# ---- block 1 ----
Fig. 1: block 1, wiring by layer
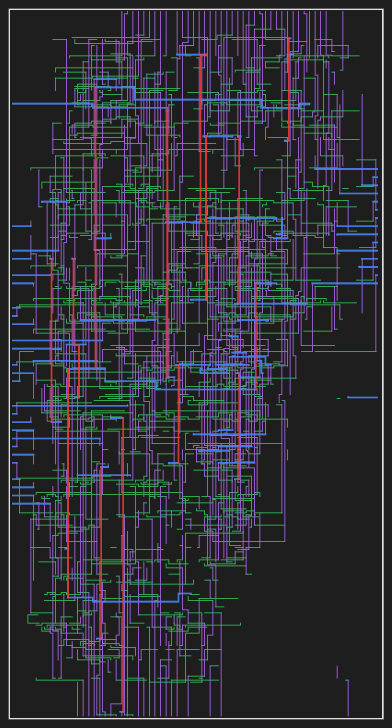

**config.mk**
```make
export PLATFORM = sky130hd
export DESIGN_NAME = jtag_register_to_bus
export DESIGN_NICKNAME = d
export VERILOG_FILES = /design/src/rtl/jtag_bus_pkg.sv /design/src/rtl/synchronizer.sv /design/src/rtl/jtag_register_to_bus.sv
export SDC_FILE = /design/constraint.sdc
export NUM_CORES = 1
export LEC_CHECK = 0
export CORE_ASPECT_RATIO = 2
export CORE_MARGIN = 3
export CORE_UTILIZATION = 48
export DETAILED_ROUTE_END_ITERATION = 8
export GPL_ROUTABILITY_DRIVEN = 0
export GPL_TIMING_DRIVEN = 0
export PLACE_DENSITY = 0.95
export SLEW_MARGIN = 20
export SYNTH_ARGS = -nofsm -noshare
export SYNTH_HDL_FRONTEND = slang
export SYNTH_SLANG_ARGS = --single-unit
```
**constraint.sdc**
```tcl
create_clock -name clk -period 4.7 [get_ports clk]
set_clock_uncertainty 0.1 [all_clocks]
set_input_delay 1.175 -clock clk [delete_from_list [all_inputs] [get_ports clk]]
set_output_delay 1.175 -clock clk [all_outputs]
set_load 0.02 [all_outputs]
```
**src/rtl/jtag_bus_pkg.sv**
```systemverilog
// Field positions of the JTAG control/status words and the bus-bridge FSM encoding.
package jtag_bus_pkg;

    localparam int ADDR_W = 8;
    localparam int DATA_W = 16;
    localparam int CNT_W  = 16;

    localparam int CTRL_TOG_BIT   = 31;
    localparam int CTRL_WR_BIT    = 30;
    localparam int CTRL_ADDR_MSB  = 23;
    localparam int CTRL_ADDR_LSB  = 16;
    localparam int CTRL_WDATA_MSB = 15;
    localparam int CTRL_WDATA_LSB = 0;

    localparam int STAT_DONE_BIT  = 31;
    localparam int STAT_BUSY_BIT  = 30;
    localparam int STAT_ERR_BIT   = 29;
    localparam int STAT_ADDR_MSB  = 23;
    localparam int STAT_ADDR_LSB  = 16;
    localparam int STAT_DATA_MSB  = 15;
    localparam int STAT_DATA_LSB  = 0;

    typedef enum logic [1:0] {
        ST_IDLE = 2'd0,
        ST_REQ  = 2'd1,
        ST_DONE = 2'd2
    } state_t;

endpackage

```
**src/rtl/synchronizer.sv**
```systemverilog
// Multi-flop synchronizer for a single slowly-toggling control bit.
module synchronizer #(
    parameter int STAGES = 2
) (
    input  logic clk,
    input  logic rst,
    input  logic d_i,
    output logic q_o
);

    logic [STAGES-1:0] sync_q;

    always_ff @(posedge clk) begin
        if (rst) begin
            sync_q <= '0;
        end else begin
            sync_q <= {sync_q[STAGES-2:0], d_i};
        end
    end

    assign q_o = sync_q[STAGES-1];

endmodule

```
**src/rtl/jtag_register_to_bus.sv**
```systemverilog
// Bridges a JTAG data-register command word onto a simple req/ack bus using
// toggle handshakes, with a bounded wait for the slave acknowledge.
module jtag_register_to_bus
    import jtag_bus_pkg::*;
#(
    parameter int TIMEOUT_CYCLES = 1023,
    parameter int SYNC_STAGES    = 2
) (
    input  logic              clk,
    input  logic              rst,
    input  logic [31:0]       control,
    output logic [31:0]       status,
    output logic              bus_req,
    output logic              bus_wr,
    output logic [ADDR_W-1:0] bus_addr,
    output logic [DATA_W-1:0] bus_wdata,
    input  logic              bus_ack,
    input  logic [DATA_W-1:0] bus_rdata
);

    localparam logic [CNT_W-1:0] CNT_LAST = CNT_W'(TIMEOUT_CYCLES - 1);

    state_t              state_q, state_d;
    logic                tog_sync;
    logic                acc_tog_q, acc_tog_d;
    logic                done_tog_q, done_tog_d;
    logic                busy_q, busy_d;
    logic                err_q, err_d;
    logic [CNT_W-1:0]    cnt_q, cnt_d;
    logic                wr_q, wr_d;
    logic [ADDR_W-1:0]   addr_q, addr_d;
    logic [DATA_W-1:0]   wdata_q, wdata_d;
    logic [ADDR_W-1:0]   st_addr_q, st_addr_d;
    logic [DATA_W-1:0]   st_data_q, st_data_d;

    // Only the toggle crosses domains; the other fields are stable by the time it arrives.
    synchronizer #(
        .STAGES (SYNC_STAGES)
    ) u_tog_sync (
        .clk (clk),
        .rst (rst),
        .d_i (control[CTRL_TOG_BIT]),
        .q_o (tog_sync)
    );

    always_ff @(posedge clk) begin
        if (rst) begin
            state_q    <= ST_IDLE;
            acc_tog_q  <= 1'b0;
            done_tog_q <= 1'b0;
            busy_q     <= 1'b0;
            err_q      <= 1'b0;
            cnt_q      <= '0;
            wr_q       <= 1'b0;
            addr_q     <= '0;
            wdata_q    <= '0;
            st_addr_q  <= '0;
            st_data_q  <= '0;
        end else begin
            state_q    <= state_d;
            acc_tog_q  <= acc_tog_d;
            done_tog_q <= done_tog_d;
            busy_q     <= busy_d;
            err_q      <= err_d;
            cnt_q      <= cnt_d;
            wr_q       <= wr_d;
            addr_q     <= addr_d;
            wdata_q    <= wdata_d;
            st_addr_q  <= st_addr_d;
            st_data_q  <= st_data_d;
        end
    end

    always_comb begin
        state_d    = state_q;
        acc_tog_d  = acc_tog_q;
        done_tog_d = done_tog_q;
        busy_d     = busy_q;
        err_d      = err_q;
        cnt_d      = cnt_q;
        wr_d       = wr_q;
        addr_d     = addr_q;
        wdata_d    = wdata_q;
        st_addr_d  = st_addr_q;
        st_data_d  = st_data_q;
        case (state_q)
            ST_IDLE: begin
                if (tog_sync != acc_tog_q) begin
                    state_d   = ST_REQ;
                    acc_tog_d = tog_sync;
                    busy_d    = 1'b1;
                    wr_d      = control[CTRL_WR_BIT];
                    addr_d    = control[CTRL_ADDR_MSB:CTRL_ADDR_LSB];
                    wdata_d   = control[CTRL_WDATA_MSB:CTRL_WDATA_LSB];
                    cnt_d     = '0;
                end
            end
            ST_REQ: begin
                // An ack in the last counted cycle takes priority over the timeout.
                if (bus_ack) begin
                    state_d   = ST_DONE;
                    err_d     = 1'b0;
                    st_addr_d = addr_q;
                    st_data_d = wr_q ? '0 : bus_rdata;
                end else if (cnt_q == CNT_LAST) begin
                    state_d   = ST_DONE;
                    err_d     = 1'b1;
                    st_addr_d = addr_q;
                    st_data_d = '0;
                end else begin
                    cnt_d = cnt_q + 1'b1;
                end
            end
            ST_DONE: begin
                // Done toggle trails the result fields by one cycle so the host reads settled data.
                state_d    = ST_IDLE;
                done_tog_d = acc_tog_q;
                busy_d     = 1'b0;
            end
            default: begin
                state_d = ST_IDLE;
            end
        endcase
    end

    always_comb begin
        bus_req   = (state_q == ST_REQ);
        bus_wr    = wr_q;
        bus_addr  = addr_q;
        bus_wdata = wdata_q;
        status    = {done_tog_q, busy_q, err_q, 5'b0, st_addr_q, st_data_q};
    end

endmodule

```
# ---- block 2 ----
### config.mk
export PLATFORM = sky130hd
export DESIGN_NAME = wrr_arbiter
export DESIGN_NICKNAME = d
export VERILOG_FILES = /design/src/rtl/arb_pkg.sv /design/src/rtl/rr_pick.sv /design/src/rtl/wrr_arbiter.sv
export SDC_FILE = /design/constraint.sdc
export NUM_CORES = 1
export LEC_CHECK = 0
export CORE_MARGIN = 3
export CORE_UTILIZATION = 45
export CTS_BUF_LIST = sky130_fd_sc_hd__clkbuf_8 sky130_fd_sc_hd__clkbuf_16
export DETAILED_ROUTE_END_ITERATION = 12
export PLACE_DENSITY = 0.88
export SLEW_MARGIN = 20
export SYNTH_ARGS = -nofsm -noshare
export SYNTH_HDL_FRONTEND = slang
export SYNTH_HIERARCHICAL = 1
export SYNTH_SLANG_ARGS = --single-unit
### constraint.sdc
create_clock -name clk -period 5 [get_ports clk]
set_input_delay 1 -clock clk [delete_from_list [all_inputs] [get_ports clk]]
set_output_delay 1 -clock clk [all_outputs]
set_load 0.03 [all_outputs]
### src/rtl/arb_pkg.sv
// Shared definitions for the weighted round-robin arbiter: state encoding
// and the index-width helper.
package arb_pkg;

    localparam logic ST_IDLE  = 1'b0;
    localparam logic ST_GRANT = 1'b1;

    typedef enum logic {
        S_IDLE  = ST_IDLE,
        S_GRANT = ST_GRANT
    } arb_state_e;

    function automatic int clog2(input int n);
        int r;
        r = 0;
        for (int i = 0; i < 31; i++) begin
            if ((1 << i) < n) r = i + 1;
        end
        return r;
    endfunction

endpackage

### src/rtl/rr_pick.sv
// Combinational round-robin picker: first set request at or after ptr,
// wrapping modulo N.
module rr_pick
    import arb_pkg::*;
#(
    parameter int N   = 4,
    parameter int IDW = clog2(N)
) (
    input  logic [N-1:0]   req,
    input  logic [IDW-1:0] ptr,
    output logic           any,
    output logic [IDW-1:0] idx
);

    logic [N-1:0]   rot;
    logic [IDW-1:0] off;
    logic [IDW:0]   sum;
    logic [IDW:0]   wrapped;

    always_comb begin
        rot = N'({req, req} >> ptr);
        off = '0;
        for (int i = N - 1; i >= 0; i--) begin
            if (rot[i]) off = IDW'(i);
        end
        sum = {1'b0, ptr} + {1'b0, off};
        // ptr and off are both < N, so a single subtraction restores the range
        if (sum >= (IDW + 1)'(N)) wrapped = sum - (IDW + 1)'(N);
        else                      wrapped = sum;
        any = |req;
        idx = wrapped[IDW-1:0];
    end

endmodule

### src/rtl/wrr_arbiter.sv
// Weighted round-robin arbiter: a holder keeps the grant for up to weight+1
// accepted beats, then priority rotates past it.
//
// state   | meaning
// S_IDLE  | no grant outstanding, waiting for any request
// S_GRANT | out_id holds the grant, cnt = remaining beats - 1
module wrr_arbiter
    import arb_pkg::*;
#(
    parameter int N   = 4,
    parameter int IDW = clog2(N),
    parameter int WW  = 2
) (
    input  logic            clk,
    input  logic            reset,
    input  logic [N-1:0]    req,
    input  logic [N*WW-1:0] weight,
    input  logic            ready,
    output logic            valid,
    output logic [IDW-1:0]  out_id,
    output logic [N-1:0]    gnt
);

    arb_state_e     state, state_nxt;
    logic [IDW-1:0] id_nxt;
    logic [WW-1:0]  cnt, cnt_nxt;
    logic [IDW-1:0] ptr, ptr_nxt;
    logic           pick_any;
    logic [IDW-1:0] pick_idx;
    logic [IDW:0]   pick_inc;
    logic [IDW-1:0] ptr_after;
    logic           load;

    rr_pick #(.N(N), .IDW(IDW)) u_pick (
        .req (req),
        .ptr (ptr),
        .any (pick_any),
        .idx (pick_idx)
    );

    always_comb begin
        pick_inc = {1'b0, pick_idx} + (IDW + 1)'(1);
        if (pick_inc == (IDW + 1)'(N)) ptr_after = '0;
        else                           ptr_after = pick_inc[IDW-1:0];
    end

    always_ff @(posedge clk or posedge reset) begin
        if (reset) begin
            state  <= S_IDLE;
            out_id <= '0;
            cnt    <= '0;
            ptr    <= '0;
        end else begin
            state  <= state_nxt;
            out_id <= id_nxt;
            cnt    <= cnt_nxt;
            ptr    <= ptr_nxt;
        end
    end

    // ptr already points past the holder, so the holder is searched last
    always_comb begin
        state_nxt = state;
        id_nxt    = out_id;
        cnt_nxt   = cnt;
        ptr_nxt   = ptr;
        load      = 1'b0;
        case (state)
            S_IDLE: begin
                if (pick_any) load = 1'b1;
            end
            S_GRANT: begin
                if (ready) begin
                    if (cnt != '0 && req[out_id]) cnt_nxt = cnt - WW'(1);
                    else if (pick_any)            load    = 1'b1;
                    else                          state_nxt = S_IDLE;
                end
            end
            default: state_nxt = S_IDLE;
        endcase
        if (load) begin
            state_nxt = S_GRANT;
            id_nxt    = pick_idx;
            cnt_nxt   = weight[pick_idx*WW +: WW];
            ptr_nxt   = ptr_after;
        end
    end

    assign valid = (state == S_GRANT);

    always_comb begin
        gnt = '0;
        if (valid) gnt[out_id] = 1'b1;
    end

endmodule

# ---- block 3 ----
### src/rtl/alu_operand_stage_if.sv
// Bundle for the ALU operand stage: issue request, operand output handshake and
// register writeback. The stage uses the slave view; upstream drives the master view.
interface alu_operand_stage_if #(
  parameter int XLEN = 32
);
  logic            in_valid;
  logic            in_ready;
  logic [4:0]      rs1;
  logic [4:0]      rs2;
  logic [XLEN-1:0] imm;
  logic            use_imm;
  logic [1:0]      sel_in;

  logic [XLEN-1:0] a;
  logic [XLEN-1:0] b;
  logic [1:0]      sel;
  logic            out_valid;
  logic            out_ready;

  logic            wb_en;
  logic [4:0]      wb_rd;
  logic [XLEN-1:0] wb_data;

  modport master (
    output in_valid, rs1, rs2, imm, use_imm, sel_in, out_ready, wb_en, wb_rd, wb_data,
    input  in_ready, a, b, sel, out_valid
  );

  modport slave (
    input  in_valid, rs1, rs2, imm, use_imm, sel_in, out_ready, wb_en, wb_rd, wb_data,
    output in_ready, a, b, sel, out_valid
  );
endinterface

### src/rtl/alu_operand_stage.sv
// Operand fetch stage: register file with writeback bypass feeding a single-entry
// output register with valid/ready handshake toward the ALU.
module alu_operand_stage #(
  parameter int XLEN = 32,
  parameter int NREG = 32
) (
  input logic               clk,
  input logic               rst,
  alu_operand_stage_if.slave bus
);
  localparam int IW = $clog2(NREG);

  typedef enum logic {
    EMPTY = 1'b0,
    FULL  = 1'b1
  } state_t;

  logic [XLEN-1:0] rf [NREG];
  state_t          state;
  state_t          state_nx;
  logic            load;
  logic            wb_hit;
  logic [XLEN-1:0] op_a;
  logic [XLEN-1:0] op_b;
  logic [XLEN-1:0] a_q;
  logic [XLEN-1:0] b_q;
  logic [1:0]      sel_q;

  // x0 and indices beyond the implemented file are read-as-zero, write-ignored.
  function automatic logic [XLEN-1:0] rf_read(input logic [4:0] idx);
    if (idx != 5'd0 && int'(idx) < NREG) return rf[idx[IW-1:0]];
    return '0;
  endfunction

  assign wb_hit = bus.wb_en && (bus.wb_rd != 5'd0) && (int'(bus.wb_rd) < NREG);

  always_comb begin
    op_a = (wb_hit && bus.wb_rd == bus.rs1) ? bus.wb_data : rf_read(bus.rs1);
    if (bus.use_imm)                         op_b = bus.imm;
    else if (wb_hit && bus.wb_rd == bus.rs2) op_b = bus.wb_data;
    else                                     op_b = rf_read(bus.rs2);
  end

  // NOTE: the architectural registers must come up zeroed, so the array gets an
  // explicit reset loop; without it the file would power up with garbage.
  always_ff @(posedge clk) begin
    if (rst) begin
      for (int i = 0; i < NREG; i++) rf[i] <= '0;
    end else if (wb_hit) begin
      rf[bus.wb_rd[IW-1:0]] <= bus.wb_data;
    end
  end

  always_ff @(posedge clk) begin
    if (rst) state <= EMPTY;
    else     state <= state_nx;
  end

  // NOTE: every output of this block is given a default first so that no path
  // through the case leaves a signal unassigned and infers a latch.
  always_comb begin
    state_nx = state;
    load     = 1'b0;
    case (state)
      EMPTY: begin
        if (bus.in_valid) begin
          load     = 1'b1;
          state_nx = FULL;
        end
      end
      FULL: begin
        if (bus.out_ready) begin
          if (bus.in_valid) load     = 1'b1;
          else              state_nx = EMPTY;
        end
      end
      default: state_nx = EMPTY;
    endcase
  end

  // NOTE: state is written with <= so every flop samples pre-edge values and
  // the simulated order of always_ff blocks cannot change the result.
  always_ff @(posedge clk) begin
    if (rst) begin
      a_q   <= '0;
      b_q   <= '0;
      sel_q <= 2'b00;
    end else if (load) begin
      a_q   <= op_a;
      b_q   <= op_b;
      sel_q <= bus.sel_in;
    end
  end

  assign bus.in_ready  = (state == EMPTY) || bus.out_ready;
  assign bus.out_valid = (state == FULL);
  assign bus.a         = a_q;
  assign bus.b         = b_q;
  assign bus.sel       = sel_q;
endmodule

### src/flat_wrapper.sv
// flat-port wrapper written by rule: the top's interface ports become plain ports
module alu_operand_stage_flat 
#(
  parameter int XLEN = 32,
  parameter int NREG = 32
)
  (clk, rst, bus_in_valid, bus_rs1, bus_rs2, bus_imm, bus_use_imm, bus_sel_in, bus_out_ready, bus_wb_en, bus_wb_rd, bus_wb_data, bus_in_ready, bus_a, bus_b, bus_sel, bus_out_valid);
  alu_operand_stage_if #(.XLEN(XLEN)) bus_i ();
  input logic clk;
  input logic rst;
  input wire logic [$bits(bus_i.in_valid)-1:0] bus_in_valid;
  input wire logic [$bits(bus_i.rs1)-1:0] bus_rs1;
  input wire logic [$bits(bus_i.rs2)-1:0] bus_rs2;
  input wire logic [$bits(bus_i.imm)-1:0] bus_imm;
  input wire logic [$bits(bus_i.use_imm)-1:0] bus_use_imm;
  input wire logic [$bits(bus_i.sel_in)-1:0] bus_sel_in;
  input wire logic [$bits(bus_i.out_ready)-1:0] bus_out_ready;
  input wire logic [$bits(bus_i.wb_en)-1:0] bus_wb_en;
  input wire logic [$bits(bus_i.wb_rd)-1:0] bus_wb_rd;
  input wire logic [$bits(bus_i.wb_data)-1:0] bus_wb_data;
  output wire logic [$bits(bus_i.in_ready)-1:0] bus_in_ready;
  output wire logic [$bits(bus_i.a)-1:0] bus_a;
  output wire logic [$bits(bus_i.b)-1:0] bus_b;
  output wire logic [$bits(bus_i.sel)-1:0] bus_sel;
  output wire logic [$bits(bus_i.out_valid)-1:0] bus_out_valid;
  assign bus_i.in_valid = bus_in_valid;
  assign bus_i.rs1 = bus_rs1;
  assign bus_i.rs2 = bus_rs2;
  assign bus_i.imm = bus_imm;
  assign bus_i.use_imm = bus_use_imm;
  assign bus_i.sel_in = bus_sel_in;
  assign bus_i.out_ready = bus_out_ready;
  assign bus_i.wb_en = bus_wb_en;
  assign bus_i.wb_rd = bus_wb_rd;
  assign bus_i.wb_data = bus_wb_data;
  assign bus_in_ready = bus_i.in_ready;
  assign bus_a = bus_i.a;
  assign bus_b = bus_i.b;
  assign bus_sel = bus_i.sel;
  assign bus_out_valid = bus_i.out_valid;
  alu_operand_stage #(.XLEN(XLEN), .NREG(NREG)) u_core (.clk(clk), .rst(rst), .bus(bus_i));
endmodule
### config.mk
export PLATFORM = sky130hd
export DESIGN_NAME = alu_operand_stage_flat
export DESIGN_NICKNAME = d
export VERILOG_FILES = /design/src/rtl/alu_operand_stage_if.sv /design/src/rtl/alu_operand_stage.sv /design/src/flat_wrapper.sv
export SDC_FILE = /design/constraint.sdc
export NUM_CORES = 2
export LEC_CHECK = 0
export CORE_ASPECT_RATIO = 1.25
export CORE_MARGIN = 4
export CORE_UTILIZATION = 54
export CTS_CLUSTER_DIAMETER = 40
export DETAILED_ROUTE_END_ITERATION = 6
export PLACE_DENSITY = 0.75
export SETUP_SLACK_MARGIN = 0.4
export SLEW_MARGIN = 20
export SYNTH_ARGS = -nofsm -noshare
export SYNTH_HDL_FRONTEND = slang
export SYNTH_SLANG_ARGS = --single-unit
### constraint.sdc
create_clock -name clk -period 6.2 [get_ports clk]
set_clock_uncertainty 0.2 [all_clocks]
set_input_delay 1.86 -clock clk [delete_from_list [all_inputs] [get_ports clk]]
set_output_delay 1.86 -clock clk [all_outputs]
set_load 0.01 [all_outputs]
Fig. 2: block 2, signal wires on met1
Supply wires on this layer in grey.
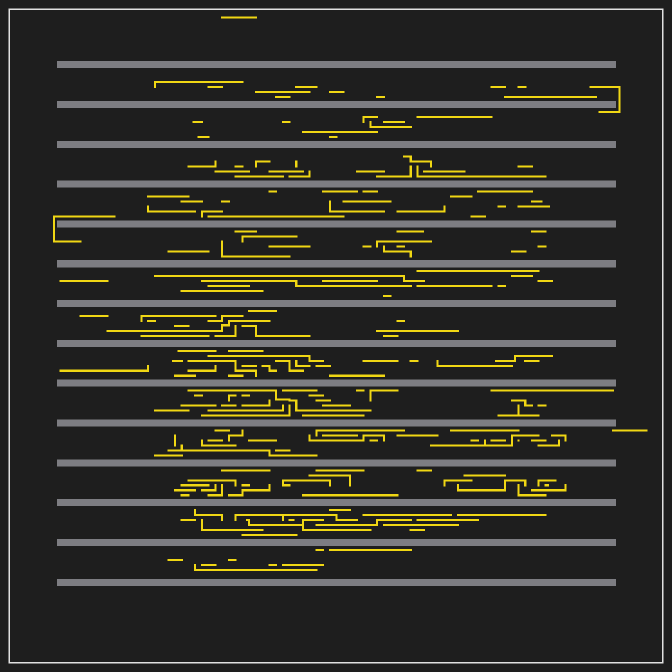
The layer carries 582 um of wire. The longest straight run is 17.0 um. The layer holds 37% of the routed length. 93 nets have wire on it. The wires run mostly horizontal.
Routed WL: 1560 um
vias: 601
met1 usage: 18.1%

==> impl_metrics.toml, block 2 <==
# synthesis and place-and-route metrics
[global_route]
grt_max_degree = 12
grt_pass1_vias = 577
grt_pass1_wl_um = 2500

[layout]
largestRegisters = "cnt: 2 flops, out_id: 2 flops, ptr: 2 flops"
final_cell_mix = "21 x clkdlybuf4s50_1, 8 x nor2_1, 7 x dfrtp_1"
clock_area_share_pct = 4.86
final_common_cell = "clkdlybuf4s50_1"
fillers = 95
fin_nets = 109
drive_gt1_share_pct = 16.7
final_cells = 105

[critical_path]
worstPathRequired_ns = 5.11
crit_path_end = "cnt[0]"
path_buffers = 1
critPathCaptureType = "flop"
r2r_setup_slack_ns = 2.53
cp.arrival_ns = 3.46

[final_timing]
hold-worst-slack_ns = 0.650
slew_viol_final = 0
fin_skew_ns = 0.00208
finalSetupViolCount = 0

[clocking]
cts_setup_buffers = 0
cts_made_buffers = 3

[logic_synthesis]
synth_top_flop_cell = "dfrtp_1"
synth.distinct_cells = 27
synth_dominant_cell_count = "nor2_1"
ys_cells = 67
ys_ff = 7
fp_nets = 85
yosysChipArea_um2 = 668

[routing]
highest_layer = "met4"
viasPerCell = 5.72
wl_met3_um = 62
drtIter0Drc = 3

[placement]
post-dp-hpwl_um = 1210
place_ws_ns = 1.49
dp.cells = 101
io_buffer_count = 21

[die]
die_x_um = 44.5
rows = 13

[status]
status = "completed"

[pwr]
power_uw = 603
## block 2: cells by family (layout without fill, tap and decap cells)
group	Yosys count	after routing	share of synthesized area [%]
and+or+nand+nor	26	26	22.7
muxes	13	13	27.3
AOI/OAI and AO/OA	8	8	9.18
DFF	7	7	26.2
buffers and inverters	7	30	5.06
adders and majority gates	3	3	5.62
xor gates and xnor gates	3	3	3.93
## block 2: report_power, final
| group | switching, uW | internal, uW | leakage (uW) |
|---|---|---|---|
| clock network | 24.7 | 53.1 | 0.0000269 |
| logic | 185 | 214 | 0.000283 |
| registers | 41.7 | 84.6 | 0.0000796 |
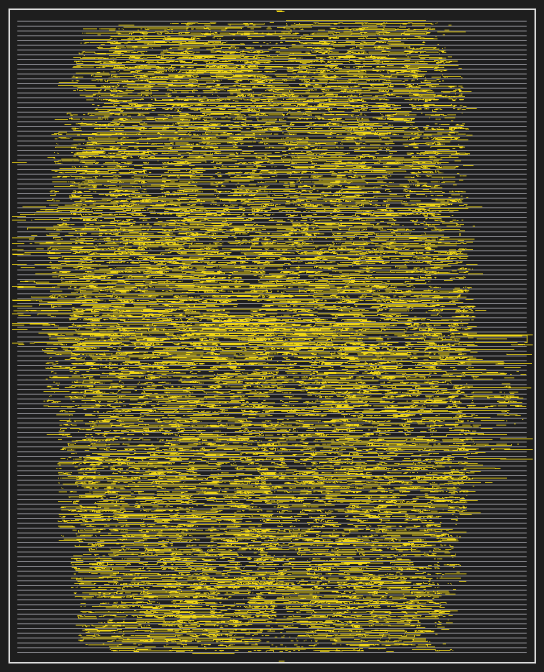
Fig. 3. Signal wires on met1 (block 3).
Supply wires on this layer in grey.
The layer carries 63.0 mm of wire. The wires run mostly horizontal. 3873 nets have wire on it. The layer holds 33% of the routed length. The longest straight run is 106 um.
met1 usage: 43.3%
vias: 38400

==> impl_metrics.toml, block 3 <==
# synthesis and place-and-route metrics
[status]
status = "completed"

[pwr]
leakagePower_uw = 0.0224
power_frac_seq_pct = 47.4
cellPowerDensity_mw_per_mm2 = 286
comb_cell_power_uw = 2070
comb_power_share_pct = 11.2

[clocking]
clock-sinks = 1091
cts-root-buf = "clkbuf_16"
cts_tree = "yes"
clk_latency_ns = 0.76

[worst_hold_path]
worstHoldPathType = "reg2reg"
min_delay_path_depth = 2
hold-path-endpoint = "u_core.bus.sel[1]"

[flow_run]
cap_violations = 0

[global_route]
grt_max_degree = 101
grt_util_met2_pct = 53.2

[placement]
gp_congestion = 0.955

[routing]
viasPerCell = 7.14
dr.pass1.iters = 6
wirelength_um = 191000

[logic_synthesis]
yosys-top-cells-count = "1024 x edfxtp_1, 993 x and2_1, 450 x mux4_2"
synth.largest_area_cell = "edfxtp_1"
logic_family = "multiplexers"
synth_cells = 3877

[critical_path]
path_max_fanout = 7
critPathLaunchType = "input port"

[die]
fp_util_pct = 54.7
coreArea_mm2 = 0.104

[final_timing]
slew_viol_final = 0
==> block 3: cell type report <==
type,count,area (um^2)
Fill cell,7472,39600
Sequential cell,1091,32100
Multi-Input combinational cell,2397,23300
Clock buffer,168,3580
Timing Repair Buffer,302,3070
Tap cell,1340,1680
Clock inverter,67,672
Antenna cell,8,20.0
Inverter,4,17.5
==> block 3: flip-flops by register name (all words and copies together), names as in the netlist <==
name                  count
u_core.bus.b             32
u_core.bus.a             32
u_core.bus.sel            2
u_core.rf              1024
u_core.bus.out_valid      1
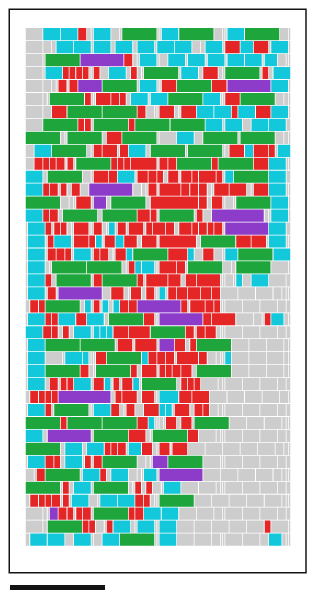
Fig. 4. Cell classes on the final placement (block 1).
The bar under the picture is 20 um long. Fill, decap, tap and diode cells in grey.
sequential cells: in green, cells 73, share of their area 34%. clock drivers and dummy loads: in purple, cells 16, share of their area 7.6%. remaining buffers and delay cells: in cyan, cells 130, share of their area 26%. combinational and other logic: in red, cells 236, share of their area 32%.

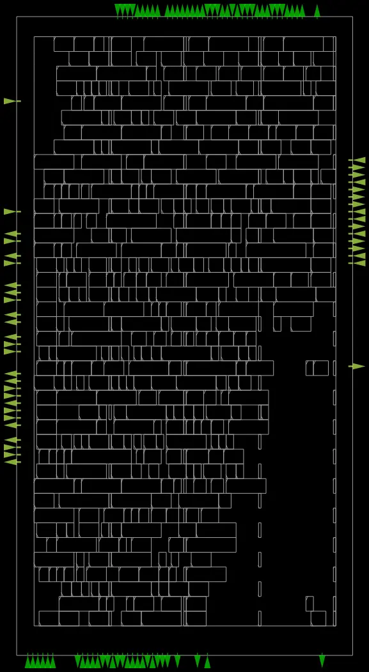
Fig. 5. Cell outlines without signal wires (block 1).
Seq/total area: 33.1%
# rows: 40
CORE AREA: 0.00606 mm^2
num sequential: 73
Layout Cells excl Fill: 539

## Picture notes: Fig. 1
metal 4: in red, wire length 411 um. metal 2: in purple, wire length 4880 um. metal 3: in blue, wire length 486 um. metal 1: in green, wire length 3120 um.
DR WL/cell: 16.5 um
Routed WL: 8890 um
vias: 2992

==> impl_metrics.toml, block 1 <==
# synthesis and place-and-route metrics
[status]
status = "completed"

[critical_path]
worstPathCellList = "nor2b_1, clkbuf_1, clkbuf_1, clkdlybuf4s50_1"
crit_top_cell = "clkbuf_1"
crit_type = "reg2out"
path_max_fanout = 10
slowest_delay_ns = 0.70
worstPathRequired_ns = 3.42

[layout]
fillers = 405
logic_gates = 227
clockBufferCount = 10
syn2layout_area_growth_pct = 46.9
combGateArea_mm2 = 0.00136
comb_share_pct = 30.7
clock_area_share_pct = 7.45
drive_gt1_share_pct = 10.3
buf_share_pct = 25.7
inv_count = 9

[die]
fp_util_pct = 49.7

[logic_synthesis]
yosysChipArea_mm2 = 0.00301
ys_seq_share_pct = 48.6
simple_gate_share_pct = 17.3
synth.largest_area_cell = "dfxtp_1"
ys_sh_mux_pct = 0.998
ys_sh_aoi_pct = 25.0
synth_cells = 339
ys_ff = 73

[global_route]
use_met3_pct = 7.35
grt_pass1_wl_um = 14200
grt_util_met2_pct = 43.4

[final_timing]
fmax_ghz = 0.281
hold-worst-slack_ns = 0.356
fin_tns_setup_ns = 0
rsz0062_at_grt = "no"
slew_viol_final = 0

[pwr]
p_clk_uw = 754

[routing]
wl_met3_um = 486
ant_nets = 0
met2_length_um = 4880

[clocking]
clk_latency_ns = 0.35
cts.path.max_buffers = 2

[flow_run]
warnings = 33

[placement]
post-dp-hpwl_um = 6180
[block 1: critical path: cells and delay by family (launching register included)]
kind / cells / cell delay, ns
buffers and inverters: 3 / 1.36
flip-flops: 1 / 0.42
AND/OR/NAND/NOR: 1 / 0.16
[block 1: path summary, 6_finish.rpt]
kind | from | to | slack (ns) | depth (start not counted)
hold / removal | u_tog_sync.sync_q[0] | u_tog_sync.sync_q[1] | 0.36 | 1
hold reg to reg | u_tog_sync.sync_q[0] | u_tog_sync.sync_q[1] | 0.36 | 1
setup / recovery | state_q[0] | bus_req | 1.14 | 4
setup reg to reg | cnt_q[0] | st_data_q[8] | 2.32 | 7

# ---- block 4 ----
Fig. 6: block 4, signal metal coverage by tile
The die is cut into 25 by 25 equal tiles; black is low, pale yellow is high, scaled to the fullest tile. Values are wire area over tile area, all layers added.
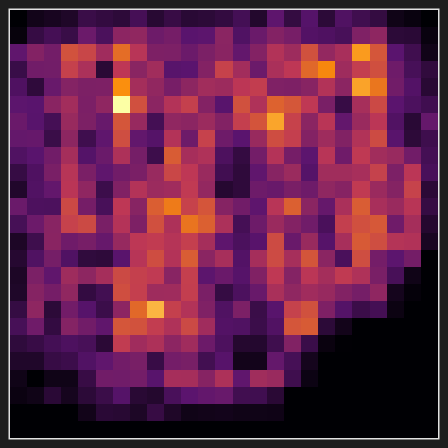

[src/rtl/matvec2_solve.sv]
// matvec2_solve: x = inv * b on one shared signed multiplier over four MAC cycles,
// with valid/ready handshakes on both sides and singular-matrix bypass.
module matvec2_solve #(
    parameter int DATA_WIDTH = 8,
    parameter int FRAC_BITS  = 4
) (
    input  logic                          clk,
    input  logic                          rst_n,
    input  logic                          in_valid,
    output logic                          in_ready,
    input  logic [4*(DATA_WIDTH+1)-1:0]   inv_flat,
    input  logic [1:0]                    error_line,
    input  logic [2*(DATA_WIDTH+1)-1:0]   b_flat,
    output logic                          out_valid,
    input  logic                          out_ready,
    output logic [2*(DATA_WIDTH+1)-1:0]   x_flat,
    output logic [1:0]                    out_err
);
    localparam int W = DATA_WIDTH + 1;

    typedef enum logic [2:0] {IDLE, MAC0, MAC1, MAC2, MAC3, DONE} state_t;

    state_t                r_state, w_next;
    logic [4*W-1:0]        r_inv;
    logic [2*W-1:0]        r_b;
    logic signed [2*W-1:0] r_acc;
    logic [2*W-1:0]        r_x;
    logic [1:0]            r_err;
    logic [W-1:0]          w_m, w_v;
    logic signed [2*W-1:0] w_prod, w_p;
    logic [2*W:0]          w_sum;
    logic                  w_ovf;
    logic [W-1:0]          w_sat;

    assign w_m = r_state == MAC0 ? r_inv[0+:W] :
                 r_state == MAC1 ? r_inv[W+:W] :
                 r_state == MAC2 ? r_inv[2*W+:W] : r_inv[3*W+:W];
    assign w_v = (r_state == MAC0 || r_state == MAC2) ? r_b[0+:W] : r_b[W+:W];
    // Sign-extended operands make the low 2W bits of the product the exact signed result
    assign w_prod = {{W{w_m[W-1]}}, w_m} * {{W{w_v[W-1]}}, w_v};
    assign w_p    = w_prod >>> FRAC_BITS;
    assign w_sum  = {r_acc[2*W-1], r_acc} + {w_p[2*W-1], w_p};
    assign w_ovf  = (|w_sum[2*W:W-1]) & ~(&w_sum[2*W:W-1]);
    assign w_sat  = w_ovf ? {w_sum[2*W], {(W-1){~w_sum[2*W]}}} : w_sum[W-1:0];

    assign in_ready  = r_state == IDLE;
    assign out_valid = r_state == DONE;
    assign x_flat    = r_x;
    assign out_err   = r_err;

    always_comb begin
        w_next = r_state;
        case (r_state)
            IDLE:    if (in_valid) w_next = |error_line ? DONE : MAC0;
            MAC0:    w_next = MAC1;
            MAC1:    w_next = MAC2;
            MAC2:    w_next = MAC3;
            MAC3:    w_next = DONE;
            DONE:    if (out_ready) w_next = IDLE;
            default: w_next = IDLE;
        endcase
    end

    always_ff @(posedge clk or negedge rst_n) begin
        if (!rst_n) begin
            r_state <= IDLE;
            r_inv   <= '0;
            r_b     <= '0;
            r_acc   <= '0;
            r_x     <= '0;
            r_err   <= '0;
        end else begin
            r_state <= w_next;
            case (r_state)
                IDLE: if (in_valid) begin
                    r_inv <= inv_flat;
                    r_b   <= b_flat;
                    r_acc <= '0;
                    if (|error_line) begin
                        r_x   <= '0;
                        r_err <= error_line;
                    end
                end
                MAC0, MAC2: r_acc <= w_p;
                MAC1: begin
                    r_x[0+:W] <= w_sat;
                    r_acc     <= '0;
                end
                MAC3: begin
                    r_x[W+:W] <= w_sat;
                    r_err     <= '0;
                end
                default: ;
            endcase
        end
    end
endmodule

[config.mk]
export PLATFORM = sky130hd
export DESIGN_NAME = matvec2_solve
export DESIGN_NICKNAME = d
export VERILOG_FILES = /design/src/rtl/matvec2_solve.sv
export SDC_FILE = /design/constraint.sdc
export NUM_CORES = 1
export LEC_CHECK = 0
export ABC_AREA = 1
export CAP_MARGIN = 20
export CORE_UTILIZATION = 53
export DETAILED_ROUTE_END_ITERATION = 16
export PLACE_DENSITY = 0.78
export SLEW_MARGIN = 20
export SYNTH_ARGS = -nofsm -noshare
export SYNTH_HDL_FRONTEND = slang
export SYNTH_SLANG_ARGS = --single-unit
[constraint.sdc]
create_clock -name clk -period 7.85 [get_ports clk]
set_clock_uncertainty 0.2 [all_clocks]
set_input_delay 1.1775 -clock clk [delete_from_list [all_inputs] [get_ports clk]]
set_output_delay 1.1775 -clock clk [all_outputs]
set_load 0.005 [all_outputs]
# ---- block 5 ----
--- config.mk ---
export PLATFORM = sky130hd
export DESIGN_NAME = seg_scan
export DESIGN_NICKNAME = d
export VERILOG_FILES = /design/src/rtl/seg_scan.sv
export SDC_FILE = /design/constraint.sdc
export NUM_CORES = 1
export LEC_CHECK = 0
export CORE_MARGIN = 2
export CORE_UTILIZATION = 54
export CTS_CLUSTER_DIAMETER = 80
export DETAILED_ROUTE_END_ITERATION = 10
export GPL_ROUTABILITY_DRIVEN = 0
export HOLD_SLACK_MARGIN = 0.12
export PLACE_DENSITY = 0.75
export SLEW_MARGIN = 20
export SYNTH_ARGS = -nofsm -noshare
export SYNTH_HDL_FRONTEND = slang
export SYNTH_SLANG_ARGS = --single-unit
export TNS_END_PERCENT = 20
--- constraint.sdc ---
create_clock -name clk -period 2.4 [get_ports clk]
set_clock_uncertainty 0.15 [all_clocks]
set_input_delay 0.48 -clock clk [delete_from_list [all_inputs] [get_ports clk]]
set_output_delay 0.48 -clock clk [all_outputs]
set_load 0.02 [all_outputs]
--- src/rtl/seg_scan.sv ---
`timescale 1ns/1ps
// 4-digit 7-segment scanner: double-buffered load (ack 1 cycle later), BLANK_CYC dark cycles per digit change,
// registered outputs, no backpressure (load always accepted). Optional leading-zero blanking via SEG_LZB_EN.
module seg_scan #(
   parameter int BLANK_CYC = 4
) (
   input  logic        clk,
   input  logic        rst,
   input  logic [1:0]  sel,
   input  logic [15:0] din,
   input  logic [3:0]  dp_in,
   input  logic        load,
   output logic        ack,
   output logic [3:0]  an,
   output logic [6:0]  seg,
   output logic        dp
);

   typedef enum logic {BLANK, ACTIVE} state_t;

   localparam logic [7:0] LAST = 8'(BLANK_CYC - 1);

   state_t      state, state_nx;
   logic [7:0]  cnt, cnt_nx;
   logic [1:0]  sel_q, sel_q_nx;
   logic [15:0] shadow, shadow_nx, display, display_nx;
   logic [3:0]  shadow_dp, shadow_dp_nx, display_dp, display_dp_nx;
   logic        pending, pending_nx;
   logic        ack_nx;
   logic [3:0]  an_nx;
   logic [6:0]  seg_nx;
   logic        dp_nx;

   logic [3:0]  nib;
   logic        blank_lz;
   logic [6:0]  lit_seg;

   function automatic logic [6:0] hex7(input logic [3:0] n);
      case (n)
         4'h0: hex7 = 7'b1000000;
         4'h1: hex7 = 7'b1111001;
         4'h2: hex7 = 7'b0100100;
         4'h3: hex7 = 7'b0110000;
         4'h4: hex7 = 7'b0011001;
         4'h5: hex7 = 7'b0010010;
         4'h6: hex7 = 7'b0000010;
         4'h7: hex7 = 7'b1111000;
         4'h8: hex7 = 7'b0000000;
         4'h9: hex7 = 7'b0010000;
         4'hA: hex7 = 7'b0001000;
         4'hB: hex7 = 7'b0000011;
         4'hC: hex7 = 7'b1000110;
         4'hD: hex7 = 7'b0100001;
         4'hE: hex7 = 7'b0000110;
         default: hex7 = 7'b0001110;
      endcase
   endfunction

   always_comb begin
      nib      = display[3:0];
      blank_lz = 1'b0;
      case (sel_q)
         2'd0: nib = display[3:0];
         2'd1: nib = display[7:4];
         2'd2: nib = display[11:8];
         default: nib = display[15:12];
      endcase
`ifdef SEG_LZB_EN
      // a digit goes dark when it and every digit to its left are zero; digit 0 always shows
      case (sel_q)
         2'd0: blank_lz = 1'b0;
         2'd1: blank_lz = (display[15:4] == 12'h000);
         2'd2: blank_lz = (display[15:8] == 8'h00);
         default: blank_lz = (display[15:12] == 4'h0);
      endcase
`else
      blank_lz = 1'b0;
`endif
      lit_seg = blank_lz ? 7'h7F : hex7(nib);
   end

   always_comb begin
      state_nx      = state;
      cnt_nx        = cnt;
      sel_q_nx      = sel_q;
      shadow_nx     = shadow;
      shadow_dp_nx  = shadow_dp;
      display_nx    = display;
      display_dp_nx = display_dp;
      pending_nx    = pending | load;
      ack_nx        = load;
      an_nx         = 4'hF;
      seg_nx        = 7'h7F;
      dp_nx         = 1'b1;

      if (load) begin
         shadow_nx    = din;
         shadow_dp_nx = dp_in;
      end

      if (sel != sel_q) begin
         sel_q_nx = sel;
         cnt_nx   = 8'd0;
         state_nx = BLANK;
         // transfer uses the pre-edge shadow; a coincident load stays pending
         if (pending) begin
            display_nx    = shadow;
            display_dp_nx = shadow_dp;
            pending_nx    = load;
         end
      end else if (state == BLANK) begin
         if (cnt == LAST) begin
            state_nx = ACTIVE;
            an_nx    = ~(4'b0001 << sel_q);
            seg_nx   = lit_seg;
            dp_nx    = ~display_dp[sel_q];
         end else begin
            cnt_nx = cnt + 8'd1;
         end
      end else begin
         an_nx  = ~(4'b0001 << sel_q);
         seg_nx = lit_seg;
         dp_nx  = ~display_dp[sel_q];
      end
   end

   always_ff @(posedge clk) begin
      if (rst) begin
         state      <= BLANK;
         cnt        <= 8'd0;
         sel_q      <= 2'd0;
         shadow     <= 16'h0000;
         shadow_dp  <= 4'h0;
         display    <= 16'h0000;
         display_dp <= 4'h0;
         pending    <= 1'b0;
         ack        <= 1'b0;
         an         <= 4'hF;
         seg        <= 7'h7F;
         dp         <= 1'b1;
      end else begin
         state      <= state_nx;
         cnt        <= cnt_nx;
         sel_q      <= sel_q_nx;
         shadow     <= shadow_nx;
         shadow_dp  <= shadow_dp_nx;
         display    <= display_nx;
         display_dp <= display_dp_nx;
         pending    <= pending_nx;
         ack        <= ack_nx;
         an         <= an_nx;
         seg        <= seg_nx;
         dp         <= dp_nx;
      end
   end

endmodule

# ---- block 6 ----
--- config.mk ---
export PLATFORM = sky130hd
export DESIGN_NAME = eth_hdr_strip_flat
export DESIGN_NICKNAME = d
export VERILOG_FILES = /design/src/rtl/eth_hdr_strip_if.sv /design/src/rtl/eth_hdr_strip.sv /design/src/flat_wrapper.sv
export SDC_FILE = /design/constraint.sdc
export NUM_CORES = 1
export LEC_CHECK = 0
export CORE_AREA = 3 3 104 206
export DETAILED_ROUTE_END_ITERATION = 12
export DIE_AREA = 0 0 107 209
export PLACE_DENSITY_LB_ADDON = 0.3
export SETUP_SLACK_MARGIN = 0.1
export SYNTH_ARGS = -nofsm -noshare
export SYNTH_HDL_FRONTEND = slang
export SYNTH_SLANG_ARGS = --single-unit
--- constraint.sdc ---
create_clock -name aclk -period 3.85 [get_ports aclk]
set_input_delay 0.9625 -clock aclk [delete_from_list [all_inputs] [get_ports aclk]]
set_output_delay 0.9625 -clock aclk [all_outputs]
set_load 0.02 [all_outputs]
--- src/rtl/eth_hdr_strip_if.sv ---
// ============================================================================
// Module : eth_hdr_strip_if
// Brief  : 64-bit byte-lane stream bundle (DATA/KEEP/LAST/VALID/READY).
// Rev    : 1.0  initial release
// ============================================================================
`default_nettype none

interface eth_hdr_strip_if;
    logic [63:0] DATA;
    logic [7:0]  KEEP;
    logic        LAST;
    logic        VALID;
    logic        READY;

    modport master (output DATA, output KEEP, output LAST, output VALID, input  READY);
    modport slave  (input  DATA, input  KEEP, input  LAST, input  VALID, output READY);
endinterface

`default_nettype wire

--- src/rtl/eth_hdr_strip.sv ---
// ============================================================================
// Module : eth_hdr_strip
// Brief  : Ethernet II receive front end: dst MAC filter, 14-byte header strip,
//          payload realignment to lane 0, src/ethertype sideband, frame counters.
// Rev    : 1.0  initial release
// ============================================================================
`default_nettype none

module eth_hdr_strip #(
    parameter logic [47:0] MAC_ADDR = 48'hfa163e55ca02,
    parameter bit          BCAST_EN = 1'b1
) (
    input  wire logic         aclk,
    input  wire logic         aresetn,
    eth_hdr_strip_if.slave    stream_in,
    eth_hdr_strip_if.master   stream_out,
    output logic [47:0]       meta_src_mac,
    output logic [15:0]       meta_ethertype,
    output logic              meta_VALID,
    output logic [31:0]       frames_passed,
    output logic [31:0]       frames_dropped
);

    typedef enum logic [2:0] {
        ST_HDR0  = 3'd0,
        ST_HDR1  = 3'd1,
        ST_PASS  = 3'd2,
        ST_FLUSH = 3'd3,
        ST_DROP  = 3'd4
    } state_t;

    state_t      r_state;
    logic [15:0] r_src_lo;
    logic [15:0] r_h;
    logic        r_resid2;
    logic [63:0] r_out_data;
    logic [7:0]  r_out_keep;
    logic        r_out_last;
    logic        r_out_valid;
    logic [47:0] r_meta_src;
    logic [15:0] r_meta_et;
    logic        r_meta_valid;
    logic [31:0] r_passed;
    logic [31:0] r_dropped;

    logic        w_out_free;
    logic        w_in_ready;
    logic        w_fire;
    logic [7:0]  w_keep;
    logic [3:0]  w_n;
    logic        w_dst_ok;
    logic        w_bcast;
    logic        w_match;
    logic [8:0]  w_pass_keep;
    logic        w_emit;
    logic [63:0] w_emit_raw;
    logic [7:0]  w_emit_keep;
    logic        w_emit_last;
    logic        w_cnt_pass;
    logic        w_cnt_drop;

    function automatic logic [63:0] lane_mask(input logic [7:0] keep);
        lane_mask = '0;
        for (int i = 0; i < 8; i++) begin
            lane_mask[8*i +: 8] = {8{keep[i]}};
        end
    endfunction

    assign w_out_free = !r_out_valid || stream_out.READY;

    always_comb begin
        w_in_ready = w_out_free;
        case (r_state)
            ST_DROP:  w_in_ready = 1'b1;
            ST_FLUSH: w_in_ready = 1'b0;
            default:  w_in_ready = w_out_free;
        endcase
    end

    assign w_fire = stream_in.VALID && w_in_ready;

    // KEEP is only honoured on the final flit; earlier flits are full width.
    always_comb begin
        w_keep = stream_in.LAST ? stream_in.KEEP : 8'hff;
        w_n    = '0;
        for (int i = 0; i < 8; i++) begin
            w_n = w_n + {3'b000, w_keep[i]};
        end
    end

    always_comb begin
        w_dst_ok = 1'b1;
        w_bcast  = 1'b1;
        for (int k = 0; k < 6; k++) begin
            if (stream_in.DATA[8*k +: 8] != MAC_ADDR[47-8*k -: 8]) w_dst_ok = 1'b0;
            if (stream_in.DATA[8*k +: 8] != 8'hff)                 w_bcast  = 1'b0;
        end
        w_match = w_dst_ok || (BCAST_EN && w_bcast);
    end

    assign w_pass_keep = (9'd1 << (w_n + 4'd2)) - 9'd1;

    // Next output flit and counter strobes, decided from the current state.
    always_comb begin
        w_emit      = 1'b0;
        w_emit_raw  = '0;
        w_emit_keep = '0;
        w_emit_last = 1'b0;
        w_cnt_pass  = 1'b0;
        w_cnt_drop  = 1'b0;
        case (r_state)
            ST_HDR0: begin
                if (w_fire && stream_in.LAST) w_cnt_drop = 1'b1;
            end
            ST_HDR1: begin
                if (w_fire && stream_in.LAST) begin
                    if (w_n <= 4'd6) begin
                        w_cnt_drop = 1'b1;
                    end else begin
                        w_emit      = 1'b1;
                        w_emit_raw  = {48'h0, stream_in.DATA[63:48]};
                        w_emit_keep = (w_n == 4'd8) ? 8'h03 : 8'h01;
                        w_emit_last = 1'b1;
                        w_cnt_pass  = 1'b1;
                    end
                end
            end
            ST_PASS: begin
                if (w_fire) begin
                    w_emit      = 1'b1;
                    w_emit_raw  = {stream_in.DATA[47:0], r_h};
                    w_emit_keep = 8'hff;
                    if (stream_in.LAST && (w_n <= 4'd6)) begin
                        w_emit_keep = w_pass_keep[7:0];
                        w_emit_last = 1'b1;
                        w_cnt_pass  = 1'b1;
                    end
                end
            end
            ST_FLUSH: begin
                if (w_out_free) begin
                    w_emit      = 1'b1;
                    w_emit_raw  = {48'h0, r_h};
                    w_emit_keep = r_resid2 ? 8'h03 : 8'h01;
                    w_emit_last = 1'b1;
                    w_cnt_pass  = 1'b1;
                end
            end
            ST_DROP: begin
                if (w_fire && stream_in.LAST) w_cnt_drop = 1'b1;
            end
            default: ;
        endcase
    end

    always_ff @(posedge aclk or negedge aresetn) begin
        if (!aresetn) begin
            r_state      <= ST_HDR0;
            r_src_lo     <= '0;
            r_h          <= '0;
            r_resid2     <= 1'b0;
            r_out_data   <= '0;
            r_out_keep   <= '0;
            r_out_last   <= 1'b0;
            r_out_valid  <= 1'b0;
            r_meta_src   <= '0;
            r_meta_et    <= '0;
            r_meta_valid <= 1'b0;
            r_passed     <= '0;
            r_dropped    <= '0;
        end else begin
            r_meta_valid <= 1'b0;

            if (w_emit) begin
                // Lanes beyond KEEP are forced to zero.
                r_out_data  <= w_emit_raw & lane_mask(w_emit_keep);
                r_out_keep  <= w_emit_keep;
                r_out_last  <= w_emit_last;
                r_out_valid <= 1'b1;
            end else if (stream_out.READY) begin
                r_out_valid <= 1'b0;
            end

            if (w_cnt_pass) r_passed  <= r_passed + 32'd1;
            if (w_cnt_drop) r_dropped <= r_dropped + 32'd1;

            case (r_state)
                ST_HDR0: begin
                    if (w_fire && !stream_in.LAST) begin
                        if (w_match) begin
                            r_src_lo <= stream_in.DATA[63:48];
                            r_state  <= ST_HDR1;
                        end else begin
                            r_state  <= ST_DROP;
                        end
                    end
                end
                ST_HDR1: begin
                    if (w_fire) begin
                        if (stream_in.LAST && (w_n <= 4'd6)) begin
                            r_state <= ST_HDR0;
                        end else begin
                            r_meta_src   <= {r_src_lo[7:0], r_src_lo[15:8],
                                             stream_in.DATA[7:0],   stream_in.DATA[15:8],
                                             stream_in.DATA[23:16], stream_in.DATA[31:24]};
                            r_meta_et    <= {stream_in.DATA[39:32], stream_in.DATA[47:40]};
                            r_meta_valid <= 1'b1;
                            r_h          <= stream_in.DATA[63:48];
                            r_state      <= stream_in.LAST ? ST_HDR0 : ST_PASS;
                        end
                    end
                end
                ST_PASS: begin
                    if (w_fire) begin
                        r_h <= stream_in.DATA[63:48];
                        if (stream_in.LAST) begin
                            if (w_n <= 4'd6) begin
                                r_state <= ST_HDR0;
                            end else begin
                                r_resid2 <= (w_n == 4'd8);
                                r_state  <= ST_FLUSH;
                            end
                        end
                    end
                end
                ST_FLUSH: begin
                    if (w_out_free) r_state <= ST_HDR0;
                end
                ST_DROP: begin
                    if (w_fire && stream_in.LAST) r_state <= ST_HDR0;
                end
                default: r_state <= ST_HDR0;
            endcase
        end
    end

    assign stream_in.READY   = w_in_ready;
    assign stream_out.DATA   = r_out_data;
    assign stream_out.KEEP   = r_out_keep;
    assign stream_out.LAST   = r_out_last;
    assign stream_out.VALID  = r_out_valid;
    assign meta_src_mac      = r_meta_src;
    assign meta_ethertype    = r_meta_et;
    assign meta_VALID        = r_meta_valid;
    assign frames_passed     = r_passed;
    assign frames_dropped    = r_dropped;

endmodule

`default_nettype wire

--- src/flat_wrapper.sv ---
// flat-port wrapper written by rule: the top's interface ports become plain ports
module eth_hdr_strip_flat 
#(
    parameter logic [47:0] MAC_ADDR = 48'hfa163e55ca02,
    parameter bit          BCAST_EN = 1'b1
)
  (aclk, aresetn, meta_src_mac, meta_ethertype, meta_VALID, frames_passed, frames_dropped, stream_in_DATA, stream_in_KEEP, stream_in_LAST, stream_in_VALID, stream_in_READY, stream_out_DATA, stream_out_KEEP, stream_out_LAST, stream_out_VALID, stream_out_READY);
  eth_hdr_strip_if stream_in_i ();
  eth_hdr_strip_if stream_out_i ();
  input  wire logic aclk;
  input  wire logic aresetn;
  output logic [47:0] meta_src_mac;
  output logic [15:0] meta_ethertype;
  output logic meta_VALID;
  output logic [31:0] frames_passed;
  output logic [31:0] frames_dropped;
  input wire logic [$bits(stream_in_i.DATA)-1:0] stream_in_DATA;
  input wire logic [$bits(stream_in_i.KEEP)-1:0] stream_in_KEEP;
  input wire logic [$bits(stream_in_i.LAST)-1:0] stream_in_LAST;
  input wire logic [$bits(stream_in_i.VALID)-1:0] stream_in_VALID;
  output wire logic [$bits(stream_in_i.READY)-1:0] stream_in_READY;
  output wire logic [$bits(stream_out_i.DATA)-1:0] stream_out_DATA;
  output wire logic [$bits(stream_out_i.KEEP)-1:0] stream_out_KEEP;
  output wire logic [$bits(stream_out_i.LAST)-1:0] stream_out_LAST;
  output wire logic [$bits(stream_out_i.VALID)-1:0] stream_out_VALID;
  input wire logic [$bits(stream_out_i.READY)-1:0] stream_out_READY;
  assign stream_in_i.DATA = stream_in_DATA;
  assign stream_in_i.KEEP = stream_in_KEEP;
  assign stream_in_i.LAST = stream_in_LAST;
  assign stream_in_i.VALID = stream_in_VALID;
  assign stream_in_READY = stream_in_i.READY;
  assign stream_out_DATA = stream_out_i.DATA;
  assign stream_out_KEEP = stream_out_i.KEEP;
  assign stream_out_LAST = stream_out_i.LAST;
  assign stream_out_VALID = stream_out_i.VALID;
  assign stream_out_i.READY = stream_out_READY;
  eth_hdr_strip #(.MAC_ADDR(MAC_ADDR), .BCAST_EN(BCAST_EN)) u_core (.aclk(aclk), .aresetn(aresetn), .stream_in(stream_in_i), .stream_out(stream_out_i), .meta_src_mac(meta_src_mac), .meta_ethertype(meta_ethertype), .meta_VALID(meta_VALID), .frames_passed(frames_passed), .frames_dropped(frames_dropped));
endmodule
# ---- block 7 ----
===== config.mk =====
export PLATFORM = sky130hd
export DESIGN_NAME = layer_sequencer
export DESIGN_NICKNAME = d
export VERILOG_FILES = /design/src/rtl/layer_pkg.sv /design/src/rtl/seq_writeback_counter.sv /design/src/rtl/layer_sequencer.sv
export SDC_FILE = /design/constraint.sdc
export NUM_CORES = 1
export LEC_CHECK = 0
export ABC_AREA = 1
export ABC_CLOCK_PERIOD_IN_PS = 8400
export CORE_UTILIZATION = 36
export DETAILED_ROUTE_END_ITERATION = 8
export GPL_TIMING_DRIVEN = 0
export SLEW_MARGIN = 40
export SYNTH_ARGS = -nofsm -noshare
export SYNTH_HDL_FRONTEND = slang
export SYNTH_SLANG_ARGS = --single-unit

===== constraint.sdc =====
create_clock -name clk -period 8.4 [get_ports clk]
set_clock_uncertainty 0.05 [all_clocks]
set_input_delay 1.68 -clock clk [delete_from_list [all_inputs] [get_ports clk]]
set_output_delay 1.68 -clock clk [all_outputs]
set_load 0.05 [all_outputs]

===== src/rtl/layer_pkg.sv =====
// Shared types for the NU-array layer sequencer: descriptor layout and FSM states.
// The assembler and the testbench also import this package.
package layer_pkg;

    localparam int DEF_NU_COUNT   = 8;
    localparam int DEF_INST_DEPTH = 8;
    localparam int DEF_XY_DEPTH   = 10;
    localparam int DEF_W_DEPTH    = 10;
    localparam int DEF_LEN_W      = 10;
    localparam int DEF_ACT_MASK_W = 4;

    typedef struct packed {
        logic [DEF_XY_DEPTH-1:0]   x_offset;
        logic [DEF_LEN_W-1:0]      x_length;
        logic [DEF_XY_DEPTH-1:0]   y_offset;
        logic [DEF_LEN_W-1:0]      y_length;
        logic [DEF_W_DEPTH-1:0]    w_offset;
        logic [DEF_ACT_MASK_W-1:0] act_mask;
        logic                      output_layer;
        logic                      last;
    } Layer;

    typedef enum logic [2:0] {
        IDLE,
        FETCH,
        ACC,
        DRAIN,
        PAUSE
    } SeqState;

endpackage


===== src/rtl/seq_writeback_counter.sv =====
// Write-back side of the sequencer: counts down the outputs of a handed-off batch,
// walking xy_write_addr and holding the batch's activation mask and output select.
module seq_writeback_counter
    import layer_pkg::*;
#(
    parameter int XY_DEPTH   = DEF_XY_DEPTH,
    parameter int ACT_MASK_W = DEF_ACT_MASK_W,
    parameter int CNT_W      = 4
)(
    input  logic                  clk,
    input  logic                  reset,
    input  logic                  clear,
    input  logic                  load,
    input  logic                  load_first,
    input  logic [CNT_W-1:0]      load_count,
    input  logic [XY_DEPTH-1:0]   first_addr,
    input  logic [ACT_MASK_W-1:0] mask_in,
    input  logic                  select_in,
    output logic [CNT_W-1:0]      wr_count,
    output logic                  xy_write_enable,
    output logic [XY_DEPTH-1:0]   xy_write_addr,
    output logic [ACT_MASK_W-1:0] act_mask,
    output logic                  xy_output_write_select
);

    assign xy_write_enable = (wr_count != '0);

    // The address rests on the last written location, so the next batch starts one past it.
    always_ff @(posedge clk or posedge reset) begin
        if (reset) begin
            wr_count               <= '0;
            xy_write_addr          <= '0;
            act_mask               <= '0;
            xy_output_write_select <= 1'b0;
        end else if (clear) begin
            wr_count <= '0;
        end else if (load) begin
            wr_count               <= load_count;
            xy_write_addr          <= load_first ? first_addr : xy_write_addr + XY_DEPTH'(1);
            act_mask               <= mask_in;
            xy_output_write_select <= select_in;
        end else if (wr_count != '0) begin
            wr_count <= wr_count - CNT_W'(1);
            if (wr_count != CNT_W'(1))
                xy_write_addr <= xy_write_addr + XY_DEPTH'(1);
        end
    end

endmodule


===== src/rtl/layer_sequencer.sv =====
// Layer controller for the NU array: fetches descriptors, walks x/w operands for MAC
// accumulation in batches of NU_COUNT outputs and hands each batch to the write-back counter.
module layer_sequencer
    import layer_pkg::*;
#(
    parameter int NU_COUNT   = DEF_NU_COUNT,
    parameter int INST_DEPTH = DEF_INST_DEPTH,
    parameter int XY_DEPTH   = DEF_XY_DEPTH,
    parameter int W_DEPTH    = DEF_W_DEPTH,
    parameter int LEN_W      = DEF_LEN_W,
    parameter int ACT_MASK_W = DEF_ACT_MASK_W
)(
    input  logic                  clk,
    input  logic                  reset,
    input  logic                  run,
    input  logic                  abort,
    input  logic                  step_mode,
    input  logic [INST_DEPTH-1:0] start_addr,
    output logic [INST_DEPTH-1:0] inst_read_addr,
    input  Layer                  inst_read_data,
    output logic                  mac_acc_update,
    output logic                  mac_acc_loopback,
    output logic                  serializer_update,
    output logic [XY_DEPTH-1:0]   xy_read_addr,
    output logic [W_DEPTH-1:0]    w_read_addr,
    output logic                  xy_write_enable,
    output logic [XY_DEPTH-1:0]   xy_write_addr,
    output logic                  xy_output_write_select,
    output logic [ACT_MASK_W-1:0] act_mask,
    output logic                  busy,
    output logic                  done
);

    localparam int CNT_W = $clog2(NU_COUNT + 1);

    SeqState               state;
    Layer                  desc;
    logic [INST_DEPTH-1:0] pc;
    logic [XY_DEPTH-1:0]   x_ptr, x_end;
    logic [W_DEPTH-1:0]    w_ptr;
    logic [LEN_W-1:0]      batches_left, nb;
    logic [LEN_W:0]        nb_sum;
    logic                  first_batch, done_pend;
    logic [CNT_W-1:0]      wr_count, rem, load_count;
    logic                  skip, handoff, final_batch, layer_done, layer_last;

    assign nb_sum      = (LEN_W+1)'(inst_read_data.y_length) + (LEN_W+1)'(NU_COUNT - 1);
    assign nb          = LEN_W'(nb_sum / (LEN_W+1)'(NU_COUNT));
    assign skip        = (inst_read_data.x_length == '0) || (inst_read_data.y_length == '0);
    assign x_end       = desc.x_offset + XY_DEPTH'(desc.x_length) - XY_DEPTH'(1);
    assign final_batch = (batches_left == LEN_W'(1));
    assign rem         = CNT_W'(desc.y_length % LEN_W'(NU_COUNT));
    assign load_count  = (final_batch && rem != '0) ? rem : CNT_W'(NU_COUNT);
    assign handoff     = !abort && (wr_count <= CNT_W'(1)) &&
                         ((state == ACC && x_ptr == x_end) || state == DRAIN);
    assign layer_done  = (state == FETCH && skip) || (handoff && final_batch);
    assign layer_last  = (state == FETCH) ? inst_read_data.last : desc.last;

    // Address leads pc by one cycle so the descriptor is valid throughout FETCH.
    assign inst_read_addr    = (state == IDLE) ? (run ? start_addr : pc) : pc + INST_DEPTH'(1);
    assign mac_acc_update    = (state == ACC);
    assign mac_acc_loopback  = (x_ptr != desc.x_offset);
    assign serializer_update = handoff;
    assign xy_read_addr      = x_ptr;
    assign w_read_addr       = w_ptr;
    assign busy              = (state != IDLE) || (wr_count != '0);

    always_ff @(posedge clk or posedge reset) begin
        if (reset) begin
            state        <= IDLE;
            pc           <= '0;
            desc         <= '0;
            x_ptr        <= '0;
            w_ptr        <= '0;
            batches_left <= '0;
            first_batch  <= 1'b0;
            done_pend    <= 1'b0;
            done         <= 1'b0;
        end else if (abort) begin
            state     <= IDLE;
            done_pend <= 1'b0;
            done      <= 1'b0;
        end else begin
            done <= 1'b0;
            // done waits for the writer to issue the final batch's last write
            if (done_pend && wr_count <= CNT_W'(1)) begin
                done      <= 1'b1;
                done_pend <= 1'b0;
            end
            case (state)
                IDLE: if (run) begin
                    pc    <= start_addr;
                    state <= FETCH;
                end
                FETCH: begin
                    desc         <= inst_read_data;
                    x_ptr        <= inst_read_data.x_offset;
                    w_ptr        <= inst_read_data.w_offset;
                    batches_left <= nb;
                    first_batch  <= 1'b1;
                    if (!skip)
                        state <= ACC;
                end
                ACC: begin
                    x_ptr <= x_ptr + XY_DEPTH'(1);
                    w_ptr <= w_ptr + W_DEPTH'(1);
                    if (x_ptr == x_end && !handoff)
                        state <= DRAIN;
                end
                DRAIN: ;
                PAUSE: if (run) begin
                    pc    <= pc + INST_DEPTH'(1);
                    state <= FETCH;
                end
                default: state <= IDLE;
            endcase
            if (handoff) begin
                first_batch  <= 1'b0;
                batches_left <= batches_left - LEN_W'(1);
                if (!final_batch) begin
                    x_ptr <= desc.x_offset;
                    state <= ACC;
                end
            end
            if (layer_done) begin
                if (layer_last) begin
                    state     <= IDLE;
                    done_pend <= 1'b1;
                end else if (step_mode) begin
                    state <= PAUSE;
                end else begin
                    pc    <= pc + INST_DEPTH'(1);
                    state <= FETCH;
                end
            end
        end
    end

    seq_writeback_counter #(
        .XY_DEPTH   (XY_DEPTH),
        .ACT_MASK_W (ACT_MASK_W),
        .CNT_W      (CNT_W)
    ) u_wb (
        .clk                    (clk),
        .reset                  (reset),
        .clear                  (abort),
        .load                   (handoff),
        .load_first             (first_batch),
        .load_count             (load_count),
        .first_addr             (desc.y_offset),
        .mask_in                (desc.act_mask),
        .select_in              (desc.output_layer),
        .wr_count               (wr_count),
        .xy_write_enable        (xy_write_enable),
        .xy_write_addr          (xy_write_addr),
        .act_mask               (act_mask),
        .xy_output_write_select (xy_output_write_select)
    );

endmodule


Fig. 7: block 4, cell outlines without signal wires
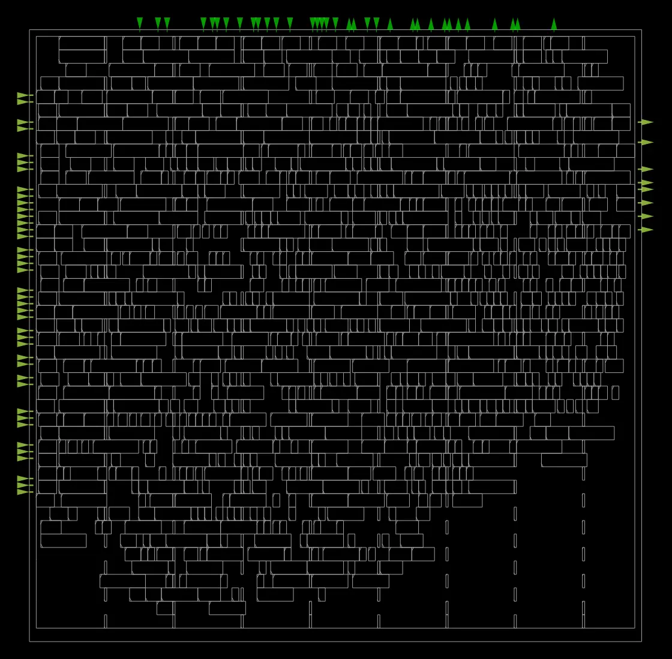
# rows: 44
Seq/total area: 23.9%

Notes on Fig. 6 above:
13% of the tiles are nearly empty. The mean over all tiles is 0.18. The fullest tile reaches 0.62. The densest ninth of the die: middle. The emptiest ninth of the die: bottom right.
gr usage total: 23.7%
Routed WL: 17500 um

==> impl_metrics.toml, block 4 <==
# synthesis and place-and-route metrics
[final_timing]
hold-worst-slack_ns = 0.285

[logic_synthesis]
synth_cells = 930
synth_area_mm2 = 0.00786
top_cells_by_area = "dfrtp_1 29%, fa_1 18%, nand2_1 9.7%"
ys_ff = 91
ys_seq_share_pct = 29.0
ys_sh_aoi_pct = 6.86
synth.distinct_cells = 45

[critical_path]
cp.arrival_ns = 7.49
r2r_cells = 39

[routing]
wl_met3_um = 574

[status]
status = "completed"

[worst_hold_path]
worstHoldStart = "x_flat[7]"

[global_route]
overflow = 0
-- block 4: cell usage after synthesis, types with 8 or more instances --
cell,n
o22ai_1,8
dfrtp_1,91
inv_1,172
nand2_1,204
nor2_1,91
fa_1,71
o21ai_0,17
ha_1,49
mux2_2,42
xor2_1,8
nand2_2,10
buf_2,12
a21oi_1,30
nand3_1,42
xnor2_1,14
-- block 4: cell type report --
cell class,instances,share of cell area (%)
Inverter,178,7.06
Clock buffer,9,2.36
Sequential cell,91,23.9
Tap cell,184,2.41
Timing Repair Buffer,109,10.8
Timing Repair inverter,1,0.0525
Clock inverter,7,0.800
Multi-Input combinational cell,646,52.6
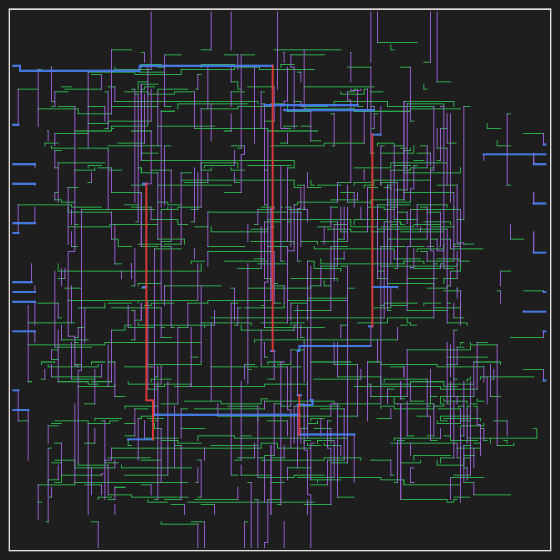
Fig. 8. Wiring by layer (block 5).
metal 4: in red, wire length 108 um. metal 2: in purple, wire length 2180 um. metal 1: in green, wire length 2200 um. metal 3: in blue, wire length 155 um.

==> impl_metrics.toml, block 5 <==
# synthesis and place-and-route metrics
[status]
status = "completed"

[die]
die_x_um = 74.7
tapCellCount = 67
rows = 25
dieArea_mm2 = 0.00558
fp_util_pct = 56.4

[logic_synthesis]
syn_area_per_cell_um2 = 10.3
synth_top_flop_cell = "dfxtp_1"
synth.distinct_cells = 35
synthAdderAreaFrac_pct = 3.24
ys.warnings.count = 0

[worst_hold_path]
min_delay_path_depth = 1

[layout]
non_clock_buffer_count = 45
buf_share_pct = 13.2
final_common_cell = "dfxtp_1"
fin_nets = 334

[critical_path]
path_max_fanout = 9
cp_top_family = "flip-flops"
worstPathRequired_ns = 2.52

[global_route]
grt_pass1_wl_um = 7740

[flow_run]
warnings = 31

[routing]
dr_total_vias = 1882

[final_timing]
worst_slack_ns = 0.308
-- block 5: synthesized netlist by cell type (4+ instances only) --
library cell	instances
clkbuf_1	8
xnor2_1	8
buf_2	4
mux4_2	5
nor2b_1	5
o21ai_0	4
xor2_1	5
nand3_1	5
dfxtp_1	65
a21oi_1	4
nand2_1	12
ha_1	7
nor2_1	51
mux2i_1	44
-- block 5: layer usage --
metal  up-vias  GRT usage, %  share of wire [%]
li1        975             -                  -
met1       857          24.6                 47
met2        38          27.6                 47
met3        12          4.55                3.3
met4         0          12.1                2.3
met5         -             0                  0
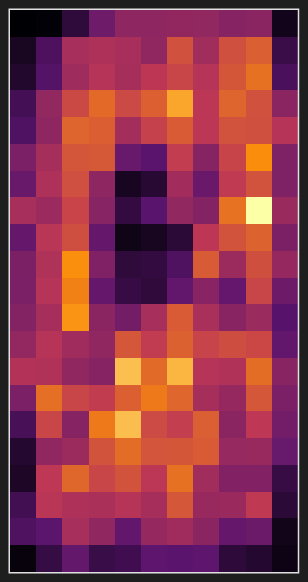
Fig. 9. Signal metal coverage by tile (block 6).
The die is cut into 11 by 21 equal tiles; black is low, pale yellow is high, scaled to the fullest tile. Values are wire area over tile area, all layers added.
The mean over all tiles is 0.24. 1.3% of the tiles are nearly empty. 33% of the tiles are over half the peak. The fullest tile reaches 0.58.
gr usage total: 28.1%
Routed WL: 33200 um
vias: 8480

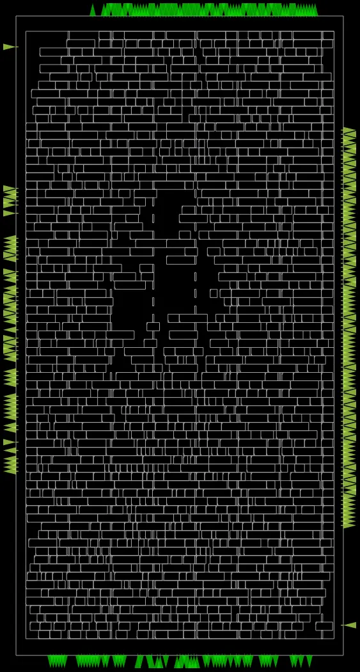
Fig. 10. Cell outlines without signal wires (block 6).
num sequential: 239
# rows: 73
fillcell total: 1081
Seq/total area: 37.1%

==> impl_metrics.toml, block 6 <==
# synthesis and place-and-route metrics
[die]
coreArea_mm2 = 0.0200

[worst_hold_path]
worstHoldPathType = "reg2reg"
min_delay_path_depth = 1

[status]
violations = "negative setup slack"
status = "finished, violations left"

[flow_run]
warnings = 31

[final_timing]
finalSetupViolCount = 222
min_period_ns = 4.80
worst_slack_ns = -0.947

[routing]
highest_layer = "met4"

[logic_synthesis]
ys.warnings.count = 0

[critical_path]
slowest_delay_ns = 0.57
crit_path_top_delay_cell = "fa_2"

[clocking]
clock-sinks = 239

[layout]
final_common_cell = "clkdlybuf4s50_1"
[block 6: logic make-up after synthesis]
kind of cell,count (synthesis),share of synthesized area [%]
xor gates and xnor gates,65,5.51
and+or+nand+nor,214,11.2
adders and majority gates,11,1.62
DFF,239,57.9
muxes,99,11.2
buffers and inverters,48,2.30
AOI/OAI and AO/OA,127,10.3
[block 6: layout make-up]
type                    instances  area [um^2]  share of cell area, %
inverters                      12         45.0                  0.280
clock inverters                14          184                   1.14
well taps                     262          328                   2.04
multi-input cells             518         4880                   30.3
flip-flops and latches        239         5980                   37.1
repair buffers                384         4140                   25.7
clock buffers                  24          547                   3.39
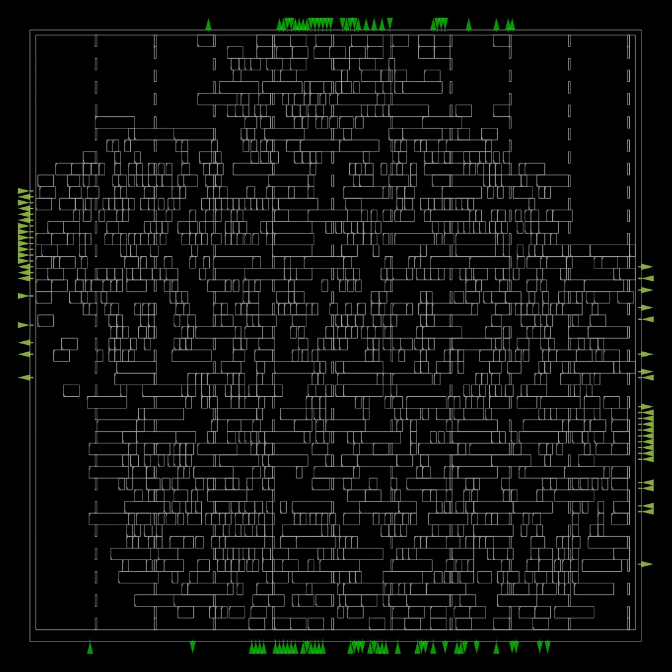
Fig. 11. Cell outlines without signal wires (block 7).
CORE AREA: 0.0194 mm^2
Seq/total area: 28.6%

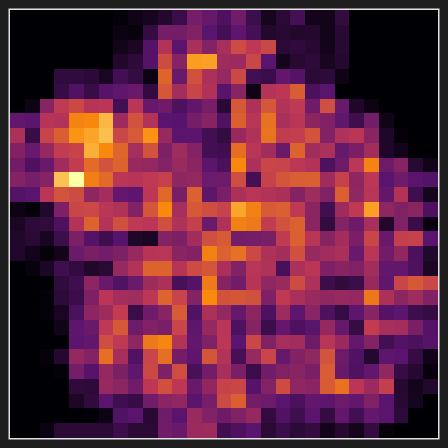
Fig. 12. Signal metal coverage by tile (block 7).
The die is cut into 29 by 29 equal tiles; black is low, pale yellow is high, scaled to the fullest tile. Values are wire area over tile area, all layers added.
The emptiest ninth of the die: top right. The fullest tile reaches 0.53. The densest ninth of the die: middle. 18% of the tiles are over half the peak. 16% of the tiles are nearly empty.

==> impl_metrics.toml, block 7 <==
# synthesis and place-and-route metrics
[status]
status = "completed"

[clocking]
cts_repair_resize_count = 0
clock-sinks = 102
cts_setup_buffers = 0

[layout]
largest_reg_flops = 39
largest_register = "desc"
fillers = 2070

[routing]
dr_total_vias = 7057

[critical_path]
critPathLaunchType = "input port"
worstPathCellList = "clkdlybuf4s50_1, inv_1, clkbuf_1, nor2_1, nor3_1, o21bai_1, clkdlybuf4s50_1"
slowest_delay_ns = 0.84

[global_route]
overflow = 0

[logic_synthesis]
synth.distinct_cells = 46
synth_area_mm2 = 0.00712
ys_cells = 1058

[final_timing]
hold_viol = 0
## block 7: kinds of logic after synthesis
kind of cell | count (synthesis)
AOI/OAI and AO/OA | 142
DFF | 102
buffers and inverters | 174
xor gates and xnor gates | 31
adders and majority gates | 26
and+or+nand+nor | 583
## block 7: routing by layer
| metal | vias up | part of all wire [%] |
|---|---|---|
| met5 | - | 0 |
| met4 | 0 | 1.3 |
| met3 | 15 | 3.3 |
| met2 | 132 | 47 |
| met1 | 3298 | 49 |
| li1 | 3612 | - |


==> gallery <==
Cell classes on the final placement.
(a)
The bar under the picture is 50 um long. Fill, decap, tap and diode cells in grey.
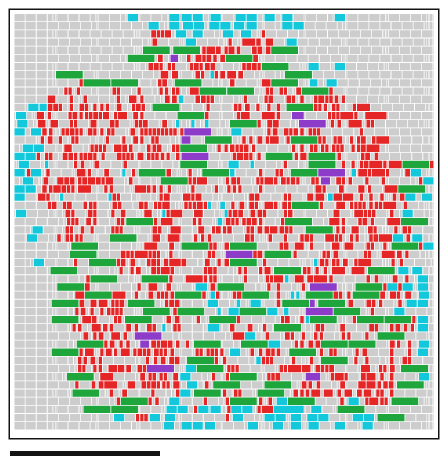
(b)
The bar under the picture is 20 um long. Fill, decap, tap and diode cells in grey.
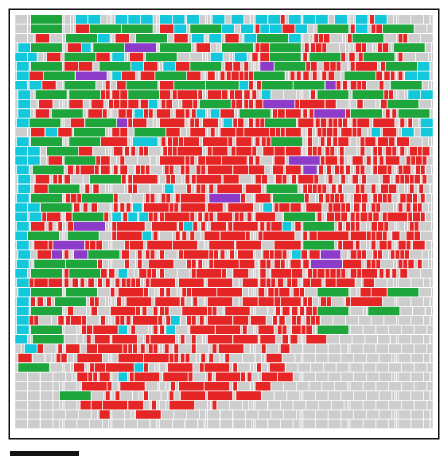
(c)
The bar under the picture is 20 um long. Fill, decap, tap and diode cells in grey.
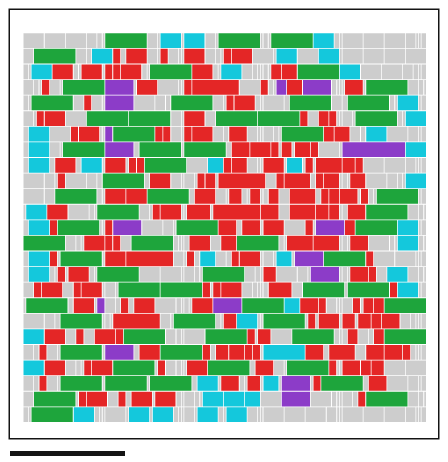
(d)
The bar under the picture is 20 um long. Fill, decap, tap and diode cells in grey.
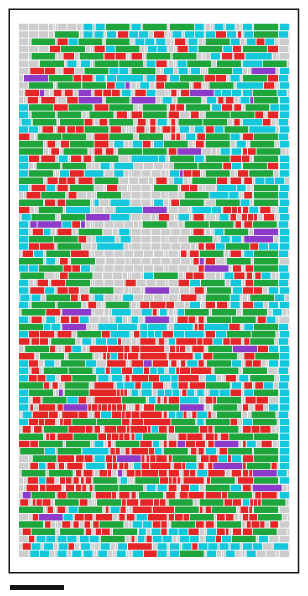
(e)
The bar under the picture is 100 um long. Fill, decap, tap and diode cells in grey.
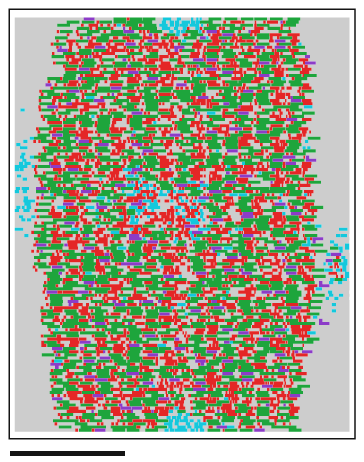
(f)
The bar under the picture is 10 um long. Fill, decap, tap and diode cells in grey.
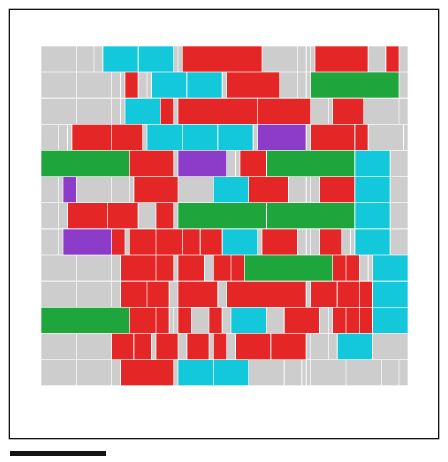
(b) -> block 4
(f) -> block 2
(d) -> block 6
(c) -> block 5
(a) -> block 7
(e) -> block 3
- smallest die: (f)
- lowest utilization: (a)

Key to (a):
sequential cells: in green, cells 102, share of their area 30%. remaining buffers and delay cells: in cyan, cells 150, share of their area 16%. combinational and other logic: in red, cells 922, share of their area 51%. clock drivers and dummy loads: in purple, cells 16, share of their area 3.4%.


==> screenshots <==
Wiring by layer.
image #1
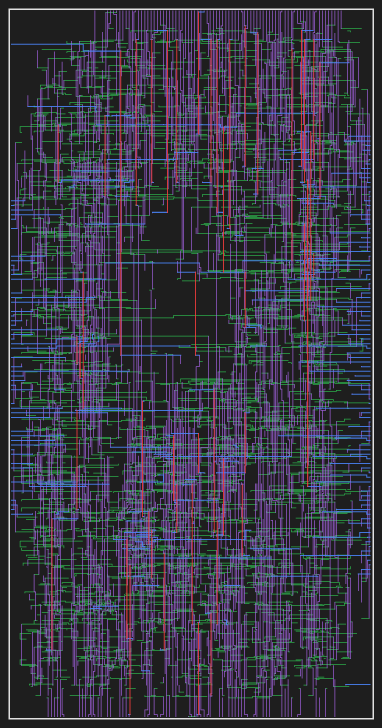
image #2
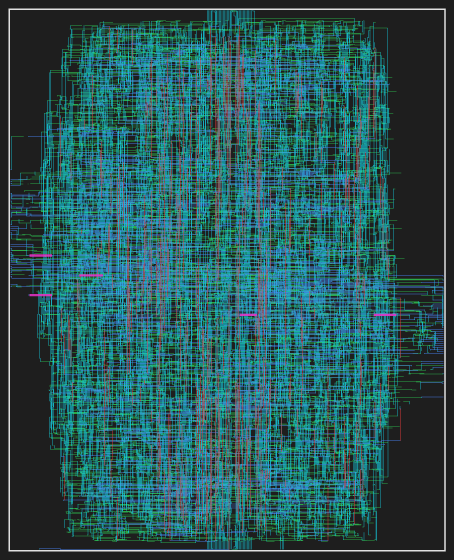
image #3
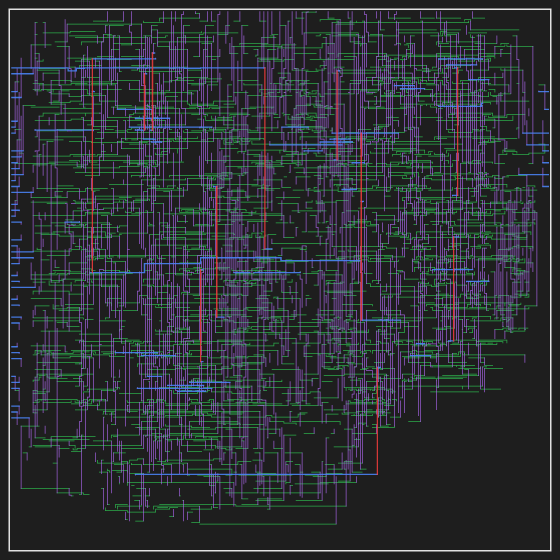
image #4
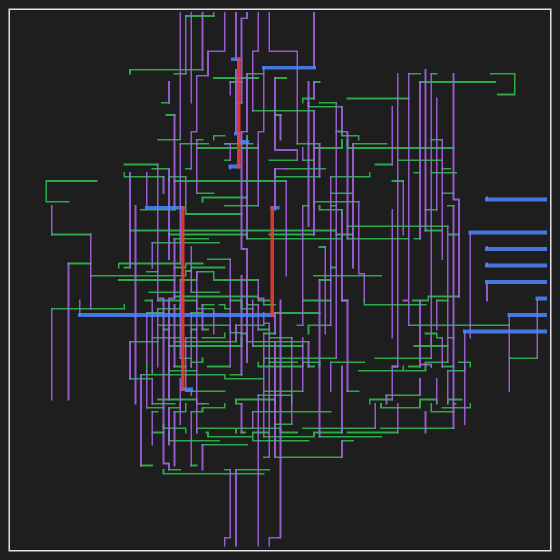
image #5
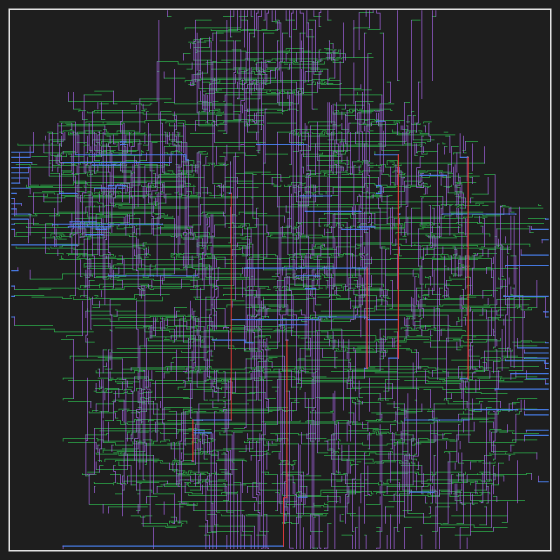
Image #4 is block 2.
Image #3 is block 4.
Image #5 is block 7.
Image #2 is block 3.
Image #1 is block 6.
Of these, least wire: image #4

Key to image #5:
metal 4: in red, wire length 265 um. metal 2: in purple, wire length 9620 um. metal 3: in blue, wire length 680 um. metal 1: in green, wire length 9980 um.

No activity file was given, so power comes from the tool's default toggle rates.
